=== block 1 ===
Figure 1. Signal wires on met4 (block 1).
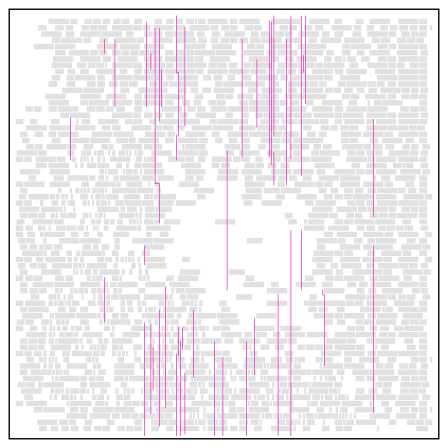
Figure 2. Track usage over the die (block 1).
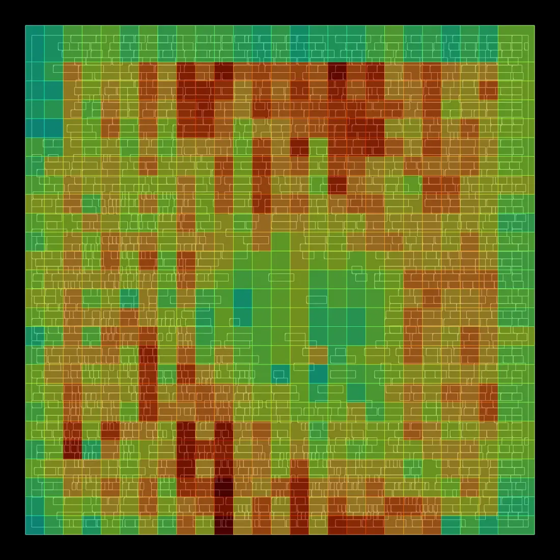
Figure 3. Sequential cells coloured by netlist name (block 1).
Other sequential cells in the stronger grey, the rest of the logic in the fainter grey.
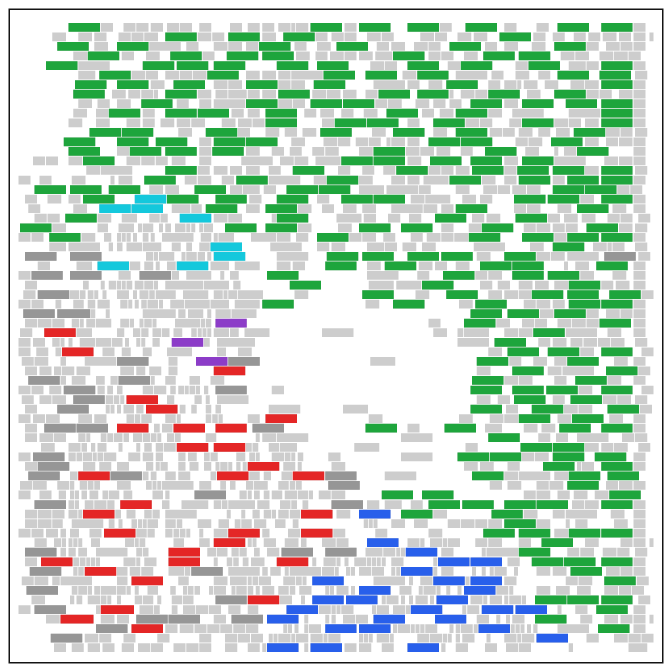
## src/rtl/mac_pkg.sv

```systemverilog
// Shared types and defaults for the Wishbone MAC operand fetcher.
package mac_pkg;

    localparam int unsigned NWORDS_DEF  = 8;
    localparam int unsigned RES_W_DEF   = 28;
    localparam int unsigned TIMEOUT_DEF = 255;

    localparam int unsigned WB_AW = 32;
    localparam int unsigned WB_DW = 32;
    localparam int unsigned WB_SW = 4;

    localparam logic [WB_SW-1:0] WB_SEL_ALL = 4'hF;
    localparam logic [WB_AW-1:0] WORD_BYTES = 32'd4;

    typedef enum logic [1:0] {
        ST_IDLE     = 2'd0,
        ST_READ     = 2'd1,
        ST_WAIT_RES = 2'd2,
        ST_WRITE    = 2'd3
    } mac_state_e;

    // Registered Wishbone initiator request
    typedef struct packed {
        logic             cyc;
        logic             stb;
        logic             we;
        logic [WB_SW-1:0] sel;
        logic [WB_AW-1:0] adr;
        logic [WB_DW-1:0] dat;
    } wb_req_t;

endpackage

```

## src/rtl/wb_ack_timer.sv

```systemverilog
// Loadable down-counter; expired_o rises on the TIMEOUT-th consecutive tick after a load.
module wb_ack_timer
    import mac_pkg::*;
#(
    parameter int unsigned TIMEOUT = TIMEOUT_DEF
) (
    input  logic clk_i,
    input  logic rst_ni,
    input  logic load_i,
    input  logic tick_i,
    output logic expired_o
);

    localparam int unsigned CW = (TIMEOUT > 1) ? $clog2(TIMEOUT) : 1;
    localparam logic [CW-1:0] LOAD_VAL = CW'(TIMEOUT - 1);
    localparam logic EXP_ON_LOAD = (TIMEOUT <= 1);

    logic [CW-1:0] cnt_q, cnt_d;
    logic          expired_q, expired_d;

    // Flag is registered one tick early so it is visible during the last allowed cycle
    always_comb begin
        cnt_d     = cnt_q;
        expired_d = expired_q;
        if (load_i) begin
            cnt_d     = LOAD_VAL;
            expired_d = EXP_ON_LOAD;
        end else if (tick_i) begin
            if (cnt_q != '0) begin
                cnt_d = cnt_q - CW'(1);
            end
            if (cnt_q == CW'(1)) begin
                expired_d = 1'b1;
            end
        end
    end

    always_ff @(posedge clk_i or negedge rst_ni) begin
        if (!rst_ni) begin
            cnt_q     <= '0;
            expired_q <= 1'b0;
        end else begin
            cnt_q     <= cnt_d;
            expired_q <= expired_d;
        end
    end

    assign expired_o = expired_q;

endmodule

```

## src/rtl/wb_mac_fetch.sv

```systemverilog
// Fetches NWORDS operand words over Wishbone, hands them to a MAC, then writes the
// MAC result back to a destination address.
module wb_mac_fetch
    import mac_pkg::*;
#(
    parameter int unsigned NWORDS  = NWORDS_DEF,
    parameter int unsigned RES_W   = RES_W_DEF,
    parameter int unsigned TIMEOUT = TIMEOUT_DEF
) (
    input  logic                   wb_clk_i,
    input  logic                   wb_rst_ni,
    input  logic                   start_i,
    input  logic [WB_AW-1:0]       src_adr_i,
    input  logic [WB_AW-1:0]       dst_adr_i,
    output logic                   busy_o,
    output logic                   done_o,
    output logic                   err_o,
    output logic                   wbm_cyc_o,
    output logic                   wbm_stb_o,
    output logic                   wbm_we_o,
    output logic [WB_SW-1:0]       wbm_sel_o,
    output logic [WB_AW-1:0]       wbm_adr_o,
    output logic [WB_DW-1:0]       wbm_dat_o,
    input  logic [WB_DW-1:0]       wbm_dat_i,
    input  logic                   wbm_ack_i,
    input  logic                   wbm_err_i,
    output logic [NWORDS*WB_DW-1:0] op_data_o,
    output logic                   op_valid_o,
    input  logic [RES_W-1:0]       res_i,
    input  logic                   res_valid_i
);

    localparam int unsigned OPW = NWORDS * WB_DW;
    localparam int unsigned IW  = (NWORDS > 1) ? $clog2(NWORDS) : 1;
    localparam logic [IW-1:0] LAST_IDX = IW'(NWORDS - 1);

    mac_state_e       state_q, state_d;
    wb_req_t          wb_q, wb_d;
    logic [WB_AW-1:0] dst_q, dst_d;
    logic [IW-1:0]    idx_q, idx_d;
    logic [OPW-1:0]   op_data_q, op_data_d;
    logic             op_valid_q, op_valid_d;
    logic             done_q, done_d;
    logic             err_q, err_d;
    logic             busy_q, busy_d;

    logic bus_ack_c, bus_err_c, abort_c;
    logic tmr_load_c, tmr_tick_c, tmr_expired;

    // Responses only count while a strobe is outstanding; error beats ack, ack beats timeout
    assign bus_ack_c  = wbm_ack_i & wb_q.stb;
    assign bus_err_c  = wbm_err_i & wb_q.stb;
    assign abort_c    = bus_err_c | (tmr_expired & ~bus_ack_c);
    assign tmr_tick_c = wb_q.stb & ~bus_ack_c;

    wb_ack_timer #(
        .TIMEOUT (TIMEOUT)
    ) u_ack_timer (
        .clk_i     (wb_clk_i),
        .rst_ni    (wb_rst_ni),
        .load_i    (tmr_load_c),
        .tick_i    (tmr_tick_c),
        .expired_o (tmr_expired)
    );

    always_comb begin
        state_d    = state_q;
        wb_d       = wb_q;
        dst_d      = dst_q;
        idx_d      = idx_q;
        op_data_d  = op_data_q;
        op_valid_d = 1'b0;
        done_d     = 1'b0;
        err_d      = 1'b0;
        tmr_load_c = 1'b0;

        case (state_q)
            ST_IDLE: begin
                if (start_i) begin
                    state_d    = ST_READ;
                    wb_d.cyc   = 1'b1;
                    wb_d.stb   = 1'b1;
                    wb_d.we    = 1'b0;
                    wb_d.sel   = WB_SEL_ALL;
                    wb_d.adr   = src_adr_i;
                    dst_d      = dst_adr_i;
                    idx_d      = '0;
                    tmr_load_c = 1'b1;
                end
            end

            ST_READ: begin
                if (abort_c) begin
                    state_d  = ST_IDLE;
                    wb_d.cyc = 1'b0;
                    wb_d.stb = 1'b0;
                    err_d    = 1'b1;
                    done_d   = 1'b1;
                end else if (bus_ack_c) begin
                    for (int unsigned w = 0; w < NWORDS; w++) begin
                        if (IW'(w) == idx_q) begin
                            op_data_d[w*WB_DW +: WB_DW] = wbm_dat_i;
                        end
                    end
                    if (idx_q == LAST_IDX) begin
                        state_d    = ST_WAIT_RES;
                        wb_d.cyc   = 1'b0;
                        wb_d.stb   = 1'b0;
                        op_valid_d = 1'b1;
                    end else begin
                        idx_d      = idx_q + IW'(1);
                        wb_d.adr   = wb_q.adr + WORD_BYTES;
                        tmr_load_c = 1'b1;
                    end
                end
            end

            ST_WAIT_RES: begin
                if (res_valid_i) begin
                    state_d    = ST_WRITE;
                    wb_d.cyc   = 1'b1;
                    wb_d.stb   = 1'b1;
                    wb_d.we    = 1'b1;
                    wb_d.sel   = WB_SEL_ALL;
                    wb_d.adr   = dst_q;
                    wb_d.dat   = WB_DW'(res_i);
                    tmr_load_c = 1'b1;
                end
            end

            ST_WRITE: begin
                if (abort_c) begin
                    state_d  = ST_IDLE;
                    wb_d.cyc = 1'b0;
                    wb_d.stb = 1'b0;
                    wb_d.we  = 1'b0;
                    err_d    = 1'b1;
                    done_d   = 1'b1;
                end else if (bus_ack_c) begin
                    state_d  = ST_IDLE;
                    wb_d.cyc = 1'b0;
                    wb_d.stb = 1'b0;
                    wb_d.we  = 1'b0;
                    done_d   = 1'b1;
                end
            end

            default: begin
                state_d = ST_IDLE;
            end
        endcase

        busy_d = (state_d != ST_IDLE);
    end

    always_ff @(posedge wb_clk_i or negedge wb_rst_ni) begin
        if (!wb_rst_ni) begin
            state_q    <= ST_IDLE;
            wb_q       <= '0;
            dst_q      <= '0;
            idx_q      <= '0;
            op_data_q  <= '0;
            op_valid_q <= 1'b0;
            done_q     <= 1'b0;
            err_q      <= 1'b0;
            busy_q     <= 1'b0;
        end else begin
            state_q    <= state_d;
            wb_q       <= wb_d;
            dst_q      <= dst_d;
            idx_q      <= idx_d;
            op_data_q  <= op_data_d;
            op_valid_q <= op_valid_d;
            done_q     <= done_d;
            err_q      <= err_d;
            busy_q     <= busy_d;
        end
    end

    assign busy_o     = busy_q;
    assign done_o     = done_q;
    assign err_o      = err_q;
    assign wbm_cyc_o  = wb_q.cyc;
    assign wbm_stb_o  = wb_q.stb;
    assign wbm_we_o   = wb_q.we;
    assign wbm_sel_o  = wb_q.sel;
    assign wbm_adr_o  = wb_q.adr;
    assign wbm_dat_o  = wb_q.dat;
    assign op_data_o  = op_data_q;
    assign op_valid_o = op_valid_q;

endmodule

```

## config.mk

```make
export PLATFORM = sky130hd
export DESIGN_NAME = wb_mac_fetch
export DESIGN_NICKNAME = d
export VERILOG_FILES = /design/src/rtl/mac_pkg.sv /design/src/rtl/wb_ack_timer.sv /design/src/rtl/wb_mac_fetch.sv
export SDC_FILE = /design/constraint.sdc
export NUM_CORES = 1
export LEC_CHECK = 0
export CORE_MARGIN = 2
export CORE_UTILIZATION = 47
export CTS_CLUSTER_SIZE = 12
export DETAILED_ROUTE_END_ITERATION = 12
export GPL_ROUTABILITY_DRIVEN = 0
export PLACE_DENSITY_LB_ADDON = 0.25
export SETUP_SLACK_MARGIN = 0.2
export SLEW_MARGIN = 15
export SYNTH_ARGS = -nofsm -noshare
export SYNTH_HDL_FRONTEND = slang
export SYNTH_SLANG_ARGS = --single-unit
```

## constraint.sdc

```tcl
create_clock -name wb_clk_i -period 2.5 [get_ports wb_clk_i]
set_clock_uncertainty 0.05 [all_clocks]
set_input_delay 0.25 -clock wb_clk_i [delete_from_list [all_inputs] [get_ports wb_clk_i]]
set_output_delay 0.25 -clock wb_clk_i [all_outputs]
set_load 0.05 [all_outputs]
```

==> CHANGELOG.md <==
## Flow update

* Status: finished, final reports clean
* Clock group at 6.04 mW
* RR Endpoint: op_data_o[167]
* Synth Cell Area at 15500 um2
* Met2 usage at a little over two fifths
* Dominant logic cell type in the layout: clkdlybuf4s50_1
* Grt ovf at 0
* Vias post-DR at 11608
* Placed Area at 20700 um2
* Vias per Instance at 5.40
* Slew Viols, Final at 0
* Log Warnings at 39
* Seq/Total Area, Yosys at 59.4%
* Top Ports at approximately 460
* Kind of start point of the critical path: register
* NetSw at between 10 and 15 mW
* Crit path max fanout at 16
* Comb/total area at 26.9%
* Setup crit end kind: register
About Figure 1:
share of all routed wire: 3.8%
nets with wire on the layer: 35
main direction: vertical
longest straight run: 89.1 um

About Figure 2:
drt wl/cell: 21.5 um
met3 Use GR: 5.32%
GR peak layer: met2
gr usage total: 25.2%

About Figure 3:
legend:
  green:
    name_in_the_netlist: op_data_o
    sequential_cells: 256
    where: all over the die
  blue:
    name_in_the_netlist: wbm_dat_o
    sequential_cells: 28
  red:
    name_in_the_netlist: wbm_adr_o
    sequential_cells: 32
  cyan:
    name_in_the_netlist: u_ack_timer.cnt_q
    sequential_cells: 8
  purple:
    name_in_the_netlist: idx_q
    sequential_cells: 3
not coloured: 42

==> sequential cells by signal (all words and copies together) (netlist names) <==
signal,cells
busy_o,1
op_valid_o,1
wbm_sel_o,1
wbm_dat_o,28
idx_q,3
wbm_we_o,1
done_o,1
u_ack_timer.cnt_q,8
op_data_o,256
state_q,2
wbm_cyc_o,1
dst_q,32
err_o,1
wbm_adr_o,32
u_ack_timer.expired_o,1
==> cell usage after synthesis (4+ instances only) <==
cell type and instances:
o22ai_1 5, o211ai_1 7, o21ai_0 57, xor2_1 12, nor3_1 8, inv_1 21, a221oi_1 13, ha_1 15
a21oi_1 18, nor2_1 34, mux2_2 258, clkbuf_1 28, xnor2_1 4, nand3_1 15, buf_6 10, nand2_1 145
and3_1 21, nand4_1 14, nand2b_1 4, nor4_1 8, and4_1 4, mux2_1 31, buf_2 14, and2_1 4
buf_1 7, a211o_1 4, dfrtp_1 369, buf_4 8
==> critical path, cell delays in order, from the launching register on <==
cell and delay (ns):
dfrtp_2 0.43, inv_1 0.11, ha_1 0.19, inv_2 0.08, or3_4 0.43, nor2_8 0.15, buf_12 0.19, nand2_8 0.16
mux2_2 0.31

=== block 2 ===
Figure 4. Sequential cells coloured by netlist name (block 2).
Other sequential cells in the stronger grey, the rest of the logic in the fainter grey.
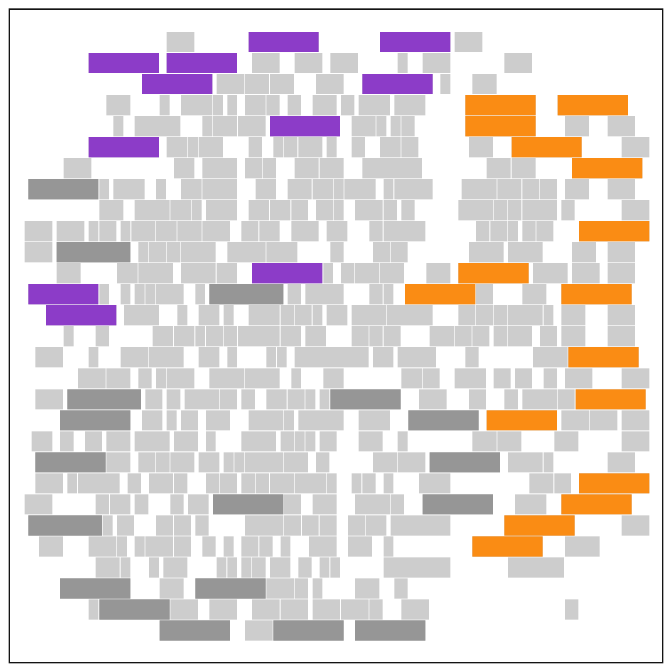
**config.mk**
```make
export PLATFORM = sky130hd
export DESIGN_NAME = vga_timing_gen
export DESIGN_NICKNAME = d
export VERILOG_FILES = /design/src/rtl/vga_pkg.sv /design/src/rtl/vga_sync_decode.sv /design/src/rtl/vga_timing_gen.sv
export SDC_FILE = /design/constraint.sdc
export NUM_CORES = 1
export LEC_CHECK = 0
export CORE_MARGIN = 1.5
export CORE_UTILIZATION = 50
export CTS_CLUSTER_DIAMETER = 200
export CTS_CLUSTER_SIZE = 30
export DETAILED_ROUTE_END_ITERATION = 16
export GPL_TIMING_DRIVEN = 0
export PLACE_DENSITY = 0.77
export SLEW_MARGIN = 20
export SYNTH_ARGS = -nofsm -noshare
export SYNTH_HDL_FRONTEND = slang
export SYNTH_SLANG_ARGS = --single-unit
```
**constraint.sdc**
```tcl
create_clock -name clk -period 3.4 [get_ports clk]
set_input_delay 0.51 -clock clk [delete_from_list [all_inputs] [get_ports clk]]
set_output_delay 0.51 -clock clk [all_outputs]
set_load 0.02 [all_outputs]
```
**src/rtl/vga_pkg.sv**
```systemverilog
`default_nettype none
// ============================================================================
//  Module      : vga_pkg
//  Description : Shared VGA timing constants and the timing-mode struct.
//  Revision    : 1.0 - initial parametrised timing release
// ============================================================================
package vga_pkg;

    localparam int unsigned C_TIMING_W = 11;

    localparam logic [C_TIMING_W-1:0] c_h_active_1024     = 11'd1024;
    localparam logic [C_TIMING_W-1:0] c_h_sync_start_1024 = 11'd1048;
    localparam logic [C_TIMING_W-1:0] c_h_sync_stop_1024  = 11'd1184;
    localparam logic [C_TIMING_W-1:0] c_h_total_1024      = 11'd1344;
    localparam logic [C_TIMING_W-1:0] c_v_active_768      = 11'd768;
    localparam logic [C_TIMING_W-1:0] c_v_sync_start_768  = 11'd771;
    localparam logic [C_TIMING_W-1:0] c_v_sync_stop_768   = 11'd777;
    localparam logic [C_TIMING_W-1:0] c_v_total_768       = 11'd806;

    localparam logic [C_TIMING_W-1:0] c_h_active_800      = 11'd800;
    localparam logic [C_TIMING_W-1:0] c_h_sync_start_800  = 11'd840;
    localparam logic [C_TIMING_W-1:0] c_h_sync_stop_800   = 11'd968;
    localparam logic [C_TIMING_W-1:0] c_h_total_800       = 11'd1056;
    localparam logic [C_TIMING_W-1:0] c_v_active_600      = 11'd600;
    localparam logic [C_TIMING_W-1:0] c_v_sync_start_600  = 11'd601;
    localparam logic [C_TIMING_W-1:0] c_v_sync_stop_600   = 11'd605;
    localparam logic [C_TIMING_W-1:0] c_v_total_600       = 11'd628;

    typedef struct packed {
        logic [C_TIMING_W-1:0] h_active;
        logic [C_TIMING_W-1:0] h_sync_start;
        logic [C_TIMING_W-1:0] h_sync_stop;
        logic [C_TIMING_W-1:0] h_total;
        logic [C_TIMING_W-1:0] v_active;
        logic [C_TIMING_W-1:0] v_sync_start;
        logic [C_TIMING_W-1:0] v_sync_stop;
        logic [C_TIMING_W-1:0] v_total;
    } vga_timing_t;

    localparam vga_timing_t TIMING_1024X768 = '{
        h_active:     c_h_active_1024,
        h_sync_start: c_h_sync_start_1024,
        h_sync_stop:  c_h_sync_stop_1024,
        h_total:      c_h_total_1024,
        v_active:     c_v_active_768,
        v_sync_start: c_v_sync_start_768,
        v_sync_stop:  c_v_sync_stop_768,
        v_total:      c_v_total_768
    };

    localparam vga_timing_t TIMING_800X600 = '{
        h_active:     c_h_active_800,
        h_sync_start: c_h_sync_start_800,
        h_sync_stop:  c_h_sync_stop_800,
        h_total:      c_h_total_800,
        v_active:     c_v_active_600,
        v_sync_start: c_v_sync_start_600,
        v_sync_stop:  c_v_sync_stop_600,
        v_total:      c_v_total_600
    };

endpackage
`default_nettype wire

```
**src/rtl/vga_sync_decode.sv**
```systemverilog
`default_nettype none
// ============================================================================
//  Module      : vga_sync_decode
//  Description : Combinational sync/blank/strobe decode of the next counts.
//  Revision    : 1.0 - initial parametrised timing release
// ============================================================================
module vga_sync_decode
    import vga_pkg::*;
#(
    parameter int   CNT_W     = 11,
    parameter logic HSYNC_POL = 1'b0,
    parameter logic VSYNC_POL = 1'b0
) (
    input  logic [CNT_W-1:0] i_hcount_nxt,
    input  logic [CNT_W-1:0] i_vcount_nxt,
    input  vga_timing_t      i_timing,
    output logic             o_hsync,
    output logic             o_vsync,
    output logic             o_hblnk,
    output logic             o_vblnk,
    output logic             o_line_start,
    output logic             o_frame_start
);

    logic [CNT_W-1:0] w_h_active;
    logic [CNT_W-1:0] w_h_sync_start;
    logic [CNT_W-1:0] w_h_sync_stop;
    logic [CNT_W-1:0] w_v_active;
    logic [CNT_W-1:0] w_v_sync_start;
    logic [CNT_W-1:0] w_v_sync_stop;
    logic             w_h_in_sync;
    logic             w_v_in_sync;

    assign w_h_active     = CNT_W'(i_timing.h_active);
    assign w_h_sync_start = CNT_W'(i_timing.h_sync_start);
    assign w_h_sync_stop  = CNT_W'(i_timing.h_sync_stop);
    assign w_v_active     = CNT_W'(i_timing.v_active);
    assign w_v_sync_start = CNT_W'(i_timing.v_sync_start);
    assign w_v_sync_stop  = CNT_W'(i_timing.v_sync_stop);

    assign w_h_in_sync = (i_hcount_nxt >= w_h_sync_start) && (i_hcount_nxt < w_h_sync_stop);
    assign w_v_in_sync = (i_vcount_nxt >= w_v_sync_start) && (i_vcount_nxt < w_v_sync_stop);

    assign o_hsync       = w_h_in_sync ? HSYNC_POL : ~HSYNC_POL;
    assign o_vsync       = w_v_in_sync ? VSYNC_POL : ~VSYNC_POL;
    assign o_hblnk       = (i_hcount_nxt >= w_h_active);
    assign o_vblnk       = (i_vcount_nxt >= w_v_active);
    assign o_line_start  = (i_hcount_nxt == '0);
    assign o_frame_start = (i_hcount_nxt == '0) && (i_vcount_nxt == '0);

endmodule
`default_nettype wire

```
**src/rtl/vga_timing_gen.sv**
```systemverilog
`default_nettype none
// ============================================================================
//  Module      : vga_timing_gen
//  Description : Two-mode VGA timing generator with stall, strobes and frame count.
//  Revision    : 1.0 - initial parametrised timing release
// ============================================================================
module vga_timing_gen
    import vga_pkg::*;
#(
    parameter int          CNT_W     = 11,
    parameter int          FRAME_W   = 16,
    parameter vga_timing_t MODE0     = TIMING_1024X768,
    parameter vga_timing_t MODE1     = TIMING_800X600,
    parameter logic        HSYNC_POL = 1'b0,
    parameter logic        VSYNC_POL = 1'b0
) (
    input  logic               clk,
    input  logic               rst_n,
    input  logic               en,
    input  logic               mode_sel,
    output logic [CNT_W-1:0]   hcount,
    output logic [CNT_W-1:0]   vcount,
    output logic               hsync,
    output logic               vsync,
    output logic               hblnk,
    output logic               vblnk,
    output logic               line_start,
    output logic               frame_start,
    output logic [FRAME_W-1:0] frame_cnt,
    output logic               mode_active
);

    if ((int'(MODE0.h_total) > (1 << CNT_W)) || (int'(MODE0.v_total) > (1 << CNT_W)) ||
        (int'(MODE1.h_total) > (1 << CNT_W)) || (int'(MODE1.v_total) > (1 << CNT_W)))
    begin : g_cnt_w_check
        $error("vga_timing_gen: CNT_W too small for configured timing totals");
    end

    logic [CNT_W-1:0]   r_hcount;
    logic [CNT_W-1:0]   r_vcount;
    logic               r_hsync;
    logic               r_vsync;
    logic               r_hblnk;
    logic               r_vblnk;
    logic               r_line_start;
    logic               r_frame_start;
    logic [FRAME_W-1:0] r_frame_cnt;
    logic               r_mode;

    vga_timing_t        w_timing;
    vga_timing_t        w_timing_nxt;
    logic [CNT_W-1:0]   w_h_max;
    logic [CNT_W-1:0]   w_v_max;
    logic               w_h_last;
    logic               w_v_last;
    logic               w_frame_wrap;
    logic               w_mode_nxt;
    logic [CNT_W-1:0]   w_hcount_nxt;
    logic [CNT_W-1:0]   w_vcount_nxt;
    logic               w_hsync_nxt;
    logic               w_vsync_nxt;
    logic               w_hblnk_nxt;
    logic               w_vblnk_nxt;
    logic               w_line_start_nxt;
    logic               w_frame_start_nxt;

    always_comb begin
        w_timing     = r_mode ? MODE1 : MODE0;
        w_h_max      = CNT_W'(w_timing.h_total - 11'd1);
        w_v_max      = CNT_W'(w_timing.v_total - 11'd1);
        w_h_last     = (r_hcount == w_h_max);
        w_v_last     = (r_vcount == w_v_max);
        w_frame_wrap = w_h_last && w_v_last;
        // Mode can only change on the frame wrap, so counters never exceed the new totals.
        w_mode_nxt   = w_frame_wrap ? mode_sel : r_mode;
        w_timing_nxt = w_mode_nxt ? MODE1 : MODE0;
        w_hcount_nxt = w_h_last ? '0 : (r_hcount + CNT_W'(1));
        w_vcount_nxt = r_vcount;
        if (w_h_last) begin
            w_vcount_nxt = w_v_last ? '0 : (r_vcount + CNT_W'(1));
        end
    end

    vga_sync_decode #(
        .CNT_W     (CNT_W),
        .HSYNC_POL (HSYNC_POL),
        .VSYNC_POL (VSYNC_POL)
    ) u_sync_decode (
        .i_hcount_nxt  (w_hcount_nxt),
        .i_vcount_nxt  (w_vcount_nxt),
        .i_timing      (w_timing_nxt),
        .o_hsync       (w_hsync_nxt),
        .o_vsync       (w_vsync_nxt),
        .o_hblnk       (w_hblnk_nxt),
        .o_vblnk       (w_vblnk_nxt),
        .o_line_start  (w_line_start_nxt),
        .o_frame_start (w_frame_start_nxt)
    );

    always_ff @(posedge clk or negedge rst_n) begin
        if (!rst_n) begin
            r_hcount      <= '0;
            r_vcount      <= '0;
            r_hsync       <= ~HSYNC_POL;
            r_vsync       <= ~VSYNC_POL;
            r_hblnk       <= 1'b0;
            r_vblnk       <= 1'b0;
            r_line_start  <= 1'b0;
            r_frame_start <= 1'b0;
            r_frame_cnt   <= '0;
            r_mode        <= 1'b0;
        end else if (en) begin
            r_hcount      <= w_hcount_nxt;
            r_vcount      <= w_vcount_nxt;
            r_hsync       <= w_hsync_nxt;
            r_vsync       <= w_vsync_nxt;
            r_hblnk       <= w_hblnk_nxt;
            r_vblnk       <= w_vblnk_nxt;
            r_line_start  <= w_line_start_nxt;
            r_frame_start <= w_frame_start_nxt;
            r_mode        <= w_mode_nxt;
            if (w_frame_start_nxt) begin
                r_frame_cnt <= r_frame_cnt + FRAME_W'(1);
            end
        end else begin
            r_line_start  <= 1'b0;
            r_frame_start <= 1'b0;
        end
    end

    assign hcount      = r_hcount;
    assign vcount      = r_vcount;
    assign hsync       = r_hsync;
    assign vsync       = r_vsync;
    assign hblnk       = r_hblnk;
    assign vblnk       = r_vblnk;
    assign line_start  = r_line_start;
    assign frame_start = r_frame_start;
    assign frame_cnt   = r_frame_cnt;
    assign mode_active = r_mode;

endmodule
`default_nettype wire

```
==> CHANGELOG.md <==
## Flow update

* Yosys cell count at 352
* Max Fclk at 0.311 GHz
* Seq/Total Area, Yosys at 34.1%
* Number of non-clock buffers at 84
* H-tree levels at 2
* Non-clock buffering overhead at 16.8%
* Vias post-DR at 3008
* Met3 Use GR at ~3.1%
* Resize count post-CTS at 9
* XORs/XNORs by Area at 9.26%
* Power Total at 1.62 mW
* Post-layout util at approximately 64%
* GR peak layer: met2
* Die W at 84.4 um
* Status: finished, final reports clean
* Max reg flops at 16
* Number of synthesized flops with an enable pin at 0
* Yosys synthesis warning count at 0
## Picture notes: Figure 4
legend:
  orange:
    name_in_the_netlist: frame_cnt
    sequential_cells: 16
  purple:
    name_in_the_netlist: vcount
    sequential_cells: 11

==> synthesized netlist by cell type (2+ instances only) <==
library cell | instances | area, um2
dfrtp_1 | 43 | 1080
nor2_1 | 26 | 97.6
nand2_1 | 22 | 82.6
nand3_1 | 19 | 95.1
xor2_1 | 19 | 166
ha_1 | 17 | 213
clkbuf_1 | 16 | 60.1
xnor2_1 | 16 | 140
nand4_1 | 12 | 75.1
a21oi_1 | 10 | 50.1
nor4_2 | 10 | 125
and3_1 | 9 | 56.3
inv_1 | 9 | 33.8
buf_2 | 7 | 35.0
mux2_2 | 7 | 78.8
nor3_1 | 7 | 35.0
nor4_1 | 7 | 43.8
or3_1 | 7 | 43.8
and4_1 | 6 | 52.6
o21ai_0 | 6 | 30.0
o21ai_1 | 5 | 25.0
a21o_1 | 4 | 30.0
a31oi_1 | 4 | 25.0
nor2b_1 | 4 | 25.0
o31ai_1 | 4 | 30.0
a211o_1 | 3 | 26.3
and2_1 | 3 | 18.8
o211ai_1 | 3 | 22.5
a211oi_1 | 2 | 15.0
a22oi_1 | 2 | 15.0
and3b_1 | 2 | 17.5
dfstp_2 | 2 | 52.6
nor3_2 | 2 | 20.0
nor3b_1 | 2 | 15.0
or4_1 | 2 | 15.0

=== block 3 ===
Figure 5. Track usage over the die (block 3).
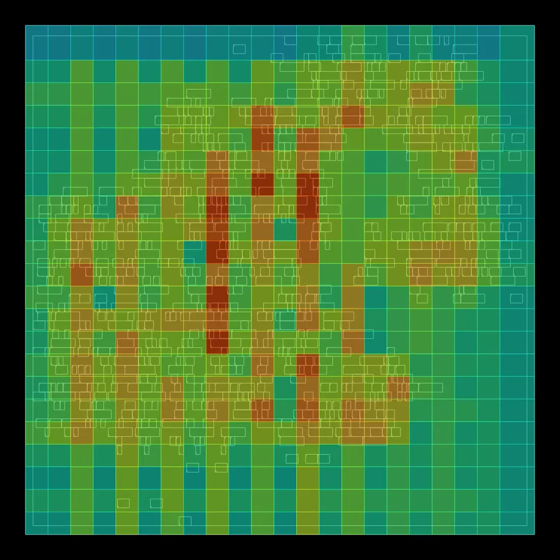
Figure 6. Routed metal, one colour a layer (block 3).
The bar under the picture is 50 um long.
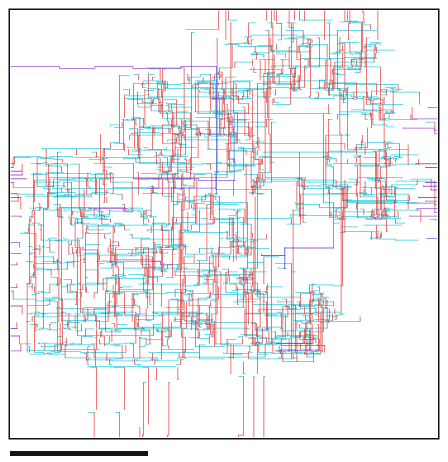
[src/rtl/t3d_abs_slave.sv]
// t3d_abs_slave: RS485 absolute-encoder slave. Answers a 0x02 request with a
// 6-byte frame {02, status, pos[7:0], pos[15:8], pos[23:16], xor-checksum}.
// Optional feature macro: T3D_ABS_SLAVE_ALARM_EN (adds alarm[7:0] as status).
// Contains its own 8N1 uart_rx / uart_tx.

module uart_rx #(
  parameter int unsigned ClkFrequency = 32400000,
  parameter int unsigned Baud         = 2500000
) (
  input  logic       clk,
  input  logic       rst_n,
  input  logic       RxD,
  output logic       RxD_data_ready,
  output logic [7:0] RxD_data
);
  localparam int unsigned BitCycles = ClkFrequency / Baud;
  localparam int unsigned CntW      = $clog2(BitCycles + 1);

  logic [1:0]      sync_q;
  logic            active_q;
  logic [CntW-1:0] cnt_q;
  logic [3:0]      bit_q;
  logic [7:0]      shift_q;
  logic            ready_q;

  // Synchronise the line, find the start edge, sample each bit mid-cell.
  always_ff @(posedge clk) begin
    if (!rst_n) begin
      sync_q   <= 2'b11;
      active_q <= 1'b0;
      cnt_q    <= '0;
      bit_q    <= '0;
      shift_q  <= '0;
      ready_q  <= 1'b0;
    end else begin
      sync_q  <= {sync_q[0], RxD};
      ready_q <= 1'b0;
      if (!active_q) begin
        if (!sync_q[1]) begin
          active_q <= 1'b1;
          cnt_q    <= CntW'(BitCycles / 2);
          bit_q    <= '0;
        end
      end else if (cnt_q != '0) begin
        cnt_q <= cnt_q - CntW'(1);
      end else begin
        cnt_q <= CntW'(BitCycles - 1);
        bit_q <= bit_q + 4'd1;
        if (bit_q == 4'd0) begin
          if (sync_q[1]) active_q <= 1'b0;
        end else if (bit_q <= 4'd8) begin
          shift_q <= {sync_q[1], shift_q[7:1]};
        end else begin
          active_q <= 1'b0;
          ready_q  <= sync_q[1];
        end
      end
    end
  end

  assign RxD_data_ready = ready_q;
  assign RxD_data       = shift_q;
endmodule

module uart_tx #(
  parameter int unsigned ClkFrequency = 32400000,
  parameter int unsigned Baud         = 2500000
) (
  input  logic       clk,
  input  logic       rst_n,
  input  logic       TxD_start,
  input  logic [7:0] TxD_data,
  output logic       TxD,
  output logic       TxD_busy
);
  localparam int unsigned BitCycles = ClkFrequency / Baud;
  localparam int unsigned CntW      = $clog2(BitCycles + 1);

  logic [CntW-1:0] cnt_q;
  logic [3:0]      bit_q;
  logic [9:0]      shift_q;
  logic            busy_q;

  // Shift start, 8 data bits LSB first and stop, one bit per BitCycles.
  always_ff @(posedge clk) begin
    if (!rst_n) begin
      cnt_q   <= '0;
      bit_q   <= '0;
      shift_q <= '1;
      busy_q  <= 1'b0;
    end else if (!busy_q) begin
      if (TxD_start) begin
        busy_q  <= 1'b1;
        shift_q <= {1'b1, TxD_data, 1'b0};
        cnt_q   <= CntW'(BitCycles - 1);
        bit_q   <= '0;
      end
    end else if (cnt_q != '0) begin
      cnt_q <= cnt_q - CntW'(1);
    end else begin
      cnt_q   <= CntW'(BitCycles - 1);
      shift_q <= {1'b1, shift_q[9:1]};
      if (bit_q == 4'd9) busy_q <= 1'b0;
      else               bit_q  <= bit_q + 4'd1;
    end
  end

  assign TxD      = busy_q ? shift_q[0] : 1'b1;
  assign TxD_busy = busy_q;
endmodule

module t3d_abs_slave #(
  parameter int unsigned ClkFrequency = 32400000,
  parameter int unsigned Baud         = 2500000,
  parameter int unsigned TurnCycles   = ClkFrequency / 1000000
) (
  input  logic        clk,
  input  logic        rst_n,
  input  logic        rx,
  output logic        tx,
  output logic        tx_enable,
  input  logic [23:0] position,
`ifdef T3D_ABS_SLAVE_ALARM_EN
  input  logic [7:0]  alarm,
`endif
  output logic        busy,
  output logic [15:0] req_count,
  output logic [15:0] bad_count
);
  localparam int unsigned BitCycles = ClkFrequency / Baud;
  localparam int unsigned MaxCnt    = (TurnCycles > BitCycles) ? TurnCycles : BitCycles;
  localparam int unsigned CntW      = $clog2(MaxCnt + 1);

  typedef enum logic [1:0] {IDLE, TURN, SEND, DRAIN} state_e;

  state_e          state_q;
  logic [23:0]     pos_q;
  logic [CntW-1:0] cnt_q;
  logic [2:0]      idx_q;
  logic            hold_q;
  logic            tx_start_q;
  logic [7:0]      tx_data_q;
  logic            tx_q;
  logic [7:0]      status;
  logic [7:0]      frame_byte;
  logic            rx_ready;
  logic [7:0]      rx_data;
  logic            txd;
  logic            tx_busy;

  uart_rx #(.ClkFrequency(ClkFrequency), .Baud(Baud)) u_rx (
    .clk(clk), .rst_n(rst_n), .RxD(rx),
    .RxD_data_ready(rx_ready), .RxD_data(rx_data)
  );

  uart_tx #(.ClkFrequency(ClkFrequency), .Baud(Baud)) u_tx (
    .clk(clk), .rst_n(rst_n), .TxD_start(tx_start_q), .TxD_data(tx_data_q),
    .TxD(txd), .TxD_busy(tx_busy)
  );

`ifdef T3D_ABS_SLAVE_ALARM_EN
  logic [7:0] alarm_q;
  assign status = alarm_q;
`else
  assign status = 8'h00;
`endif

  // Select the reply byte for the current index; checksum is XOR of bytes 0..4.
  always_comb begin
    frame_byte = 8'h02;
    case (idx_q)
      3'd0:    frame_byte = 8'h02;
      3'd1:    frame_byte = status;
      3'd2:    frame_byte = pos_q[7:0];
      3'd3:    frame_byte = pos_q[15:8];
      3'd4:    frame_byte = pos_q[23:16];
      default: frame_byte = 8'h02 ^ status ^ pos_q[7:0] ^ pos_q[15:8] ^ pos_q[23:16];
    endcase
  end

  // Request/reply sequencer with registered bus control and counters.
  always_ff @(posedge clk) begin
    if (!rst_n) begin
      state_q    <= IDLE;
      tx_enable  <= 1'b0;
      busy       <= 1'b0;
      req_count  <= '0;
      bad_count  <= '0;
      tx_start_q <= 1'b0;
      tx_data_q  <= '0;
      pos_q      <= '0;
      cnt_q      <= '0;
      idx_q      <= '0;
      hold_q     <= 1'b0;
`ifdef T3D_ABS_SLAVE_ALARM_EN
      alarm_q    <= '0;
`endif
    end else begin
      tx_start_q <= 1'b0;
      case (state_q)
        IDLE: begin
          tx_enable <= 1'b0;
          hold_q    <= 1'b0;
          if (rx_ready && rx_data == 8'h02) begin
            pos_q     <= position;
`ifdef T3D_ABS_SLAVE_ALARM_EN
            alarm_q   <= alarm;
`endif
            cnt_q     <= CntW'(TurnCycles);
            req_count <= req_count + 16'd1;
            busy      <= 1'b1;
            state_q   <= TURN;
          end else if (rx_ready) begin
            bad_count <= bad_count + 16'd1;
          end
        end
        TURN: begin
          if (cnt_q == '0) begin
            tx_enable <= 1'b1;
            idx_q     <= '0;
            state_q   <= SEND;
          end else begin
            cnt_q <= cnt_q - CntW'(1);
          end
        end
        SEND: begin
          // tx_start_q guard covers the cycle before uart_tx raises busy.
          if (!tx_busy && !tx_start_q) begin
            tx_data_q  <= frame_byte;
            tx_start_q <= 1'b1;
            if (idx_q == 3'd5) state_q <= DRAIN;
            else               idx_q   <= idx_q + 3'd1;
          end
        end
        DRAIN: begin
          if (hold_q) begin
            if (cnt_q == '0) begin
              tx_enable <= 1'b0;
              busy      <= 1'b0;
              hold_q    <= 1'b0;
              state_q   <= IDLE;
            end else begin
              cnt_q <= cnt_q - CntW'(1);
            end
          end else if (!tx_busy && !tx_start_q) begin
            hold_q <= 1'b1;
            cnt_q  <= CntW'(BitCycles - 1);
          end
        end
        default: state_q <= IDLE;
      endcase
    end
  end

  // Line output idles high whenever the driver is not enabled.
  always_ff @(posedge clk) begin
    if (!rst_n) tx_q <= 1'b1;
    else        tx_q <= tx_enable ? txd : 1'b1;
  end

  assign tx = tx_q;
endmodule

[config.mk]
export PLATFORM = sky130hd
export DESIGN_NAME = t3d_abs_slave
export DESIGN_NICKNAME = d
export VERILOG_FILES = /design/src/rtl/t3d_abs_slave.sv
export SDC_FILE = /design/constraint.sdc
export NUM_CORES = 1
export LEC_CHECK = 0
export CORE_MARGIN = 2
export CORE_UTILIZATION = 25
export CTS_CLUSTER_DIAMETER = 50
export DETAILED_ROUTE_END_ITERATION = 12
export GPL_TIMING_DRIVEN = 0
export PLACE_DENSITY = 0.53
export RECOVER_POWER = 100
export REMOVE_ABC_BUFFERS = 1
export SLEW_MARGIN = 40
export SYNTH_ARGS = -nofsm -noshare
export SYNTH_HDL_FRONTEND = slang
export SYNTH_SLANG_ARGS = --single-unit
export TNS_END_PERCENT = 20
[constraint.sdc]
create_clock -name clk -period 6.2 [get_ports clk]
set_clock_uncertainty 0.1 [all_clocks]
set_input_delay 1.86 -clock clk [delete_from_list [all_inputs] [get_ports clk]]
set_output_delay 1.86 -clock clk [all_outputs]
set_load 0.02 [all_outputs]
==> CHANGELOG.md <==
## Flow update

* Crit path max fanout at 64
* Comb area leader: simple AND/OR/NAND/NOR gates
* R2R setup slack at slightly below 3 ns
* Final min period at approximately 3.7 ns
* Slew Viols, Final at 8
* P&R area growth vs syn at 26.1%
* Required time reported for the critical path endpoint at 6.42 ns
* Die height at 155 um
* Grt ovf at 0
* Kind of start point of the critical path: input pin
* Pwr top: the clock network
* Yosys stat area at between 5000 and 6000 um2
* Power of the sequential group at about 770 uW
* Max_slew headroom at -26.5%
* Dominant flop cell: dfxtp_1
* Max Fclk at 0.270 GHz
* Critical path origin: rst_n
* Placed Cells at roughly 1000
* Post-Layout Cell Count at about 1000
* Remaining DRCs at 0
* Fp_density at 25.4%
* Max_cap viols at 1
* Largest net degree at the start of global routing at between 60 and 70
* Sequential power share at between 40% and 50%
* Period utilisation layout at roughly three fifths
* Status: finished, violations left
* Power Total at 1.76 mW
* Failing checks: capacitance limit, slew limit
## Picture notes: Figure 5
drt wl/cell: 12.8 um
gr usage total: 11.5%
GR peak layer: met2

## Picture notes: Figure 6
legend:
  red:
    layer: metal 2
    wire_length: 5940 um
  blue:
    layer: metal 4
    wire_length: 120 um
  cyan:
    layer: metal 1
    wire_length: 6750 um
  purple:
    layer: metal 3
    wire_length: 436 um
vias post-DR: 4879
DRT Wirelength: 13.2 mm

## per-stage QoR
step	instance area, um2	hold WS [ns]	setup slack [ns]
after floorplan	5590	0.286	3.23
after global placement	6560	0.288	0.213
after detailed placement	6700	0.299	2.87
after CTS	7270	0.312	2.69
after global routing	7230	0.342	2.26
final	7230	0.309	2.50
## sequential cells by signal (all words and copies together), names as in the netlist, 2 cells and up
| register | flops |
|---|---|
| tx_data_q | 8 |
| pos_q | 24 |
| u_rx.bit_q | 4 |
| state_q | 2 |
| u_tx.bit_q | 4 |
| u_rx.sync_q | 2 |
| bad_count | 16 |
| u_rx.RxD_data | 8 |
| cnt_q | 6 |
| idx_q | 3 |
| u_rx.cnt_q | 4 |
| u_tx.shift_q | 9 |
| u_tx.cnt_q | 4 |
| req_count | 16 |
## area by class of cell
type | count | area (um2)
Timing Repair Buffer | 68 | 684
Inverter | 30 | 114
Fill cell | 2371 | 15300
Clock inverter | 14 | 126
Multi-Input combinational cell | 501 | 3150
Sequential cell | 118 | 2360
Tap cell | 285 | 357
Clock buffer | 18 | 439

=== block 4 ===
Figure 7. Clock network drawn from the DEF (block 4).
The bar under the picture is 20 um long.
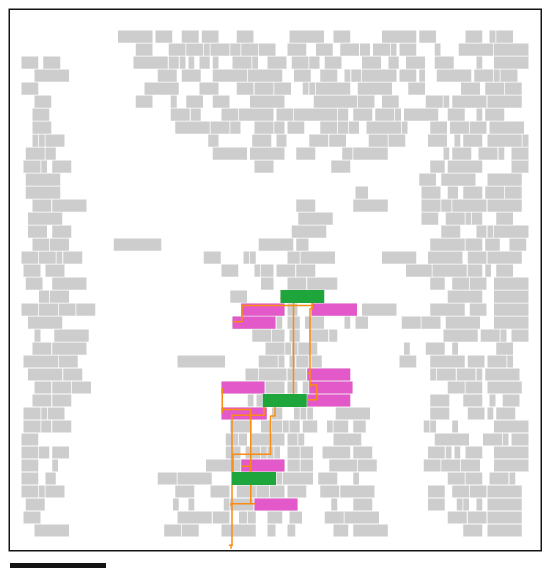
Figure 8. Track usage over the die (block 4).
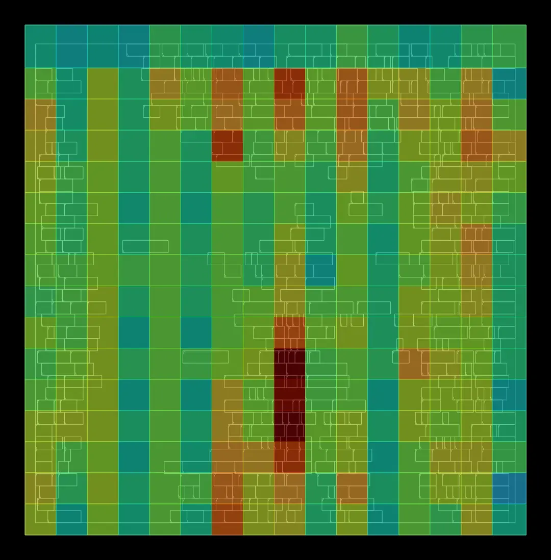
## src/rtl/core_mem_arbiter.sv

```systemverilog
// Purpose  : round-robin arbiter that merges an instruction fetch port and a data
//            port onto one memory request channel and routes responses back in
//            grant order. Grants are zero-latency; responses are routed in the
//            same cycle. An ungranted offer is held (locked) until it is granted.
//            Requests are held off while DEPTH transactions are outstanding.
// Ports    : clk/rst_n (async active-low); instr_* read-only request/response port;
//            data_* read/write request/response port; m_* shared request toward the
//            bridge and its response; proto_err_o sticky "response without owner".
module core_mem_arbiter #(
  parameter int DEPTH = 2,
  parameter int AW    = 32
) (
  input  logic          clk,
  input  logic          rst_n,
  input  logic          instr_req_i,
  input  logic [AW-1:0] instr_addr_i,
  output logic          instr_gnt_o,
  output logic          instr_rvalid_o,
  output logic [31:0]   instr_rdata_o,
  output logic          instr_err_o,
  input  logic          data_req_i,
  input  logic          data_we_i,
  input  logic [3:0]    data_be_i,
  input  logic [AW-1:0] data_addr_i,
  input  logic [31:0]   data_wdata_i,
  output logic          data_gnt_o,
  output logic          data_rvalid_o,
  output logic [31:0]   data_rdata_o,
  output logic          data_err_o,
  output logic          m_req_o,
  output logic          m_we_o,
  output logic [3:0]    m_be_o,
  output logic [AW-1:0] m_addr_o,
  output logic [31:0]   m_wdata_o,
  input  logic          m_gnt_i,
  input  logic          m_rvalid_i,
  input  logic [31:0]   m_rdata_i,
  input  logic          m_err_i,
  output logic          proto_err_o
);

  localparam int CW = $clog2(DEPTH + 1);
  localparam int PW = (DEPTH > 1) ? $clog2(DEPTH) : 1;
  localparam logic [CW-1:0] C_DEPTH = CW'(DEPTH);
  localparam logic [PW-1:0] C_LAST  = PW'(DEPTH - 1);

  logic             r_prio;       // ID favoured when both ports request
  logic             r_locked;     // an offer is pending without grant
  logic             r_lock_id;
  logic             r_proto_err;
  logic [DEPTH-1:0] r_owner;      // owner ID per outstanding slot
  logic [PW-1:0]    r_rd_ptr;
  logic [PW-1:0]    r_wr_ptr;
  logic [CW-1:0]    r_count;

  logic w_full;
  logic w_empty;
  logic w_sel;
  logic w_req_raw;
  logic w_req;
  logic w_push;
  logic w_pop;
  logic w_head;

  function automatic logic [PW-1:0] f_next(input logic [PW-1:0] p);
    return (p == C_LAST) ? '0 : p + 1'b1;
  endfunction

  assign w_full  = (r_count == C_DEPTH);
  assign w_empty = (r_count == '0);
  assign w_head  = r_owner[r_rd_ptr];

  // A locked offer only follows its own port's request; the other port is
  // ignored until the pending offer is granted or withdrawn.
  always_comb begin
    w_sel     = 1'b0;
    w_req_raw = 1'b0;
    if (r_locked) begin
      w_sel     = r_lock_id;
      w_req_raw = r_lock_id ? data_req_i : instr_req_i;
    end else begin
      w_req_raw = instr_req_i | data_req_i;
      if (instr_req_i & data_req_i) w_sel = r_prio;
      else                          w_sel = data_req_i;
    end
  end

  // rst_n gates the handshake outputs so they are quiet for the whole reset.
  assign w_req  = w_req_raw & ~w_full & rst_n;
  assign w_push = w_req & m_gnt_i;
  assign w_pop  = m_rvalid_i & ~w_empty & rst_n;

  assign m_req_o   = w_req;
  assign m_we_o    = w_sel ? data_we_i    : 1'b0;
  assign m_be_o    = w_sel ? data_be_i    : 4'hF;
  assign m_addr_o  = w_sel ? data_addr_i  : instr_addr_i;
  assign m_wdata_o = w_sel ? data_wdata_i : 32'h0;

  assign instr_gnt_o    = w_push & ~w_sel;
  assign data_gnt_o     = w_push &  w_sel;
  assign instr_rvalid_o = w_pop  & ~w_head;
  assign data_rvalid_o  = w_pop  &  w_head;
  assign instr_rdata_o  = m_rdata_i;
  assign data_rdata_o   = m_rdata_i;
  assign instr_err_o    = m_err_i & instr_rvalid_o;
  assign data_err_o     = m_err_i & data_rvalid_o;
  assign proto_err_o    = r_proto_err;

  // Arbitration state: priority moves away from the winner on acceptance only.
  always_ff @(posedge clk or negedge rst_n) begin
    if (!rst_n) begin
      r_prio    <= 1'b1;
      r_locked  <= 1'b0;
      r_lock_id <= 1'b0;
    end else begin
      r_locked  <= w_req & ~m_gnt_i;
      r_lock_id <= w_sel;
      if (w_push) r_prio <= ~w_sel;
    end
  end

  // Owner FIFO. Pushes are already blocked at full, so a same-cycle pop and
  // push never collide on one slot.
  always_ff @(posedge clk or negedge rst_n) begin
    if (!rst_n) begin
      r_owner     <= '0;
      r_rd_ptr    <= '0;
      r_wr_ptr    <= '0;
      r_count     <= '0;
      r_proto_err <= 1'b0;
    end else begin
      if (w_pop) r_rd_ptr <= f_next(r_rd_ptr);
      if (w_push) begin
        r_owner[r_wr_ptr] <= w_sel;
        r_wr_ptr          <= f_next(r_wr_ptr);
      end
      case ({w_push, w_pop})
        2'b10:   r_count <= r_count + 1'b1;
        2'b01:   r_count <= r_count - 1'b1;
        default: r_count <= r_count;
      endcase
      if (m_rvalid_i & w_empty) r_proto_err <= 1'b1;
    end
  end

endmodule

```

## config.mk

```make
export PLATFORM = sky130hd
export DESIGN_NAME = core_mem_arbiter
export DESIGN_NICKNAME = d
export VERILOG_FILES = /design/src/rtl/core_mem_arbiter.sv
export SDC_FILE = /design/constraint.sdc
export NUM_CORES = 1
export LEC_CHECK = 0
export ABC_AREA = 1
export CAP_MARGIN = 30
export CORE_AREA = 2 2 109 111
export DETAILED_ROUTE_END_ITERATION = 7
export DIE_AREA = 0 0 111 113
export SETUP_SLACK_MARGIN = 0.15
export SYNTH_ARGS = -nofsm -noshare
export SYNTH_HDL_FRONTEND = slang
export SYNTH_SLANG_ARGS = --single-unit
```

## constraint.sdc

```tcl
create_clock -name clk -period 2.4 [get_ports clk]
set_clock_uncertainty 0.2 [all_clocks]
set_input_delay 0.6 -clock clk [delete_from_list [all_inputs] [get_ports clk]]
set_output_delay 0.6 -clock clk [all_outputs]
set_load 0.1 [all_outputs]
```

==> CHANGELOG.md <==
## Flow update

* Status: finished, violations left
* Failing checks: setup timing
* Initial antenna violation count at 0
* Critical path origin: r_prio
* Seq/Total Area, Yosys at 14.7%
* Number of port buffers at approximately 180
* Max layer used: met4
* Detailed Place HPWL at 7.03 mm
* Clock group at 334 uW
* Post-Synthesis Cells at roughly 310
* Initial DRC Count at 73
* Clock root cell: clkbuf_16
* Final setup margin at -0.101 ns
* Clock slew at reported path FFs at 0.04 ns
* Met2 usage at 25.7%
* Final setup vio count at 61
* Vias post-DR at 2370
* Syn avg cell area at 5.59 um2
* Yosys synthesis warning count at 0
* Die W at about 110 um
* Pre-CTS setup slack at -0.470 ns
* Total clock buffers created by CTS at 3
About Figure 7:
legend:
  green:
    item: clock drivers
    count: 3
  magenta:
    item: flip-flops
    count: 10
  orange:
    item: clock wires
    length: 181 um
routed clock nets: 4

About Figure 8:
met1 global-route usage: 12.2%
gr usage total: 12.7%
met3 Use GR: 3.86%

[layout by cell type (no fill, tap or decap), drive strengths merged]
master,instances
xnor2,1
or2,5
ha,1
nand4,4
xor2,2
clkinvlp,1
nand2,115
nor2,38
o21ai,3
a31o,1
clkdlybuf4s50,101
dlygate4sd2,2
dfrtp,9
inv,46
clkbuf,7
nand3,2
a21oi,2
buf,119
nor3,2
dfstp,1
[logic make-up after synthesis]
group / Yosys count / synth area share [%]
AND-OR/OR-AND: 6 / 2.62
flip-flops: 10 / 14.7
adder cells (fa/ha/maj): 1 / 0.729
buffers and inverters: 121 / 41.5
AND/OR/NAND/NOR: 166 / 38.9
XOR/XNOR: 3 / 1.53
[worst max-delay path, stage by stage, from the launching register on]
cell	delay [ns]
dfstp_2	0.52
inv_2	0.04
nand2_4	0.05
nand3_4	0.07
nand2_4	0.10
inv_8	0.05
buf_12	0.12
buf_8	0.11
or2_4	0.23
buf_12	0.17
[area by class of cell]
class | count | share of cell area [%]
Clock buffer | 4 | 1.66
Inverter | 47 | 3.50
Multi-Input combinational cell | 176 | 28.6
Sequential cell | 10 | 4.72
Tap cell | 143 | 3.34
Timing Repair Buffer | 225 | 58.1

=== block 5 ===
Figure 9. Sequential cells coloured by netlist name (block 5).
Other sequential cells in the stronger grey, the rest of the logic in the fainter grey.
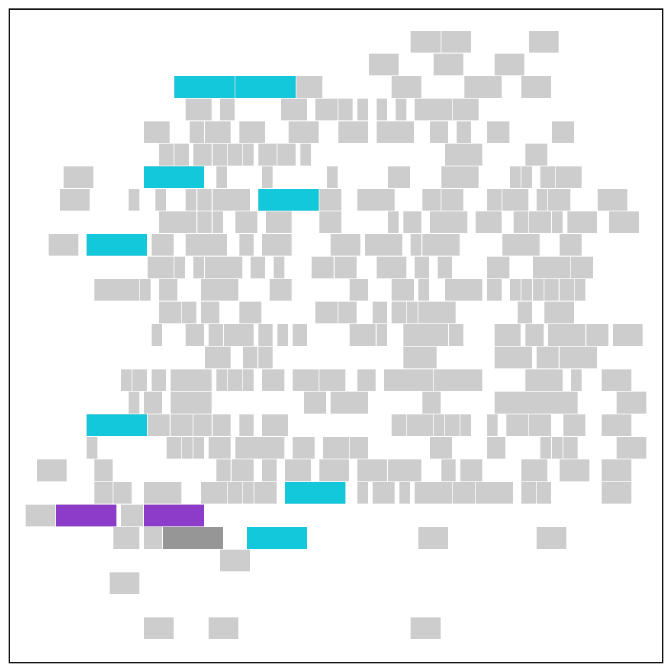
Figure 10. Routed metal, one colour a layer (block 5).
The bar under the picture is 20 um long.
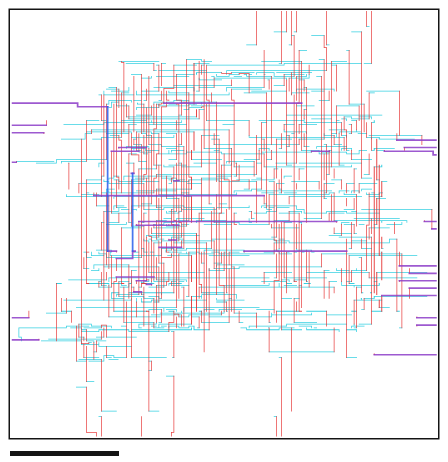
**src/rtl/modn_updown_ctr_if.sv**
```systemverilog
// ---------------------------------------------------------------------------
// modn_updown_ctr_if
// Signal bundle for the modulo-M up/down counter (everything except clk/rstn).
//
// master modport (the user of the counter):
//   drives  enb, up, mod_val, load, load_val, oneshot, start
//           (and presc_div when MODN_CTR_PRESCALE_EN is defined)
//   reads   out, cnt_max, busy
// slave modport (the counter itself): the opposite directions.
//
// Optional feature macro: MODN_CTR_PRESCALE_EN adds presc_div.
// ---------------------------------------------------------------------------
interface modn_updown_ctr_if #(
    parameter int WIDTH   = 8,
    parameter int PRESC_W = 4
);
    logic             enb;
    logic             up;
    logic [WIDTH-1:0] mod_val;
    logic             load;
    logic [WIDTH-1:0] load_val;
    logic             oneshot;
    logic             start;
`ifdef MODN_CTR_PRESCALE_EN
    logic [PRESC_W-1:0] presc_div;
`else
    // Keeps the prescaler width parameter referenced in the default build.
    logic [PRESC_W-1:0] unused_presc_w;
    assign unused_presc_w = '0;
`endif
    logic [WIDTH-1:0] out;
    logic             cnt_max;
    logic             busy;

    modport master (
`ifdef MODN_CTR_PRESCALE_EN
        output presc_div,
`endif
        output enb, up, mod_val, load, load_val, oneshot, start,
        input  out, cnt_max, busy
    );

    modport slave (
`ifdef MODN_CTR_PRESCALE_EN
        input  presc_div,
`endif
        input  enb, up, mod_val, load, load_val, oneshot, start,
        output out, cnt_max, busy
    );
endinterface

```
**src/rtl/modn_updown_ctr.sv**
```systemverilog
// ---------------------------------------------------------------------------
// modn_updown_ctr
// Runtime-programmable modulo-M up/down counter with synchronous load,
// registered terminal-count pulse and a one-shot run mode.
//
// Parameters:
//   WIDTH       counter / modulus / load width
//   DEFAULT_MOD modulus used when mod_val == 0 (2 .. 2^WIDTH-1)
//   PRESC_W     prescaler width (only with MODN_CTR_PRESCALE_EN)
//
// Ports:
//   clk      clock, rising edge
//   rstn     synchronous active-low reset
//   bus      modn_updown_ctr_if.slave:
//              enb, up, mod_val, load, load_val, oneshot, start,
//              [presc_div], out, cnt_max, busy
//
// Optional feature macro: MODN_CTR_PRESCALE_EN enables the step prescaler.
// Cascading: feed cnt_max of one stage into enb of the next.
// ---------------------------------------------------------------------------
module modn_updown_ctr #(
    parameter int WIDTH       = 8,
    parameter int DEFAULT_MOD = 10,
    parameter int PRESC_W     = 4
) (
    input  logic              clk,
    input  logic              rstn,
    modn_updown_ctr_if.slave  bus
);

    typedef enum logic [1:0] {
        IDLE = 2'd0,
        RUN  = 2'd1,
        DONE = 2'd2
    } state_t;

    localparam logic [WIDTH-1:0] DEF_MOD = WIDTH'(DEFAULT_MOD);

    state_t           state_q, state_d;
    logic [WIDTH-1:0] cnt_q, cnt_d;
    logic             cnt_max_q, cnt_max_d;

    logic [WIDTH-1:0] eff_mod;
    logic [WIDTH-1:0] top_val;
    logic [WIDTH-1:0] load_clamped;
    logic [WIDTH-1:0] stepped_val;
    logic             wrap;
    logic             tick;
    logic             step;
    logic             do_step;

`ifdef MODN_CTR_PRESCALE_EN
    logic [PRESC_W-1:0] presc_q;

    // Prescaler advances on every enabled cycle, independent of run mode,
    // and restarts on load so a reloaded count gets a full prescale period.
    assign tick = (presc_q == bus.presc_div);

    always_ff @(posedge clk) begin
        if (!rstn) begin
            presc_q <= '0;
        end else if (bus.load) begin
            presc_q <= '0;
        end else if (bus.enb) begin
            presc_q <= tick ? '0 : presc_q + PRESC_W'(1);
        end
    end
`else
    logic [PRESC_W-1:0] unused_presc_w;
    assign unused_presc_w = '0;
    assign tick           = 1'b1;
`endif

    // Datapath: effective modulus, clamped load value and the value one
    // step away in the current direction. An out-of-range count (left over
    // after mod_val shrank) snaps to M-1 on a down step without a wrap.
    always_comb begin
        eff_mod      = (bus.mod_val == '0) ? DEF_MOD : bus.mod_val;
        top_val      = eff_mod - WIDTH'(1);
        load_clamped = (bus.load_val > top_val) ? top_val : bus.load_val;
        stepped_val  = cnt_q;
        wrap         = 1'b0;
        if (bus.up) begin
            if (cnt_q >= top_val) begin
                stepped_val = '0;
                wrap        = 1'b1;
            end else begin
                stepped_val = cnt_q + WIDTH'(1);
            end
        end else begin
            if (cnt_q == '0) begin
                stepped_val = top_val;
                wrap        = 1'b1;
            end else if (cnt_q >= eff_mod) begin
                stepped_val = top_val;
            end else begin
                stepped_val = cnt_q - WIDTH'(1);
            end
        end
    end

    // A step is suppressed by load, so load can neither pulse cnt_max nor
    // push the one-shot FSM out of RUN.
    assign step    = bus.enb & tick & (bus.oneshot ? (state_q == RUN) : 1'b1);
    assign do_step = step & ~bus.load;

    always_comb begin
        cnt_d     = cnt_q;
        cnt_max_d = 1'b0;
        if (bus.load) begin
            cnt_d = load_clamped;
        end else if (step) begin
            cnt_d     = stepped_val;
            cnt_max_d = wrap;
        end
    end

    // One-shot FSM next state; leaving one-shot mode always returns to IDLE.
    always_comb begin
        state_d = state_q;
        if (!bus.oneshot) begin
            state_d = IDLE;
        end else begin
            case (state_q)
                IDLE:    if (bus.start) state_d = RUN;
                RUN:     if (do_step && wrap) state_d = DONE;
                DONE:    state_d = IDLE;
                default: state_d = IDLE;
            endcase
        end
    end

    always_ff @(posedge clk) begin
        if (!rstn) begin
            state_q   <= IDLE;
            cnt_q     <= '0;
            cnt_max_q <= 1'b0;
        end else begin
            state_q   <= state_d;
            cnt_q     <= cnt_d;
            cnt_max_q <= cnt_max_d;
        end
    end

    assign bus.out     = cnt_q;
    assign bus.cnt_max = cnt_max_q;
    assign bus.busy    = (state_q == RUN);

endmodule

```
**src/flat_wrapper.sv**
```systemverilog
// flat-port wrapper written by rule: the top's interface ports become plain ports
module modn_updown_ctr_flat 
#(
    parameter int WIDTH       = 8,
    parameter int DEFAULT_MOD = 10,
    parameter int PRESC_W     = 4
)
  (clk, rstn, bus_enb, bus_up, bus_mod_val, bus_load, bus_load_val, bus_oneshot, bus_start, bus_out, bus_cnt_max, bus_busy);
  modn_updown_ctr_if #(.WIDTH(WIDTH), .PRESC_W(PRESC_W)) bus_i ();
  input  logic clk;
  input  logic rstn;
  input wire logic [$bits(bus_i.enb)-1:0] bus_enb;
  input wire logic [$bits(bus_i.up)-1:0] bus_up;
  input wire logic [$bits(bus_i.mod_val)-1:0] bus_mod_val;
  input wire logic [$bits(bus_i.load)-1:0] bus_load;
  input wire logic [$bits(bus_i.load_val)-1:0] bus_load_val;
  input wire logic [$bits(bus_i.oneshot)-1:0] bus_oneshot;
  input wire logic [$bits(bus_i.start)-1:0] bus_start;
  output wire logic [$bits(bus_i.out)-1:0] bus_out;
  output wire logic [$bits(bus_i.cnt_max)-1:0] bus_cnt_max;
  output wire logic [$bits(bus_i.busy)-1:0] bus_busy;
  assign bus_i.enb = bus_enb;
  assign bus_i.up = bus_up;
  assign bus_i.mod_val = bus_mod_val;
  assign bus_i.load = bus_load;
  assign bus_i.load_val = bus_load_val;
  assign bus_i.oneshot = bus_oneshot;
  assign bus_i.start = bus_start;
  assign bus_out = bus_i.out;
  assign bus_cnt_max = bus_i.cnt_max;
  assign bus_busy = bus_i.busy;
  modn_updown_ctr #(.WIDTH(WIDTH), .DEFAULT_MOD(DEFAULT_MOD), .PRESC_W(PRESC_W)) u_core (.clk(clk), .rstn(rstn), .bus(bus_i));
endmodule
```
**config.mk**
```make
export PLATFORM = sky130hd
export DESIGN_NAME = modn_updown_ctr_flat
export DESIGN_NICKNAME = d
export VERILOG_FILES = /design/src/rtl/modn_updown_ctr_if.sv /design/src/rtl/modn_updown_ctr.sv /design/src/flat_wrapper.sv
export SDC_FILE = /design/constraint.sdc
export NUM_CORES = 1
export LEC_CHECK = 0
export CAP_MARGIN = 25
export CORE_MARGIN = 1.5
export CORE_UTILIZATION = 30
export CTS_CLUSTER_SIZE = 28
export DETAILED_ROUTE_END_ITERATION = 6
export SETUP_SLACK_MARGIN = 0.02
export SLEW_MARGIN = 15
export SYNTH_ARGS = -nofsm -noshare
export SYNTH_HDL_FRONTEND = slang
export SYNTH_SLANG_ARGS = --single-unit
```
**constraint.sdc**
```tcl
create_clock -name clk -period 4.2 [get_ports clk]
set_input_delay 0.42 -clock clk [delete_from_list [all_inputs] [get_ports clk]]
set_output_delay 0.42 -clock clk [all_outputs]
set_load 0.005 [all_outputs]
```
==> CHANGELOG.md <==
## Flow update

* Fillers at 574
* Simple-Gate Area Share at 24.3%
* Remaining antenna violation count after routing at 0
* RePlAce Congestion at ~0.93
* CTS Buffer Depth at 2
* Clock root cell: clkbuf_8
* CP Depth at 13
* Period utilisation layout at 92.7%
* Post-synth cell types at 62
* Final min period at 3.89 ns
* WS Path Type: in -> reg
* Static Leak at between 0.9 and 1 nW
* Status: finished, final reports clean
* Hold WC Path Type: reg -> reg
* Seq cells at 11
About Figure 9:
legend:
  cyan:
    name_in_the_netlist: u_core.bus.out
    sequential_cells: 8
  purple:
    name_in_the_netlist: u_core.state_q
    sequential_cells: 2
not coloured: 1

About Figure 10:
legend:
  cyan:
    layer: metal 1
    wire_length: 2340 um
  purple:
    layer: metal 3
    wire_length: 273 um
  blue:
    layer: metal 4
    wire_length: 40.8 um
  red:
    layer: metal 2
    wire_length: 2410 um

==> cell usage in the layout, fill, tap and decap left out, types with 3 or more instances in the layout <==
cell             Yosys  routed
o21a_1               3       3
o211ai_1             5       5
a211o_1              3       3
and3_1               3       3
a21oi_1             13      12
buf_4                0      14
a31oi_1              3       3
nand3_1              7       7
ha_1                23      23
o31ai_1              3       3
nand2_1             13      13
inv_1               18      18
dfxtp_1             11      11
nor3_1              13      13
clkdlybuf4s50_1      0      32
clkbuf_8             0       3
nand2b_1             4       4
xnor2_1              4       4
nor2_1              15      15
mux2i_1              5       5
a21o_1               8       8
o21ai_0             11      11
==> what timing repair did <==
| item | CTS | global route |
|---|---|---|
| gates resized | 0 | 1 |
| endpoints found under the setup margin | 0 | 2 |
| hold buffers | 0 | 0 |
==> layer usage <==
layer	track usage [%]	share of wire (%)	vias up
met1	23.3	46	831
met2	27.9	48	53
li1	-	-	928
met4	4.64	0.79	0
met3	1.51	5.4	4
met5	0	0	-
==> where the power goes <==
part           leakage (nW)  total [mW]  switching, mW  internal, mW
Combinational         0.846       0.342          0.176         0.166
Clock                0.0228       0.109         0.0423        0.0669
Sequential           0.0909       0.141         0.0233         0.117

=== block 6 ===
`src/rtl/cfg_pkg.sv`:
```
// Shared definitions for the configuration bus: address field layout,
// module flag codes, the buffered word type and the sequencer state enum.
package cfg_pkg;

  localparam logic [15:0] CFG_FLAG_CLB = 16'd4;
  localparam logic [15:0] CFG_FLAG_CB1 = 16'd5;
  localparam logic [15:0] CFG_FLAG_CB0 = 16'd6;
  localparam logic [15:0] CFG_FLAG_SB  = 16'd7;

  localparam int TILE_ID_LSB = 0;
  localparam int TILE_ID_MSB = 15;
  localparam int FLAG_LSB    = 16;
  localparam int FLAG_MSB    = 31;

  typedef struct packed {
    logic [31:0] addr;
    logic [31:0] data;
    logic        last;
  } cfg_word_t;

  typedef enum logic [1:0] {
    ST_IDLE,
    ST_ISSUE,
    ST_GAP
  } seq_state_e;

endpackage

```
`src/rtl/config_word_fifo.sv`:
```
// Synchronous DEPTH x cfg_word_t FIFO with occupancy count; reset_ni is a
// synchronous active-low reset. Head word is readable without a pop.
module config_word_fifo
  import cfg_pkg::*;
#(
  parameter int DEPTH = 8
) (
  input  logic                     clk_i,
  input  logic                     reset_ni,
  input  logic                     push_i,
  input  cfg_word_t                wdata_i,
  input  logic                     pop_i,
  output cfg_word_t                rdata_o,
  output logic                     empty_o,
  output logic [$clog2(DEPTH):0]   count_next_o
);

  localparam int            AW       = $clog2(DEPTH);
  localparam logic [AW:0]   FULL_CNT = DEPTH[AW:0];

  cfg_word_t       mem_q [DEPTH];
  logic [AW-1:0]   wr_ptr_q;
  logic [AW-1:0]   rd_ptr_q;
  logic [AW:0]     count_q;
  logic            full;
  logic            do_push;
  logic            do_pop;

  assign full     = (count_q == FULL_CNT);
  assign empty_o  = (count_q == '0);
  assign do_push  = push_i && !full;
  assign do_pop   = pop_i && !empty_o;
  assign rdata_o  = mem_q[rd_ptr_q];

  always_comb begin
    count_next_o = count_q;
    if (do_push && !do_pop) begin
      count_next_o = count_q + (AW+1)'(1);
    end else if (do_pop && !do_push) begin
      count_next_o = count_q - (AW+1)'(1);
    end
  end

  // Pointers wrap naturally because DEPTH is a power of two.
  always_ff @(posedge clk_i) begin
    if (!reset_ni) begin
      wr_ptr_q <= '0;
      rd_ptr_q <= '0;
      count_q  <= '0;
    end else begin
      if (do_push) wr_ptr_q <= wr_ptr_q + AW'(1);
      if (do_pop)  rd_ptr_q <= rd_ptr_q + AW'(1);
      count_q <= count_next_o;
    end
  end

  always_ff @(posedge clk_i) begin
    if (do_push) mem_q[wr_ptr_q] <= wdata_i;
  end

endmodule

```
`src/rtl/config_bus_sequencer.sv`:
```
// Drains buffered (addr,data) words onto the tile config bus, holding each
// word HOLD_CYCLES cycles followed by GAP_CYCLES cycles of IDLE_ADDR.
module config_bus_sequencer
  import cfg_pkg::*;
#(
  parameter int          DEPTH       = 8,
  parameter int          HOLD_CYCLES = 1,
  parameter int          GAP_CYCLES  = 1,
  parameter logic [31:0] IDLE_ADDR   = 32'h0000_0000
) (
  input  logic        clk,
  input  logic        reset,
  input  logic        in_valid,
  output logic        in_ready,
  input  logic [31:0] in_addr,
  input  logic [31:0] in_data,
  input  logic        in_last,
  output logic [31:0] config_addr,
  output logic [31:0] config_data,
  output logic        busy,
  output logic        done,
  output logic [15:0] word_count
);

  localparam int            AW        = $clog2(DEPTH);
  localparam logic [AW:0]   FULL_CNT  = DEPTH[AW:0];
  localparam int            HW        = (HOLD_CYCLES > 1) ? $clog2(HOLD_CYCLES) : 1;
  localparam int            GW        = (GAP_CYCLES > 1) ? $clog2(GAP_CYCLES) : 1;
  localparam logic [HW-1:0] HOLD_LOAD = HW'(HOLD_CYCLES - 1);
  localparam logic [GW-1:0] GAP_LOAD  = GW'((GAP_CYCLES > 0) ? GAP_CYCLES - 1 : 0);

  seq_state_e     state_q, state_d;
  logic [HW-1:0]  hold_cnt_q, hold_cnt_d;
  logic [GW-1:0]  gap_cnt_q, gap_cnt_d;
  logic [31:0]    addr_q, addr_d;
  logic [31:0]    data_q, data_d;
  logic           last_q, last_d;
  logic           done_q, done_d;
  logic [15:0]    word_count_q, word_count_d;
  logic           in_ready_q;
  logic           busy_q, busy_d;

  logic           fifo_push;
  logic           fifo_pop;
  logic           fifo_empty;
  cfg_word_t      fifo_head;
  cfg_word_t      fifo_wdata;
  logic [AW:0]    fifo_count_next;
  logic           try_pop;

  assign fifo_push  = in_valid && in_ready_q;
  assign fifo_wdata = '{addr: in_addr, data: in_data, last: in_last};

  config_word_fifo #(
    .DEPTH (DEPTH)
  ) u_fifo (
    .clk_i        (clk),
    .reset_ni     (reset),
    .push_i       (fifo_push),
    .wdata_i      (fifo_wdata),
    .pop_i        (fifo_pop),
    .rdata_o      (fifo_head),
    .empty_o      (fifo_empty),
    .count_next_o (fifo_count_next)
  );

  always_comb begin
    state_d      = state_q;
    hold_cnt_d   = hold_cnt_q;
    gap_cnt_d    = gap_cnt_q;
    addr_d       = addr_q;
    data_d       = data_q;
    last_d       = last_q;
    done_d       = 1'b0;
    word_count_d = word_count_q;
    fifo_pop     = 1'b0;
    try_pop      = 1'b0;

    unique case (state_q)
      ST_IDLE: try_pop = 1'b1;
      ST_ISSUE: begin
        if (hold_cnt_q == '0) begin
          addr_d       = IDLE_ADDR;
          data_d       = '0;
          word_count_d = word_count_q + 16'd1;
          if (GAP_CYCLES == 0) begin
            done_d  = last_q;
            try_pop = 1'b1;
          end else begin
            state_d   = ST_GAP;
            gap_cnt_d = GAP_LOAD;
          end
        end else begin
          hold_cnt_d = hold_cnt_q - HW'(1);
        end
      end
      ST_GAP: begin
        if (gap_cnt_q == '0) begin
          done_d  = last_q;
          try_pop = 1'b1;
        end else begin
          gap_cnt_d = gap_cnt_q - GW'(1);
        end
      end
      default: state_d = ST_IDLE;
    endcase

    // Leaving a gap (or IDLE) pops directly so consecutive words are spaced
    // by exactly GAP_CYCLES idle cycles, with no extra IDLE cycle.
    if (try_pop) begin
      if (!fifo_empty) begin
        fifo_pop   = 1'b1;
        addr_d     = fifo_head.addr;
        data_d     = fifo_head.data;
        last_d     = fifo_head.last;
        hold_cnt_d = HOLD_LOAD;
        state_d    = ST_ISSUE;
      end else begin
        addr_d  = IDLE_ADDR;
        data_d  = '0;
        state_d = ST_IDLE;
      end
    end

    busy_d = (fifo_count_next != '0) || (state_d != ST_IDLE);
  end

  always_ff @(posedge clk) begin
    if (!reset) begin
      state_q      <= ST_IDLE;
      hold_cnt_q   <= '0;
      gap_cnt_q    <= '0;
      addr_q       <= IDLE_ADDR;
      data_q       <= '0;
      last_q       <= 1'b0;
      done_q       <= 1'b0;
      word_count_q <= '0;
      in_ready_q   <= 1'b0;
      busy_q       <= 1'b0;
    end else begin
      state_q      <= state_d;
      hold_cnt_q   <= hold_cnt_d;
      gap_cnt_q    <= gap_cnt_d;
      addr_q       <= addr_d;
      data_q       <= data_d;
      last_q       <= last_d;
      done_q       <= done_d;
      word_count_q <= word_count_d;
      in_ready_q   <= (fifo_count_next != FULL_CNT);
      busy_q       <= busy_d;
    end
  end

  assign in_ready    = in_ready_q;
  assign config_addr = addr_q;
  assign config_data = data_q;
  assign busy        = busy_q;
  assign done        = done_q;
  assign word_count  = word_count_q;

endmodule

```
`config.mk`:
```
export PLATFORM = sky130hd
export DESIGN_NAME = config_bus_sequencer
export DESIGN_NICKNAME = d
export VERILOG_FILES = /design/src/rtl/cfg_pkg.sv /design/src/rtl/config_word_fifo.sv /design/src/rtl/config_bus_sequencer.sv
export SDC_FILE = /design/constraint.sdc
export NUM_CORES = 1
export LEC_CHECK = 0
export CAP_MARGIN = 20
export CORE_UTILIZATION = 55
export DETAILED_ROUTE_END_ITERATION = 8
export GPL_TIMING_DRIVEN = 0
export PLACE_DENSITY = 0.83
export SLEW_MARGIN = 40
export SYNTH_ARGS = -nofsm -noshare
export SYNTH_HDL_FRONTEND = slang
export SYNTH_SLANG_ARGS = --single-unit
```
`constraint.sdc`:
```
create_clock -name clk -period 28.6 [get_ports clk]
set_clock_uncertainty 0.1 [all_clocks]
set_input_delay 8.58 -clock clk [delete_from_list [all_inputs] [get_ports clk]]
set_output_delay 8.58 -clock clk [all_outputs]
set_load 0.02 [all_outputs]
```
Figure 11. I/O pins on the die edge (block 6).
Pins as bars across the die edge, other pins in grey.
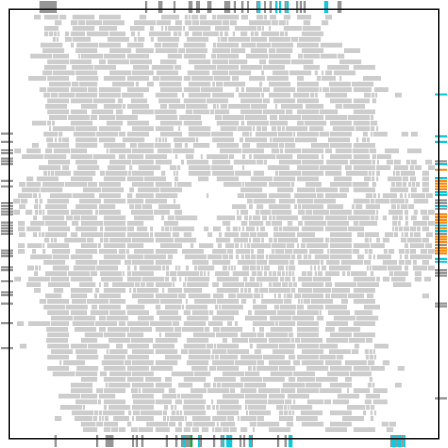
legend:
  cyan:
    port: config_data
    pins: 32
    direction: output
    edge: 14 bottom, 12 right, 6 top
  orange:
    port: word_count
    pins: 16
    direction: output
    edge: right
  green:
    port: reset
    pins: 1
    direction: input
    edge: bottom
number of port buffers: 149
die height: 209 um
Die W: 209 um

==> CHANGELOG.md <==
## Flow update

* Status: finished, final reports clean
* Kind of start point of the critical path: input pin
* Comb pwr at 623 uW
* Max reg flops at 520
* Top Ports at 151
* Slew Viols, Final at 0
* RR Endpoint: u_fifo.mem_q[5][46]
* Remaining DRCs at 0
* Hold buffer count at CTS at 0
* Top cell type by instance count after synthesis: edfxtp_1
* Fillers at 2626
* H-tree levels at 2
* Worst vdd ir at 0.0641 mV
* CTS Buffer Depth at 3
* Simple-Gate Area Share at 4.98%
* Top cells excl fill/tap: 520 x edfxtp_1, 149 x clkdlybuf4s50_1, 130 x mux4_2
* Initial antenna violation count at 4
* Vias in the first global route at 13134
* Clk sinks at 620
* Adder Share, Synth at less than 1%
* Final min period at 11.06 ns
* Sequential power share at 43.1%
-- area by class of cell --
cell class                      instances  area share (%)
Antenna cell                            2          0.0175
Buffer                                 65            1.28
Clock buffer                           81            5.91
Clock inverter                         30            1.30
Inverter                                3          0.0394
Multi-Input combinational cell        535            19.5
Sequential cell                       620            61.6
Tap cell                              539            2.36
Timing Repair Buffer                  239            7.95
-- how the worst max path moves through the flow --
stage / depth (start not counted) / slack, ns / end / startpoint
finish: 8 / 17.54 / u_fifo.mem_q[5][46] / in_valid
global route: 8 / 17.44 / u_fifo.mem_q[5][47] / in_valid
CTS: 8 / 17.58 / u_fifo.mem_q[5][55] / in_valid
detailed placement: 8 / 17.01 / u_fifo.mem_q[5][55] / in_valid
global placement: 5 / 5.81 / u_fifo.mem_q[0][55] / in_valid
floorplan: 4 / 12.66 / u_fifo.mem_q[0][0] / in_valid
-- layer usage --
| layer | wire, um | vias up | track usage [%] |
|---|---|---|---|
| met5 | 0 | - | 0 |
| met4 | 1610 | 0 | 9.10 |
| met3 | 3920 | 111 | 5.08 |
| met2 | 27100 | 557 | 42.6 |
| met1 | 20700 | 6532 | 32.2 |
| li1 | - | 5448 | - |

=== block 7 ===
Figure 12. Track usage over the die (block 7).
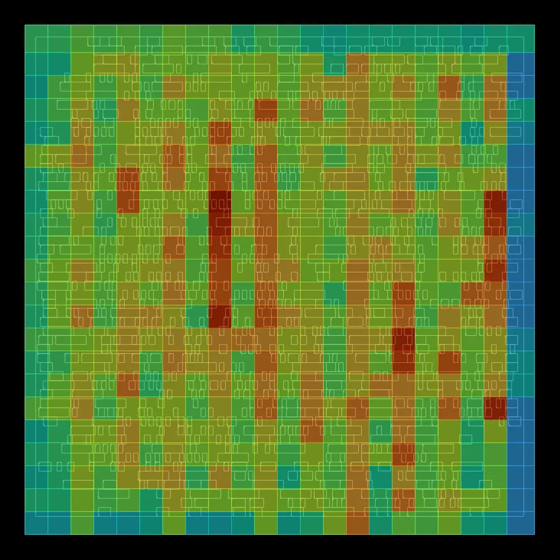
Figure 13. Signal wires on met4 (block 7).
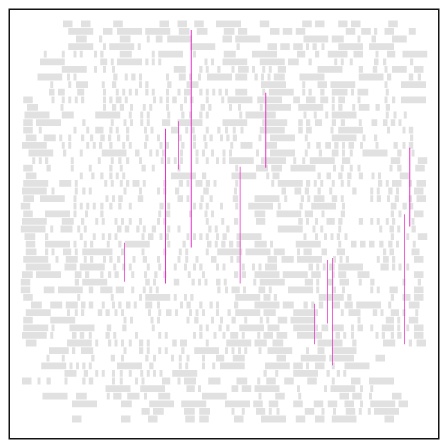
`config.mk`:
```
export PLATFORM = sky130hd
export DESIGN_NAME = mpsk_mod_gen
export DESIGN_NICKNAME = d
export VERILOG_FILES = /design/src/rtl/mpsk_mod_gen.sv
export SDC_FILE = /design/constraint.sdc
export NUM_CORES = 1
export LEC_CHECK = 0
export ABC_AREA = 1
export CELL_PAD_IN_SITES_DETAIL_PLACEMENT = 1
export CELL_PAD_IN_SITES_GLOBAL_PLACEMENT = 2
export CORE_MARGIN = 3
export CORE_UTILIZATION = 34
export DETAILED_ROUTE_END_ITERATION = 7
export PLACE_DENSITY_LB_ADDON = 0.1
export REMOVE_ABC_BUFFERS = 1
export SYNTH_ARGS = -nofsm -noshare
export SYNTH_HDL_FRONTEND = slang
export SYNTH_SLANG_ARGS = --single-unit
```
`constraint.sdc`:
```
create_clock -name clk -period 5.27 [get_ports clk]
set_clock_uncertainty 0.05 [all_clocks]
set_input_delay 0.7905 -clock clk [delete_from_list [all_inputs] [get_ports clk]]
set_output_delay 0.7905 -clock clk [all_outputs]
set_load 0.05 [all_outputs]
```
`src/rtl/mpsk_mod_gen.sv`:
```
// M-PSK modulator: a phase-continuous NCO addresses an external registered sine ROM,
// and each symbol rotates the ROM address by a fixed phase offset.
module mpsk_mod_gen #(
  parameter int ACC_W  = 32,
  parameter int ADDR_W = 12,
  parameter int DATA_W = 12,
  parameter int SPS_W  = 16,
  parameter bit GRAY   = 1'b0
) (
  input  logic              clk,
  input  logic              rst,
  input  logic [ACC_W-1:0]  freq_word,
  input  logic [SPS_W-1:0]  sym_period,
  input  logic [1:0]        mode,
  input  logic [2:0]        sym_data,
  input  logic              sym_valid,
  output logic              sym_ready,
  output logic [ADDR_W-1:0] rom_addr,
  input  logic [DATA_W-1:0] rom_q,
  output logic [DATA_W-1:0] mod_data,
  output logic              mod_valid,
  output logic              underrun
);

  typedef enum logic {IDLE, ACTIVE} state_t;
  typedef enum logic [1:0] {
    M_BPSK  = 2'd0,
    M_QPSK  = 2'd1,
    M_8PSK  = 2'd2,
    M_QPSK2 = 2'd3
  } mode_t;

  state_t             state;
  mode_t              mode_q;
  logic [2:0]         sym_q;
  logic [ACC_W-1:0]   acc;
  logic [ACC_W-1:0]   fw_q;
  logic [SPS_W-1:0]   sym_cnt;
  logic [SPS_W-1:0]   period_m1;
  logic [ADDR_W-1:0]  offset;
  logic               addr_vld;
  logic               vld_d1;
  logic               ready_en;

  // Only the bits the mode actually uses are decoded, so stray upper bits never
  // leak into the phase (Gray decode included).
  function automatic logic [ADDR_W-1:0] phase_offset(input logic [2:0] s, input mode_t m);
    logic [2:0]        b;
    logic [ADDR_W-1:0] off;
    b   = 3'b000;
    off = '0;
    case (m)
      M_BPSK: begin
        off = ADDR_W'(s[0]) << (ADDR_W - 1);
      end
      M_8PSK: begin
        b   = GRAY ? {s[2], s[2] ^ s[1], s[2] ^ s[1] ^ s[0]} : s;
        off = ADDR_W'(b) << (ADDR_W - 3);
      end
      default: begin
        b[1:0] = GRAY ? {s[1], s[1] ^ s[0]} : s[1:0];
        off    = ADDR_W'(b[1:0]) << (ADDR_W - 2);
      end
    endcase
    return off;
  endfunction

  assign period_m1 = (sym_period == '0) ? '0 : sym_period - SPS_W'(1);
  assign offset    = phase_offset(sym_q, mode_q);

  // ready_en keeps sym_ready low while reset is held and for the release edge.
  assign sym_ready = ready_en && ((state == IDLE) || (sym_cnt == '0));

  // NOTE: sequential state uses non-blocking assignments only, so every register
  // samples the pre-edge value of every other register regardless of statement order.
  always_ff @(posedge clk or negedge rst) begin
    if (!rst) begin
      state     <= IDLE;
      mode_q    <= M_BPSK;
      sym_q     <= '0;
      acc       <= '0;
      fw_q      <= '0;
      sym_cnt   <= '0;
      rom_addr  <= '0;
      addr_vld  <= 1'b0;
      vld_d1    <= 1'b0;
      mod_data  <= '0;
      mod_valid <= 1'b0;
      underrun  <= 1'b0;
      ready_en  <= 1'b0;
    end else begin
      ready_en  <= 1'b1;
      underrun  <= 1'b0;
      vld_d1    <= addr_vld;
      mod_valid <= vld_d1;
      mod_data  <= vld_d1 ? rom_q : '0;

      case (state)
        IDLE: begin
          acc      <= '0;
          rom_addr <= '0;
          addr_vld <= 1'b0;
          if (sym_valid && sym_ready) begin
            sym_q   <= sym_data;
            mode_q  <= mode_t'(mode);
            fw_q    <= freq_word;
            sym_cnt <= period_m1;
            state   <= ACTIVE;
          end
        end

        ACTIVE: begin
          acc      <= acc + fw_q;
          rom_addr <= acc[ACC_W-1 -: ADDR_W] + offset;
          addr_vld <= 1'b1;
          if (sym_cnt != '0) begin
            sym_cnt <= sym_cnt - SPS_W'(1);
          end else if (sym_valid) begin
            // Reload without touching acc keeps the carrier phase-continuous.
            sym_q   <= sym_data;
            mode_q  <= mode_t'(mode);
            sym_cnt <= period_m1;
          end else begin
            // The starving edge still issues the symbol's final sample; IDLE then
            // clears the address path on the following edge.
            state    <= IDLE;
            underrun <= 1'b1;
            acc      <= '0;
          end
        end

        default: state <= IDLE;
      endcase
    end
  end

endmodule
```
==> CHANGELOG.md <==
## Flow update

* Status: finished, final reports clean
* Total clock buffers created by CTS at 17
* Die height at 153 um
* Clock slew at reported path FFs at 0.06 ns
* Placed Area at 8580 um2
* Remaining antenna violation count after routing at 0
* Post-Synthesis Cells at 1013
* Critical path origin: sym_cnt[1]
* Setup TNS at 0 ns
* Period utilisation layout at 70.9%
* RR Endpoint: acc[18]
* Hold WC Path Type: in -> async
* Number of synthesized flops with an enable pin at 0
* Yosys stat area at 7370 um2
* Final min period at 3.74 ns
* Initial antenna violation count at 0
* Synth top cells by count: 330 x nand2_1, 174 x inv_1, 117 x nor2_1
## Picture notes: Figure 12
gr usage total: 18.3%
met2 usage: 32.1%

## Picture notes: Figure 13
share of all routed wire: 1.8%
main direction: vertical
DRT Wirelength: 20.9 mm
vias post-DR: 6442

state kept, by name (all words and copies together) (netlist names):
signal,flops
acc,32
fw_q,32
sym_cnt,16
mod_data,12
rom_addr,12
sym_q,3
mode_q,2
addr_vld,1
mod_valid,1
ready_en,1
state,1
underrun,1
vld_d1,1
report_power, final:
part           total (mW)  internal, mW  switching [mW]
clock                1.16         0.696           0.462
sequential          0.890         0.888         0.00148
combinational       0.123        0.0603          0.0625
total                2.17          1.64           0.526
layer usage:
layer	vias up	global-route usage (%)	part of all wire, %
met3	25	3.45	2.5
li1	3320	-	-
met5	-	0	0
met2	66	32.1	49
met1	3031	22.8	46
met4	0	5.47	1.8
logic make-up (layout without fill, tap and decap cells):
logic type	Yosys count	after routing	share of synthesized area [%]
compound gates	65	65	5.16
xor+xnor	25	25	2.97
fa+ha+maj	37	37	6.49
buf+inv	192	309	10.5
flops	115	115	39.1
mux	33	33	5.15
other cells	1	2	0.0509
simple gates	545	545	30.6
final cells by class:
cell class | instances | area (um2)
clock inverter | 15 | 158
tap | 275 | 344
sequential | 115 | 2880
fill | 2654 | 12000
multi-input combinational | 706 | 3710
clock buffer | 17 | 425
antenna | 1 | 2.50
inverter | 180 | 681
timing repair buffer | 97 | 961

=== block 8 ===
Figure 14. Clock network drawn from the DEF (block 8).
The bar under the picture is 50 um long.
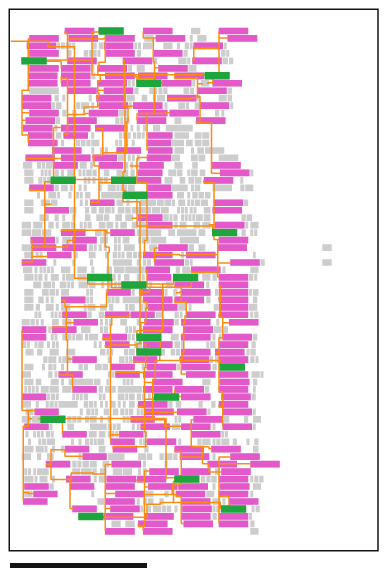
Figure 15. Signal wires on met4 (block 8).
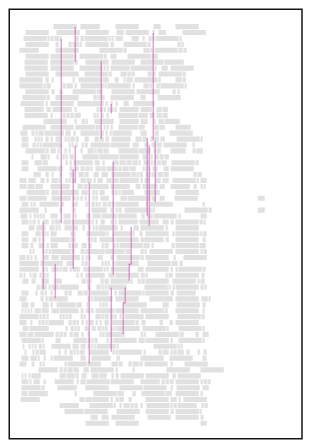
$ cat src/rtl/chk9_pkg.sv
// Shared types for the checker9 response logger: FSM output width, RLE state
// encoding and the default-width trace record.
package chk9_pkg;

  localparam int unsigned Y_W       = 11;
  localparam int unsigned REC_RUN_W = 8;

  typedef enum logic {
    IDLE = 1'b0,
    RUN  = 1'b1
  } state_t;

  typedef struct packed {
    logic [Y_W-1:0]       word;
    logic [REC_RUN_W-1:0] run;
  } rec_t;

endpackage

$ cat src/rtl/chk9_rec_fifo.sv
// Synchronous record FIFO with a registered head word, full/empty detection
// and simultaneous push/pop; a push while full is ignored unless popping.
module chk9_rec_fifo #(
  parameter int unsigned W     = 19,
  parameter int unsigned DEPTH = 8
) (
  input  logic         clk,
  input  logic         rst,
  input  logic         push,
  input  logic [W-1:0] din,
  input  logic         pop,
  output logic         full,
  output logic         valid,
  output logic [W-1:0] head
);

  localparam int unsigned AW = $clog2(DEPTH);

  logic [W-1:0] mem [DEPTH];
  logic [AW:0]  wptr, rptr;
  logic [AW:0]  wptr_n, rptr_n;
  logic         push_ok;

  assign full    = (wptr[AW] != rptr[AW]) && (wptr[AW-1:0] == rptr[AW-1:0]);
  assign push_ok = push && (!full || pop);
  assign rptr_n  = rptr + (AW+1)'(pop);
  assign wptr_n  = wptr + (AW+1)'(push_ok);

  always_ff @(posedge clk) begin
    if (push_ok) mem[wptr[AW-1:0]] <= din;
  end

  // The head is preloaded for the next cycle; when the next head slot is the
  // one being written right now, it bypasses the memory and takes din.
  always_ff @(posedge clk or posedge rst) begin
    if (rst) begin
      wptr  <= '0;
      rptr  <= '0;
      valid <= 1'b0;
      head  <= '0;
    end else begin
      wptr  <= wptr_n;
      rptr  <= rptr_n;
      valid <= (rptr_n != wptr_n);
      if (rptr_n != wptr_n) begin
        if (push_ok && (rptr_n == wptr)) head <= din;
        else                             head <= mem[rptr_n[AW-1:0]];
      end
    end
  end

endmodule

$ cat src/rtl/chk9_resp_rle_logger.sv
// Run-length encodes the checker9 FSM output word into {word, run} records and
// buffers them for a valid/ready consumer, counting records lost to overflow.
module chk9_resp_rle_logger
  import chk9_pkg::*;
#(
  parameter int unsigned RUN_W  = REC_RUN_W,
  parameter int unsigned DEPTH  = 8,
  parameter int unsigned DROP_W = 16
) (
  input  logic              clk,
  input  logic              rst,
  input  logic              en,
  input  logic              flush,
  input  logic [Y_W-1:0]    y_in,
  input  logic              out_ready,
  output logic              out_valid,
  output logic [Y_W-1:0]    out_word,
  output logic [RUN_W-1:0]  out_run,
  output logic              overflow,
  output logic [DROP_W-1:0] drop_cnt
);

  localparam int unsigned REC_W = Y_W + RUN_W;

  state_t               state;
  logic [Y_W-1:0]       cur_word;
  logic [RUN_W-1:0]     run;
  logic                 push;
  logic                 pop;
  logic                 full;
  logic                 drop;
  logic [REC_W-1:0]     head;

  assign pop  = out_valid && out_ready;
  assign drop = push && full && !pop;

  always_comb begin
    push = 1'b0;
    if (flush)
      push = (state == RUN);
    else if (en && state == RUN && (y_in != cur_word || run == '1))
      push = 1'b1;
  end

  always_ff @(posedge clk or posedge rst) begin
    if (rst) begin
      state    <= IDLE;
      cur_word <= '0;
      run      <= '0;
    end else if (flush) begin
      state <= IDLE;
    end else if (en) begin
      if (state == IDLE || y_in != cur_word) begin
        state    <= RUN;
        cur_word <= y_in;
        run      <= RUN_W'(1);
      end else if (run != '1) begin
        run <= run + RUN_W'(1);
      end else begin
        run <= RUN_W'(1);
      end
    end
  end

  always_ff @(posedge clk or posedge rst) begin
    if (rst) begin
      overflow <= 1'b0;
      drop_cnt <= '0;
    end else if (drop) begin
      overflow <= 1'b1;
      if (drop_cnt != '1) drop_cnt <= drop_cnt + DROP_W'(1);
    end
  end

  chk9_rec_fifo #(
    .W     (REC_W),
    .DEPTH (DEPTH)
  ) u_fifo (
    .clk   (clk),
    .rst   (rst),
    .push  (push),
    .din   ({cur_word, run}),
    .pop   (pop),
    .full  (full),
    .valid (out_valid),
    .head  (head)
  );

  assign out_word = head[REC_W-1:RUN_W];
  assign out_run  = head[RUN_W-1:0];

endmodule

$ cat config.mk
export PLATFORM = sky130hd
export DESIGN_NAME = chk9_resp_rle_logger
export DESIGN_NICKNAME = d
export VERILOG_FILES = /design/src/rtl/chk9_pkg.sv /design/src/rtl/chk9_rec_fifo.sv /design/src/rtl/chk9_resp_rle_logger.sv
export SDC_FILE = /design/constraint.sdc
export NUM_CORES = 1
export LEC_CHECK = 0
export ABC_AREA = 1
export CORE_ASPECT_RATIO = 1.5
export CORE_MARGIN = 4
export CORE_UTILIZATION = 40
export DETAILED_ROUTE_END_ITERATION = 12
export HOLD_SLACK_MARGIN = 0.12
export PLACE_DENSITY = 0.71
export SLEW_MARGIN = 5
export SYNTH_ARGS = -nofsm -noshare
export SYNTH_HDL_FRONTEND = slang
export SYNTH_SLANG_ARGS = --single-unit
$ cat constraint.sdc
create_clock -name clk -period 2.9 [get_ports clk]
set_input_delay 0.435 -clock clk [delete_from_list [all_inputs] [get_ports clk]]
set_output_delay 0.435 -clock clk [all_outputs]
set_load 0.01 [all_outputs]
==> CHANGELOG.md <==
## Flow update

* Post-Synthesis Cells at just under 900
* Met2 Wirelength at 12.2 mm
* Die W at 134 um
* Post-Layout Cell Count at roughly 1300
* Yosys cell count at 875
* Setup TNS at 0 ns
* Pre-CTS setup slack at -0.333 ns
* Worst vdd ir at 0.655 mV
* Status: finished, final reports clean
* Total clock buffers created by CTS at 19
* Post-synth cell types at 36
* Synth Cell Area at 9490 um2
* Cells along the critical path: ha_4 > nand3_4 > nor2_4 > nand3_4 > nand4_1 > nand2_2 > nand2_2 > nand2_2 > nor2_2 > ha_2 > ha_4 > xor2_2 > xnor2_1 > nor3_1 > nand2_1 > buf_6 > nand3_1 > nand2_1
* Sequential power share at approximately a third
* Share of power burned in combinational logic at 44.2%
* Detailed Place HPWL at 15.5 mm
* Gr usage total at 17.6%
* Seq cells at 217
Notes on Figure 14 above:
legend:
  green:
    item: clock drivers
    count: 19
  orange:
    item: clock wires
    length: 2250 um
  magenta:
    item: flip-flops
    count: 217
routed clock nets: 20
clock power share: 20.8%
Clock group: 2.44 mW
Late-Pin Clk Latency: 0.50 ns
final clock skew: 0.0157 ns

Notes on Figure 15 above:
longest straight run: 84.3 um
share of all routed wire: 2.6%
main direction: vertical
wire length on this layer: 608 um

cell families after synthesis:
kind of cell / count (synthesis) / synth area share, %
adders and majority gates: 6 / 0.791
buffers and inverters: 116 / 5.26
DFF: 217 / 65.2
and+or+nand+nor: 355 / 16.1
AOI/OAI and AO/OA: 147 / 9.21
xor gates and xnor gates: 34 / 3.41
path summary, 6_finish.rpt:
kind                                         to  cells after the start     start
min in group clk                       overflow                      1  overflow
worst min-delay path             u_fifo.head[5]                      2       rst
worst min register to register         overflow                      1  overflow
worst max-delay path            u_fifo.head[13]                     18    run[1]
worst max register to register  u_fifo.head[13]                     18    run[1]
max in group asynchronous       u_fifo.head[16]                      3       rst
what timing repair did:
item                                    CTS  global route
pin swaps                                 0            11
endpoints found under the setup margin   19            20
buffers inserted                          0             8
hold buffers                              0             0
gates resized                             2            17
cloned                                    0             1
power by group through the flow:
| stage | registers (mW) | clock network (mW) | logic [mW] |
|---|---|---|---|
| finish | 4.12 | 2.44 | 5.20 |
| global route | 4.16 | 2.65 | 5.76 |
| CTS | 4.11 | 2.49 | 5.08 |
| detailed placement | 4.16 | 0 | 5.05 |
| global placement | 4.17 | 0 | 4.92 |
| floorplan | 4.17 | 0 | 3.19 |

=== block 9 ===
Figure 16. Clock network drawn from the DEF (block 9).
The bar under the picture is 100 um long.
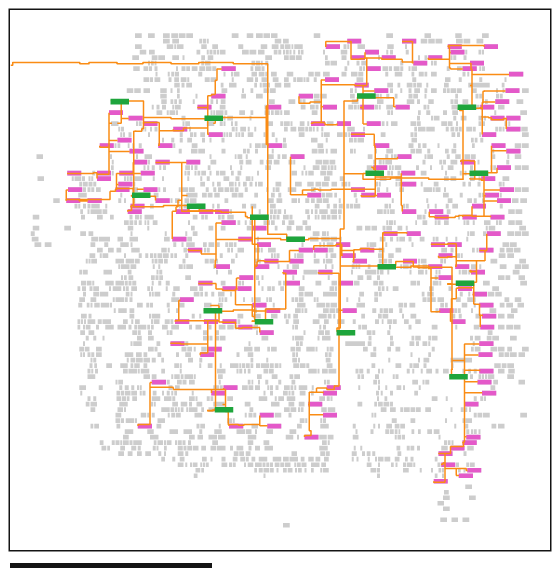
Figure 17. I/O pins on the die edge (block 9).
Pins as bars across the die edge, other pins in grey.
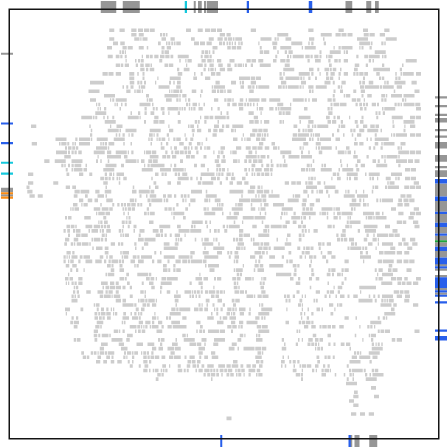
--- config.mk ---
export PLATFORM = sky130hd
export DESIGN_NAME = mips_muldiv_unit
export DESIGN_NICKNAME = d
export VERILOG_FILES = /design/src/rtl/mips_muldiv_unit.sv
export SDC_FILE = /design/constraint.sdc
export NUM_CORES = 1
export LEC_CHECK = 0
export ABC_CLOCK_PERIOD_IN_PS = 9400
export CAP_MARGIN = 20
export CORE_MARGIN = 10
export CORE_UTILIZATION = 25
export CTS_BUF_LIST = sky130_fd_sc_hd__clkbuf_16
export CTS_CLUSTER_DIAMETER = 30
export CTS_CLUSTER_SIZE = 14
export DETAILED_ROUTE_END_ITERATION = 10
export PLACE_DENSITY = 0.41
export SLEW_MARGIN = 20
export SYNTH_ARGS = -nofsm -noshare
export SYNTH_HDL_FRONTEND = slang
export SYNTH_SLANG_ARGS = --single-unit
--- constraint.sdc ---
create_clock -name clk -period 9.4 [get_ports clk]
set_clock_uncertainty 0.1 [all_clocks]
set_input_delay 2.35 -clock clk [delete_from_list [all_inputs] [get_ports clk]]
set_output_delay 2.35 -clock clk [all_outputs]
set_load 0.01 [all_outputs]
--- src/rtl/mips_muldiv_unit.sv ---
// ---------------------------------------------------------------------------
// mips_muldiv_unit
//
// Multi-cycle multiply/divide unit owning the architectural HI/LO registers.
// MULT/MULTU use a shift-add multiplier and DIV/DIVU use a restoring divider.
// Both run on operand magnitudes, one bit per enabled clock. A FIXUP cycle
// then applies the sign correction and writes HI/LO. MTHI/MTLO write HI/LO
// directly in a single edge without raising busy.
//
// Optional build macro:
//   MULDIV_FAST_MULT_EN - when defined, MULT/MULTU form the 64-bit product
//                         combinationally from the latched operands and go
//                         straight to FIXUP, so the result lands one edge
//                         after accept. Divide timing is unaffected.
//
// Ports:
//   clk         in   1  rising-edge clock
//   reset       in   1  synchronous, active-high; clears FSM, counter, HI, LO
//   clk_enable  in   1  low = every register holds
//   start       in   1  request strobe, sampled only while busy is low
//   op          in   3  0 MULT, 1 MULTU, 2 DIV, 3 DIVU, 4 MTHI, 5 MTLO,
//                       6/7 no-op
//   rs_content  in  32  multiplicand / dividend / MTHI-MTLO source
//   rt_content  in  32  multiplier / divisor
//   busy        out  1  operation in flight (FSM not idle)
//   done        out  1  one-cycle pulse while HI/LO first show a new result
//   hi          out 32  HI register
//   lo          out 32  LO register
//   state_dbg   out  2  current FSM state (0 IDLE, 1 CALC, 2 FIXUP)
//
// Handshake: a request is taken on a rising edge where start=1, busy=0 and
// clk_enable=1. There is no queueing; start is ignored while busy=1.
// ---------------------------------------------------------------------------
module mips_muldiv_unit #(
    parameter int ITER = 32
) (
    input  logic        clk,
    input  logic        reset,
    input  logic        clk_enable,
    input  logic        start,
    input  logic [2:0]  op,
    input  logic [31:0] rs_content,
    input  logic [31:0] rt_content,
    output logic        busy,
    output logic        done,
    output logic [31:0] hi,
    output logic [31:0] lo,
    output logic [1:0]  state_dbg
);

    localparam int            CW       = $clog2(ITER);
    localparam logic [CW-1:0] CNT_LAST = CW'(ITER - 1);

    localparam logic [2:0] OP_MULT  = 3'd0;
    localparam logic [2:0] OP_MULTU = 3'd1;
    localparam logic [2:0] OP_DIV   = 3'd2;
    localparam logic [2:0] OP_DIVU  = 3'd3;
    localparam logic [2:0] OP_MTHI  = 3'd4;
    localparam logic [2:0] OP_MTLO  = 3'd5;

    typedef enum logic [1:0] {
        ST_IDLE  = 2'd0,
        ST_CALC  = 2'd1,
        ST_FIXUP = 2'd2
    } state_t;

    state_t        state_q, state_d;
    logic [CW-1:0] cnt_q, cnt_d;
    // acc: multiply = {partial product, remaining multiplier bits};
    //      divide   = {partial remainder, dividend bits / quotient bits}.
    logic [63:0]   acc_q, acc_d;
    // opa: multiplicand magnitude (multiply) or divisor magnitude (divide).
    logic [31:0]   opa_q, opa_d;
    logic          is_div_q, is_div_d;
    logic          div0_q, div0_d;
    logic          neg_q, neg_d;          // product / quotient must be negated
    logic          rem_neg_q, rem_neg_d;  // remainder follows dividend sign
    logic [31:0]   hi_q, hi_d;
    logic [31:0]   lo_q, lo_d;
    logic          done_q, done_d;

    // ------------------------------------------------------------------
    // Operand magnitudes at accept time
    // ------------------------------------------------------------------
    logic        op_signed;
    logic        rs_neg, rt_neg;
    logic [31:0] rs_mag, rt_mag;

    assign op_signed = (op == OP_MULT) || (op == OP_DIV);
    assign rs_neg    = op_signed & rs_content[31];
    assign rt_neg    = op_signed & rt_content[31];
    assign rs_mag    = rs_neg ? (~rs_content + 32'd1) : rs_content;
    assign rt_mag    = rt_neg ? (~rt_content + 32'd1) : rt_content;

    // ------------------------------------------------------------------
    // One shift-add multiply step: add multiplicand into the upper half
    // when the current multiplier LSB is set, then shift right by one with
    // the carry coming back in at the top.
    // ------------------------------------------------------------------
    logic [32:0] mul_sum;
    logic [63:0] mul_next;

    assign mul_sum  = {1'b0, acc_q[63:32]} + (acc_q[0] ? {1'b0, opa_q} : 33'd0);
    assign mul_next = {mul_sum, acc_q[31:1]};

    // ------------------------------------------------------------------
    // One restoring divide step: shift the next dividend bit into the
    // remainder, trial-subtract the divisor, keep the difference only when
    // it did not go negative. The remainder always stays below the divisor,
    // so 32 bits hold it after each step.
    // ------------------------------------------------------------------
    logic [32:0] div_shift;
    logic [33:0] div_diff;
    logic [63:0] div_next;

    assign div_shift = {acc_q[63:32], acc_q[31]};
    assign div_diff  = {1'b0, div_shift} - {2'b0, opa_q};
    assign div_next  = div_diff[33] ? {div_shift[31:0], acc_q[30:0], 1'b0}
                                    : {div_diff[31:0],  acc_q[30:0], 1'b1};

    // ------------------------------------------------------------------
    // FIXUP results
    // ------------------------------------------------------------------
    logic [63:0] mul_prod, mul_res;
    logic [31:0] quo_res, rem_res;

`ifdef MULDIV_FAST_MULT_EN
    // CALC is skipped for multiplies, so acc_q[31:0] still holds the
    // multiplier magnitude loaded at accept.
    assign mul_prod = {32'd0, opa_q} * {32'd0, acc_q[31:0]};
`else
    assign mul_prod = acc_q;
`endif

    assign mul_res = neg_q     ? (~mul_prod + 64'd1)     : mul_prod;
    assign quo_res = neg_q     ? (~acc_q[31:0] + 32'd1)  : acc_q[31:0];
    assign rem_res = rem_neg_q ? (~acc_q[63:32] + 32'd1) : acc_q[63:32];

    // ------------------------------------------------------------------
    // Next-state / datapath logic
    // ------------------------------------------------------------------
    always_comb begin
        state_d   = state_q;
        cnt_d     = cnt_q;
        acc_d     = acc_q;
        opa_d     = opa_q;
        is_div_d  = is_div_q;
        div0_d    = div0_q;
        neg_d     = neg_q;
        rem_neg_d = rem_neg_q;
        hi_d      = hi_q;
        lo_d      = lo_q;
        done_d    = 1'b0;

        case (state_q)
            ST_IDLE: begin
                if (start) begin
                    case (op)
                        OP_MULT, OP_MULTU: begin
                            opa_d     = rs_mag;
                            acc_d     = {32'd0, rt_mag};
                            neg_d     = rs_neg ^ rt_neg;
                            rem_neg_d = 1'b0;
                            is_div_d  = 1'b0;
                            div0_d    = 1'b0;
                            cnt_d     = '0;
`ifdef MULDIV_FAST_MULT_EN
                            state_d   = ST_FIXUP;
`else
                            state_d   = ST_CALC;
`endif
                        end
                        OP_DIV, OP_DIVU: begin
                            opa_d     = rt_mag;
                            neg_d     = rs_neg ^ rt_neg;
                            rem_neg_d = rs_neg;
                            is_div_d  = 1'b1;
                            cnt_d     = '0;
                            if (rt_content == 32'd0) begin
                                // Divide by zero: result is preloaded into
                                // acc and FIXUP passes it through untouched.
                                div0_d  = 1'b1;
                                acc_d   = {rs_content, 32'hFFFF_FFFF};
                                state_d = ST_FIXUP;
                            end else begin
                                div0_d  = 1'b0;
                                acc_d   = {32'd0, rs_mag};
                                state_d = ST_CALC;
                            end
                        end
                        OP_MTHI: hi_d = rs_content;
                        OP_MTLO: lo_d = rs_content;
                        default: ;
                    endcase
                end
            end

            ST_CALC: begin
                acc_d = is_div_q ? div_next : mul_next;
                if (cnt_q == CNT_LAST) begin
                    cnt_d   = '0;
                    state_d = ST_FIXUP;
                end else begin
                    cnt_d = cnt_q + CW'(1);
                end
            end

            ST_FIXUP: begin
                if (div0_q) begin
                    hi_d = acc_q[63:32];
                    lo_d = acc_q[31:0];
                end else if (is_div_q) begin
                    hi_d = rem_res;
                    lo_d = quo_res;
                end else begin
                    hi_d = mul_res[63:32];
                    lo_d = mul_res[31:0];
                end
                done_d  = 1'b1;
                state_d = ST_IDLE;
            end

            default: state_d = ST_IDLE;
        endcase
    end

    // ------------------------------------------------------------------
    // Registers: reset wins, otherwise update only on enabled edges.
    // ------------------------------------------------------------------
    always_ff @(posedge clk) begin
        if (reset) begin
            state_q   <= ST_IDLE;
            cnt_q     <= '0;
            acc_q     <= '0;
            opa_q     <= '0;
            is_div_q  <= 1'b0;
            div0_q    <= 1'b0;
            neg_q     <= 1'b0;
            rem_neg_q <= 1'b0;
            hi_q      <= '0;
            lo_q      <= '0;
            done_q    <= 1'b0;
        end else if (clk_enable) begin
            state_q   <= state_d;
            cnt_q     <= cnt_d;
            acc_q     <= acc_d;
            opa_q     <= opa_d;
            is_div_q  <= is_div_d;
            div0_q    <= div0_d;
            neg_q     <= neg_d;
            rem_neg_q <= rem_neg_d;
            hi_q      <= hi_d;
            lo_q      <= lo_d;
            done_q    <= done_d;
        end
    end

    assign busy      = (state_q != ST_IDLE);
    assign done      = done_q;
    assign hi        = hi_q;
    assign lo        = lo_q;
    assign state_dbg = state_q;

endmodule

==> CHANGELOG.md <==
## Flow update

* Status: finished, final reports clean
* XORs/XNORs by Area at 9.19%
* Detailed Place HPWL at 59.9 mm
* Sequential share of cell area at 19.1%
* First-pass DRT Iterations at 6
* Vias per Instance at 5.68
* Placed Cells at 2936
* Synth Cell Area at 15200 um2
* Hold Fails Final Rpt at 0
* Top cells excl fill/tap: 301 x nor2_1, 227 x a21oi_1, 171 x dfxtp_1
* Pre-CTS setup slack at about 3.3 ns
* CTS Buffer Depth at 2
* Inverters at 70
* Adder Share, Synth at 6.01%
* Fp_density at 25.3%
* Post-synth top area cell: dfxtp_1
* Largest area class, layout: combinational gates
* Reg2reg start: acc_q[0]
* Tapcell count at 782
* TritonCTS clock tree: yes
* Static Leak at 6.57 nW
* Slew Viols, Final at 0
* Number of non-clock buffers at 177
* FF/Latch Area at 3440 um2
* Seq/Total Area, Yosys at a little under a quarter
* CP endpoint: acc_q[44]
* RSZ-0062 raised after global routing: false
* Worst Max-Slew Pin Slew at 1.11 ns
About Figure 16:
legend:
  magenta:
    item: flip-flops
    count: 172
  orange:
    item: clock wires
    length: 3030 um
  green:
    item: clock drivers
    count: 17
routed clock nets: 18
Late-Pin Clk Latency: 0.50 ns
clock power share: 31.1%
Clock group: 790 uW

About Figure 17:
legend:
  blue:
    port: rs_content
    pins: 32
    direction: input
    edge: 25 right, 3 top, 2 left, 2 bottom
  green:
    port: reset
    pins: 1
    direction: input
    edge: right
  cyan:
    port: op
    pins: 3
    direction: input
    edge: 2 left, 1 top
  orange:
    port: state_dbg
    pins: 2
    direction: output
    edge: left
all pins by edge: 73 right, 45 top, 11 bottom, 10 left
number of port buffers: 138
Die W: 267 um

-- critical path, cell delays in order --
cell and delay, ns:
clkdlybuf4s50_1 0.48, nor4_1 0.66, nand4b_1 0.37, nor4b_1 0.68, nand2_1 0.30, nor2_2 0.14, buf_4 0.37, a221oi_1 0.16
or3_1 0.34, o21ai_0 0.07
-- metal layers --
metal,vias to the layer above,track usage (%),wire [um]
met5,-,0,0
met3,97,3.58,4980
met2,669,33.2,34700
li1,7876,-,-
met4,0,7.57,2310
met1,8225,29.0,36100
-- sequential cells by signal, summed over array words and instances (netlist names) --
| name | count |
|---|---|
| neg_q | 1 |
| state_dbg | 2 |
| lo | 32 |
| acc_q | 64 |
| is_div_q | 1 |
| div0_q | 1 |
| opa_q | 32 |
| done | 1 |
| rem_neg_q | 1 |
| hi | 32 |
| cnt_q | 5 |
-- worst min-delay path by stage --
stage,slack [ns],endpoint,depth (start not counted),startpoint
after floorplan,0.33,opa_q[11],2,opa_q[11]
after global placement,0.34,hi[18],2,hi[18]
after detailed placement,0.35,opa_q[12],2,opa_q[12]
after CTS,0.36,opa_q[12],2,opa_q[12]
after global routing,0.39,opa_q[15],2,opa_q[15]
final,0.36,opa_q[12],2,opa_q[12]

=== block 10 ===
Figure 18. Track usage over the die (block 10).
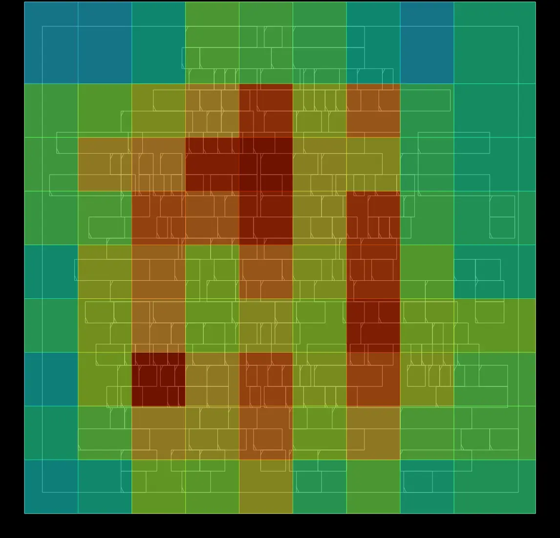
Figure 19. I/O pins on the die edge (block 10).
Pins as bars across the die edge, other pins in grey.
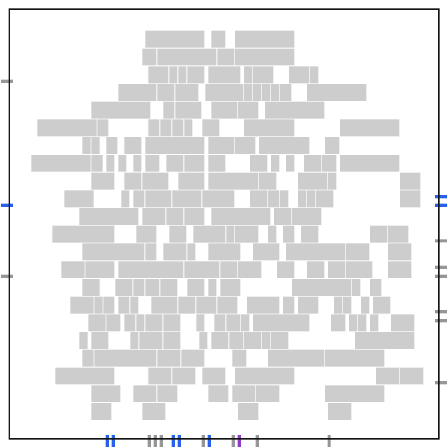
Figure 20. Sequential cells coloured by netlist name (block 10).
Other sequential cells in the stronger grey, the rest of the logic in the fainter grey.
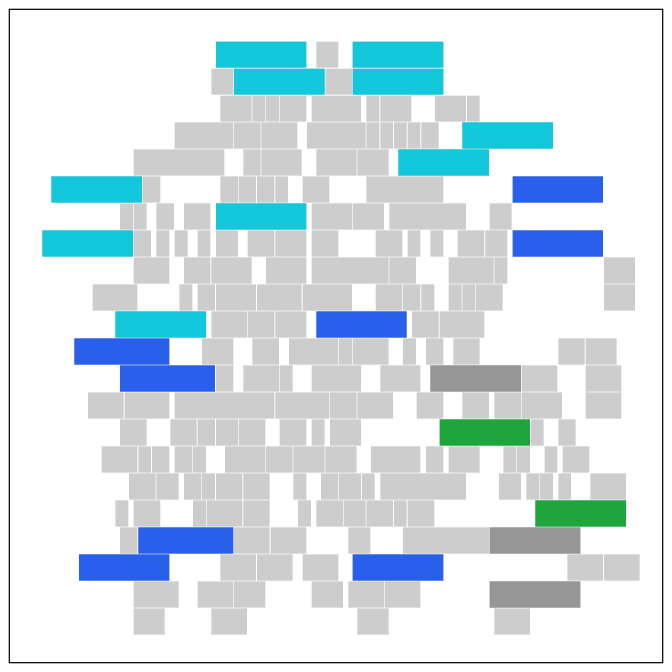
File: src/rtl/turn_countdown_timer.sv
// Per-turn countdown: counts 1 ms ticks into whole seconds and pulses Timeout at zero.
// Optional feature macro TURN_TIMER_PAUSE_EN adds a Pause input that holds the count while in RUN.
module turn_countdown_timer #(
    parameter int MS_PER_SEC = 1000,
    parameter int SEC_W      = 8,
    parameter int WARN_SEC   = 3
) (
    input  logic             Clk,
    input  logic             Rst,
    input  logic             Tick1ms,
    input  logic             Start,
    input  logic             Stop,
`ifdef TURN_TIMER_PAUSE_EN
    input  logic             Pause,
`endif
    input  logic [SEC_W-1:0] Limit,
    output logic             Running,
    output logic             Timeout,
    output logic [SEC_W-1:0] SecLeft,
    output logic             Warn
);

    localparam int MS_W = (MS_PER_SEC > 1) ? $clog2(MS_PER_SEC) : 1;
    localparam logic [MS_W-1:0]  MS_LAST  = MS_W'(MS_PER_SEC - 1);
    localparam logic [SEC_W-1:0] WARN_LIM = SEC_W'(WARN_SEC);
    localparam logic [SEC_W-1:0] ONE_SEC  = SEC_W'(1);

    typedef enum logic [1:0] {
        IDLE    = 2'd0,
        RUN     = 2'd1,
        EXPIRED = 2'd2
    } state_t;

    state_t           state_q, state_d;
    logic [SEC_W-1:0] sec_q, sec_d;
    logic [MS_W-1:0]  ms_q, ms_d;
    logic             running_q, running_d;
    logic             timeout_q, timeout_d;
    logic             warn_q, warn_d;
    logic             hold;

`ifdef TURN_TIMER_PAUSE_EN
    assign hold = Pause;
`else
    assign hold = 1'b0;
`endif

    always_comb begin
        state_d   = state_q;
        sec_d     = sec_q;
        ms_d      = ms_q;
        running_d = running_q;
        timeout_d = 1'b0;

        // Stop outranks both Start and a coincident final tick.
        if (Stop) begin
            if (state_q == RUN) begin
                state_d   = IDLE;
                running_d = 1'b0;
            end
        end else if (Start) begin
            ms_d = '0;
            if (Limit == '0) begin
                state_d   = EXPIRED;
                sec_d     = '0;
                running_d = 1'b0;
                timeout_d = 1'b1;
            end else begin
                state_d   = RUN;
                sec_d     = Limit;
                running_d = 1'b1;
            end
        end else if (state_q == RUN && Tick1ms && !hold) begin
            if (ms_q == MS_LAST) begin
                ms_d  = '0;
                sec_d = sec_q - ONE_SEC;
                if (sec_q == ONE_SEC) begin
                    state_d   = EXPIRED;
                    running_d = 1'b0;
                    timeout_d = 1'b1;
                end
            end else begin
                ms_d = ms_q + MS_W'(1);
            end
        end

        // Warn is computed from next-state values so it lines up with SecLeft.
        warn_d = (sec_d != '0) && (sec_d <= WARN_LIM) && running_d;
    end

    always_ff @(posedge Clk or negedge Rst) begin
        if (!Rst) begin
            state_q   <= IDLE;
            sec_q     <= '0;
            ms_q      <= '0;
            running_q <= 1'b0;
            timeout_q <= 1'b0;
            warn_q    <= 1'b0;
        end else begin
            state_q   <= state_d;
            sec_q     <= sec_d;
            ms_q      <= ms_d;
            running_q <= running_d;
            timeout_q <= timeout_d;
            warn_q    <= warn_d;
        end
    end

    assign Running = running_q;
    assign Timeout = timeout_q;
    assign SecLeft = sec_q;
    assign Warn    = warn_q;

endmodule

File: config.mk
export PLATFORM = sky130hd
export DESIGN_NAME = turn_countdown_timer
export DESIGN_NICKNAME = d
export VERILOG_FILES = /design/src/rtl/turn_countdown_timer.sv
export SDC_FILE = /design/constraint.sdc
export NUM_CORES = 1
export LEC_CHECK = 0
export ABC_CLOCK_PERIOD_IN_PS = 1900
export CAP_MARGIN = 10
export CORE_MARGIN = 2
export CORE_UTILIZATION = 38
export CTS_CLUSTER_DIAMETER = 40
export DETAILED_ROUTE_END_ITERATION = 8
export GPL_TIMING_DRIVEN = 0
export MAX_ROUTING_LAYER = met4
export SYNTH_ARGS = -nofsm -noshare
export SYNTH_HDL_FRONTEND = slang
export SYNTH_SLANG_ARGS = --single-unit
File: constraint.sdc
create_clock -name Clk -period 1.9 [get_ports Clk]
set_input_delay 0.38 -clock Clk [delete_from_list [all_inputs] [get_ports Clk]]
set_output_delay 0.38 -clock Clk [all_outputs]
set_load 0.05 [all_outputs]
==> CHANGELOG.md <==
## Flow update

* Worst Max-Slew Pin Slew at 1.07 ns
* Yosys stat area at 1450 um2
* Inverters at 5
* Delay-heaviest family, CP: simple AND/OR/NAND/NOR gates
* Final setup margin at -0.163 ns
* Power Total at 1.37 mW
* Remaining antenna violation count after routing at 0
* Die W at 65.7 um
* WS Path Type: reg -> reg
* WL met1 at between 1.5 and 2 mm
* Comb/total area at 44.9%
* Failing checks: setup timing
* Setup crit end kind: register
* Initial DRC Count at 39
* Share of power burned in combinational logic at around 33%
* Static Leak at roughly 0.95 nW
* Kind of start point of the critical path: register
* First-pass DRT Iterations at 4
* Top cell type by instance count after synthesis: dfrtp_1
* Final setup vio count at 3
* Placed Area at roughly 1800 um2
* Simple-Gate Area Share at 32.1%
* Syn avg cell area at 9.27 um2
* Status: finished, violations left
* Fillers at 311
* Post-synth regs at 23
* FF-to-FF path depth at 6
## Picture notes: Figure 18
post-layout util: 57.5%
met2 usage: 36.1%
GR peak layer: met2

## Picture notes: Figure 19
legend:
  purple:
    port: Start
    pins: 1
    direction: input
    edge: bottom
  blue:
    port: SecLeft
    pins: 8
    direction: output
    edge: 5 bottom, 2 right, 1 left
all pins by edge: 13 bottom, 8 right, 3 left

## Picture notes: Figure 20
legend:
  cyan:
    name_in_the_netlist: ms_q
    sequential_cells: 10
  green:
    name_in_the_netlist: state_q
    sequential_cells: 2
  blue:
    name_in_the_netlist: SecLeft
    sequential_cells: 8
not coloured: 3
sequential share of cell area: 27.5%
power of the sequential group: 599 uW
FF/Latch Area: 579 um2

## registers in the layout, summed over array words and instances (netlist names)
signal and count:
ms_q 10, SecLeft 8, state_q 2, Running 1, Timeout 1, Warn 1
## power groups by stage
stage | logic (mW) | clock network, mW | registers (mW)
floorplan | 0.155 | 0 | 0.691
global route | 0.491 | 0.339 | 0.607
finish | 0.453 | 0.316 | 0.599
CTS | 0.422 | 0.321 | 0.595
detailed placement | 0.382 | 0 | 0.608
global placement | 0.377 | 0 | 0.607
## timing repair
action / CTS / global route
setup buffers: 18 / 4
pin swaps: 15 / 8
endpoints found under the setup margin: 26 / 12
hold buffers: 0 / 0
resized: 28 / 13
## placed cells by master, fill, tap and decap left out, types with 3 or more instances in the layout
cell type,netlist,final
xor2_1,3,3
clkbuf_8,0,5
a21oi_1,4,3
nand3_1,7,6
xnor2_1,3,3
nand2_1,16,15
o21ai_0,7,6
dlygate4sd2_1,0,7
buf_4,0,20
dfrtp_2,0,3
nor3_1,5,3
mux2i_1,4,4
buf_6,0,3
clkdlybuf4s50_1,0,14
a22oi_1,4,4
a311o_1,3,3
inv_1,5,5
nor2_1,20,20
dfrtp_1,23,20


==> gallery <==
Clock network drawn from the DEF.
shot_01.png
The bar under the picture is 20 um long.
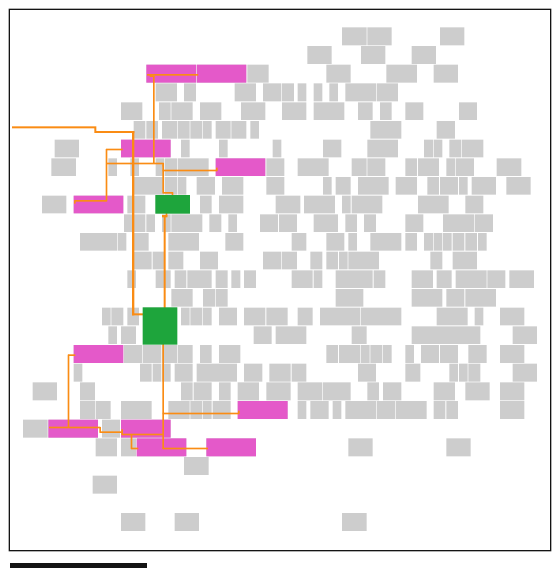
shot_02.png
The bar under the picture is 50 um long.
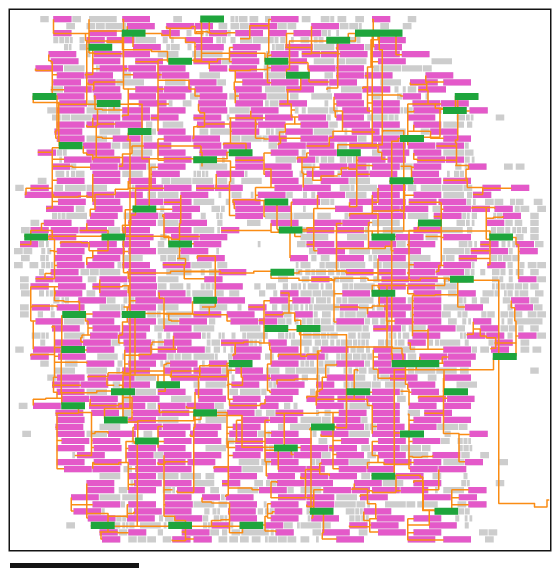
shot_03.png
The bar under the picture is 20 um long.
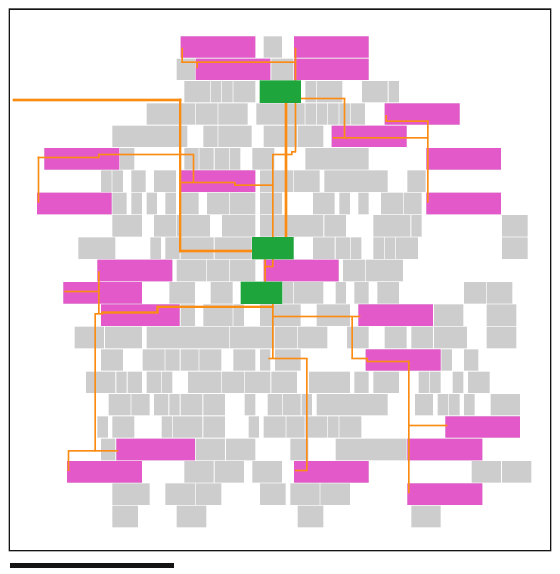
shot_04.png
The bar under the picture is 50 um long.
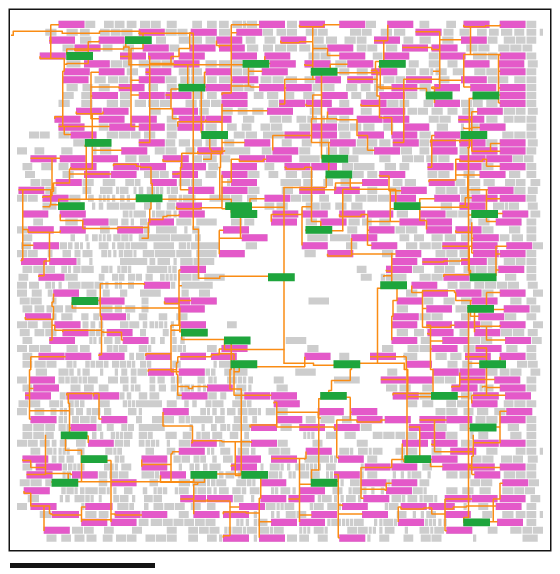
shot_05.png
The bar under the picture is 50 um long.
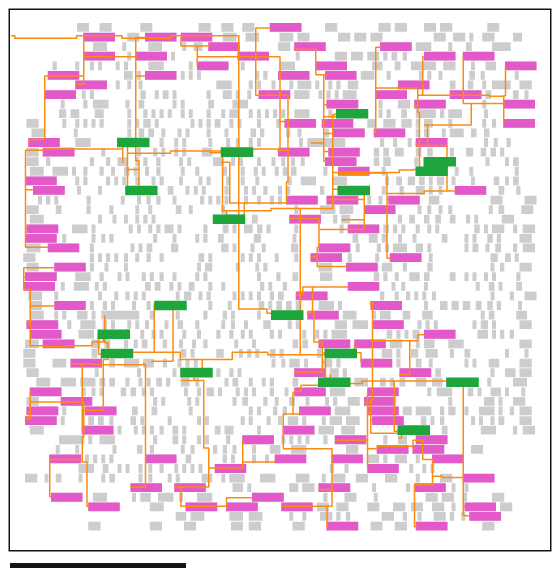
shot_06.png
The bar under the picture is 20 um long.
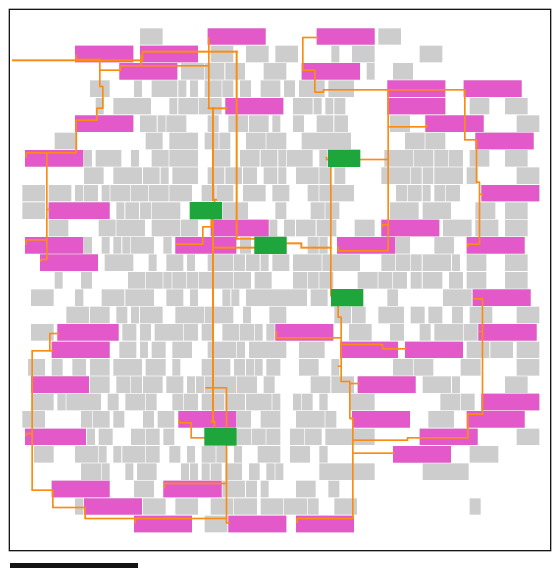
The one with the smallest die is shot_03.png.
- shot_06.png = block 2
- shot_02.png = block 6
- shot_04.png = block 1
- shot_01.png = block 5
- shot_03.png = block 10
- shot_05.png = block 7


## Gallery

I/O pins on the die edge.
Pins as bars across the die edge, other pins in grey.
picture 1
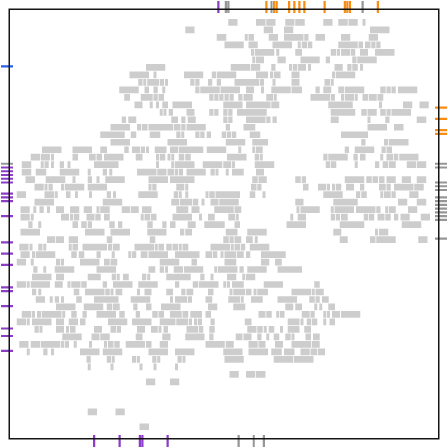
picture 2
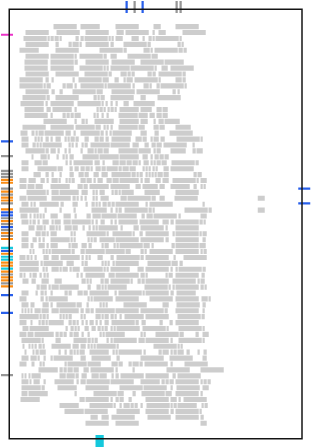
picture 3
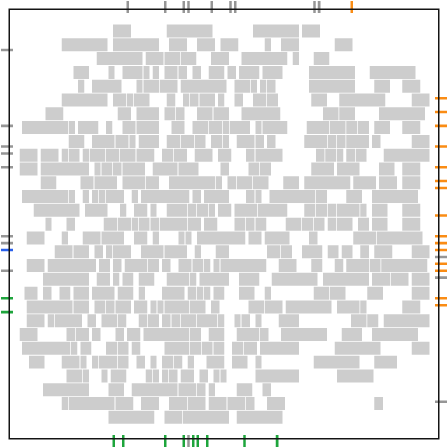
picture 4
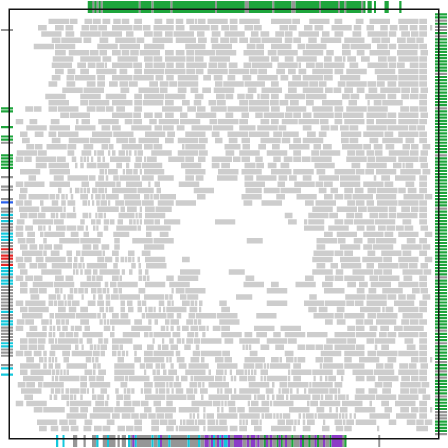
picture 5
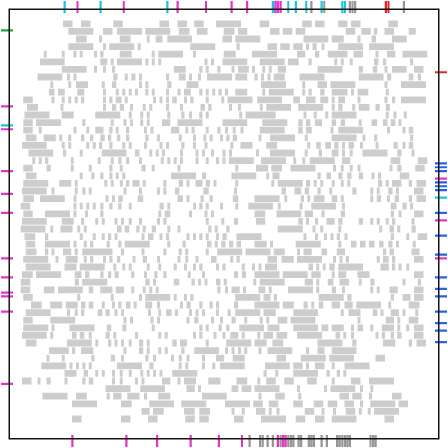
picture 6
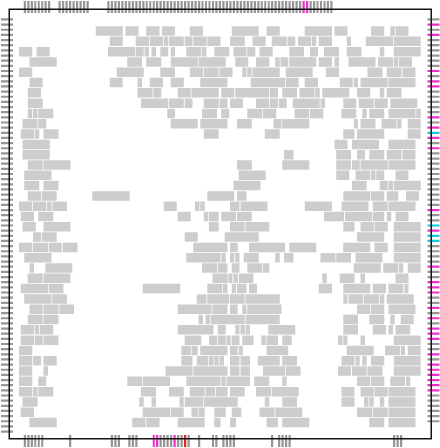
- most pins: picture 4
- block 1 = picture 4
- block 2 = picture 3
- block 4 = picture 6
- block 3 = picture 1
- block 8 = picture 2
- block 7 = picture 5

Power figures rest on the tool's default switching activity, not on a simulated workload.
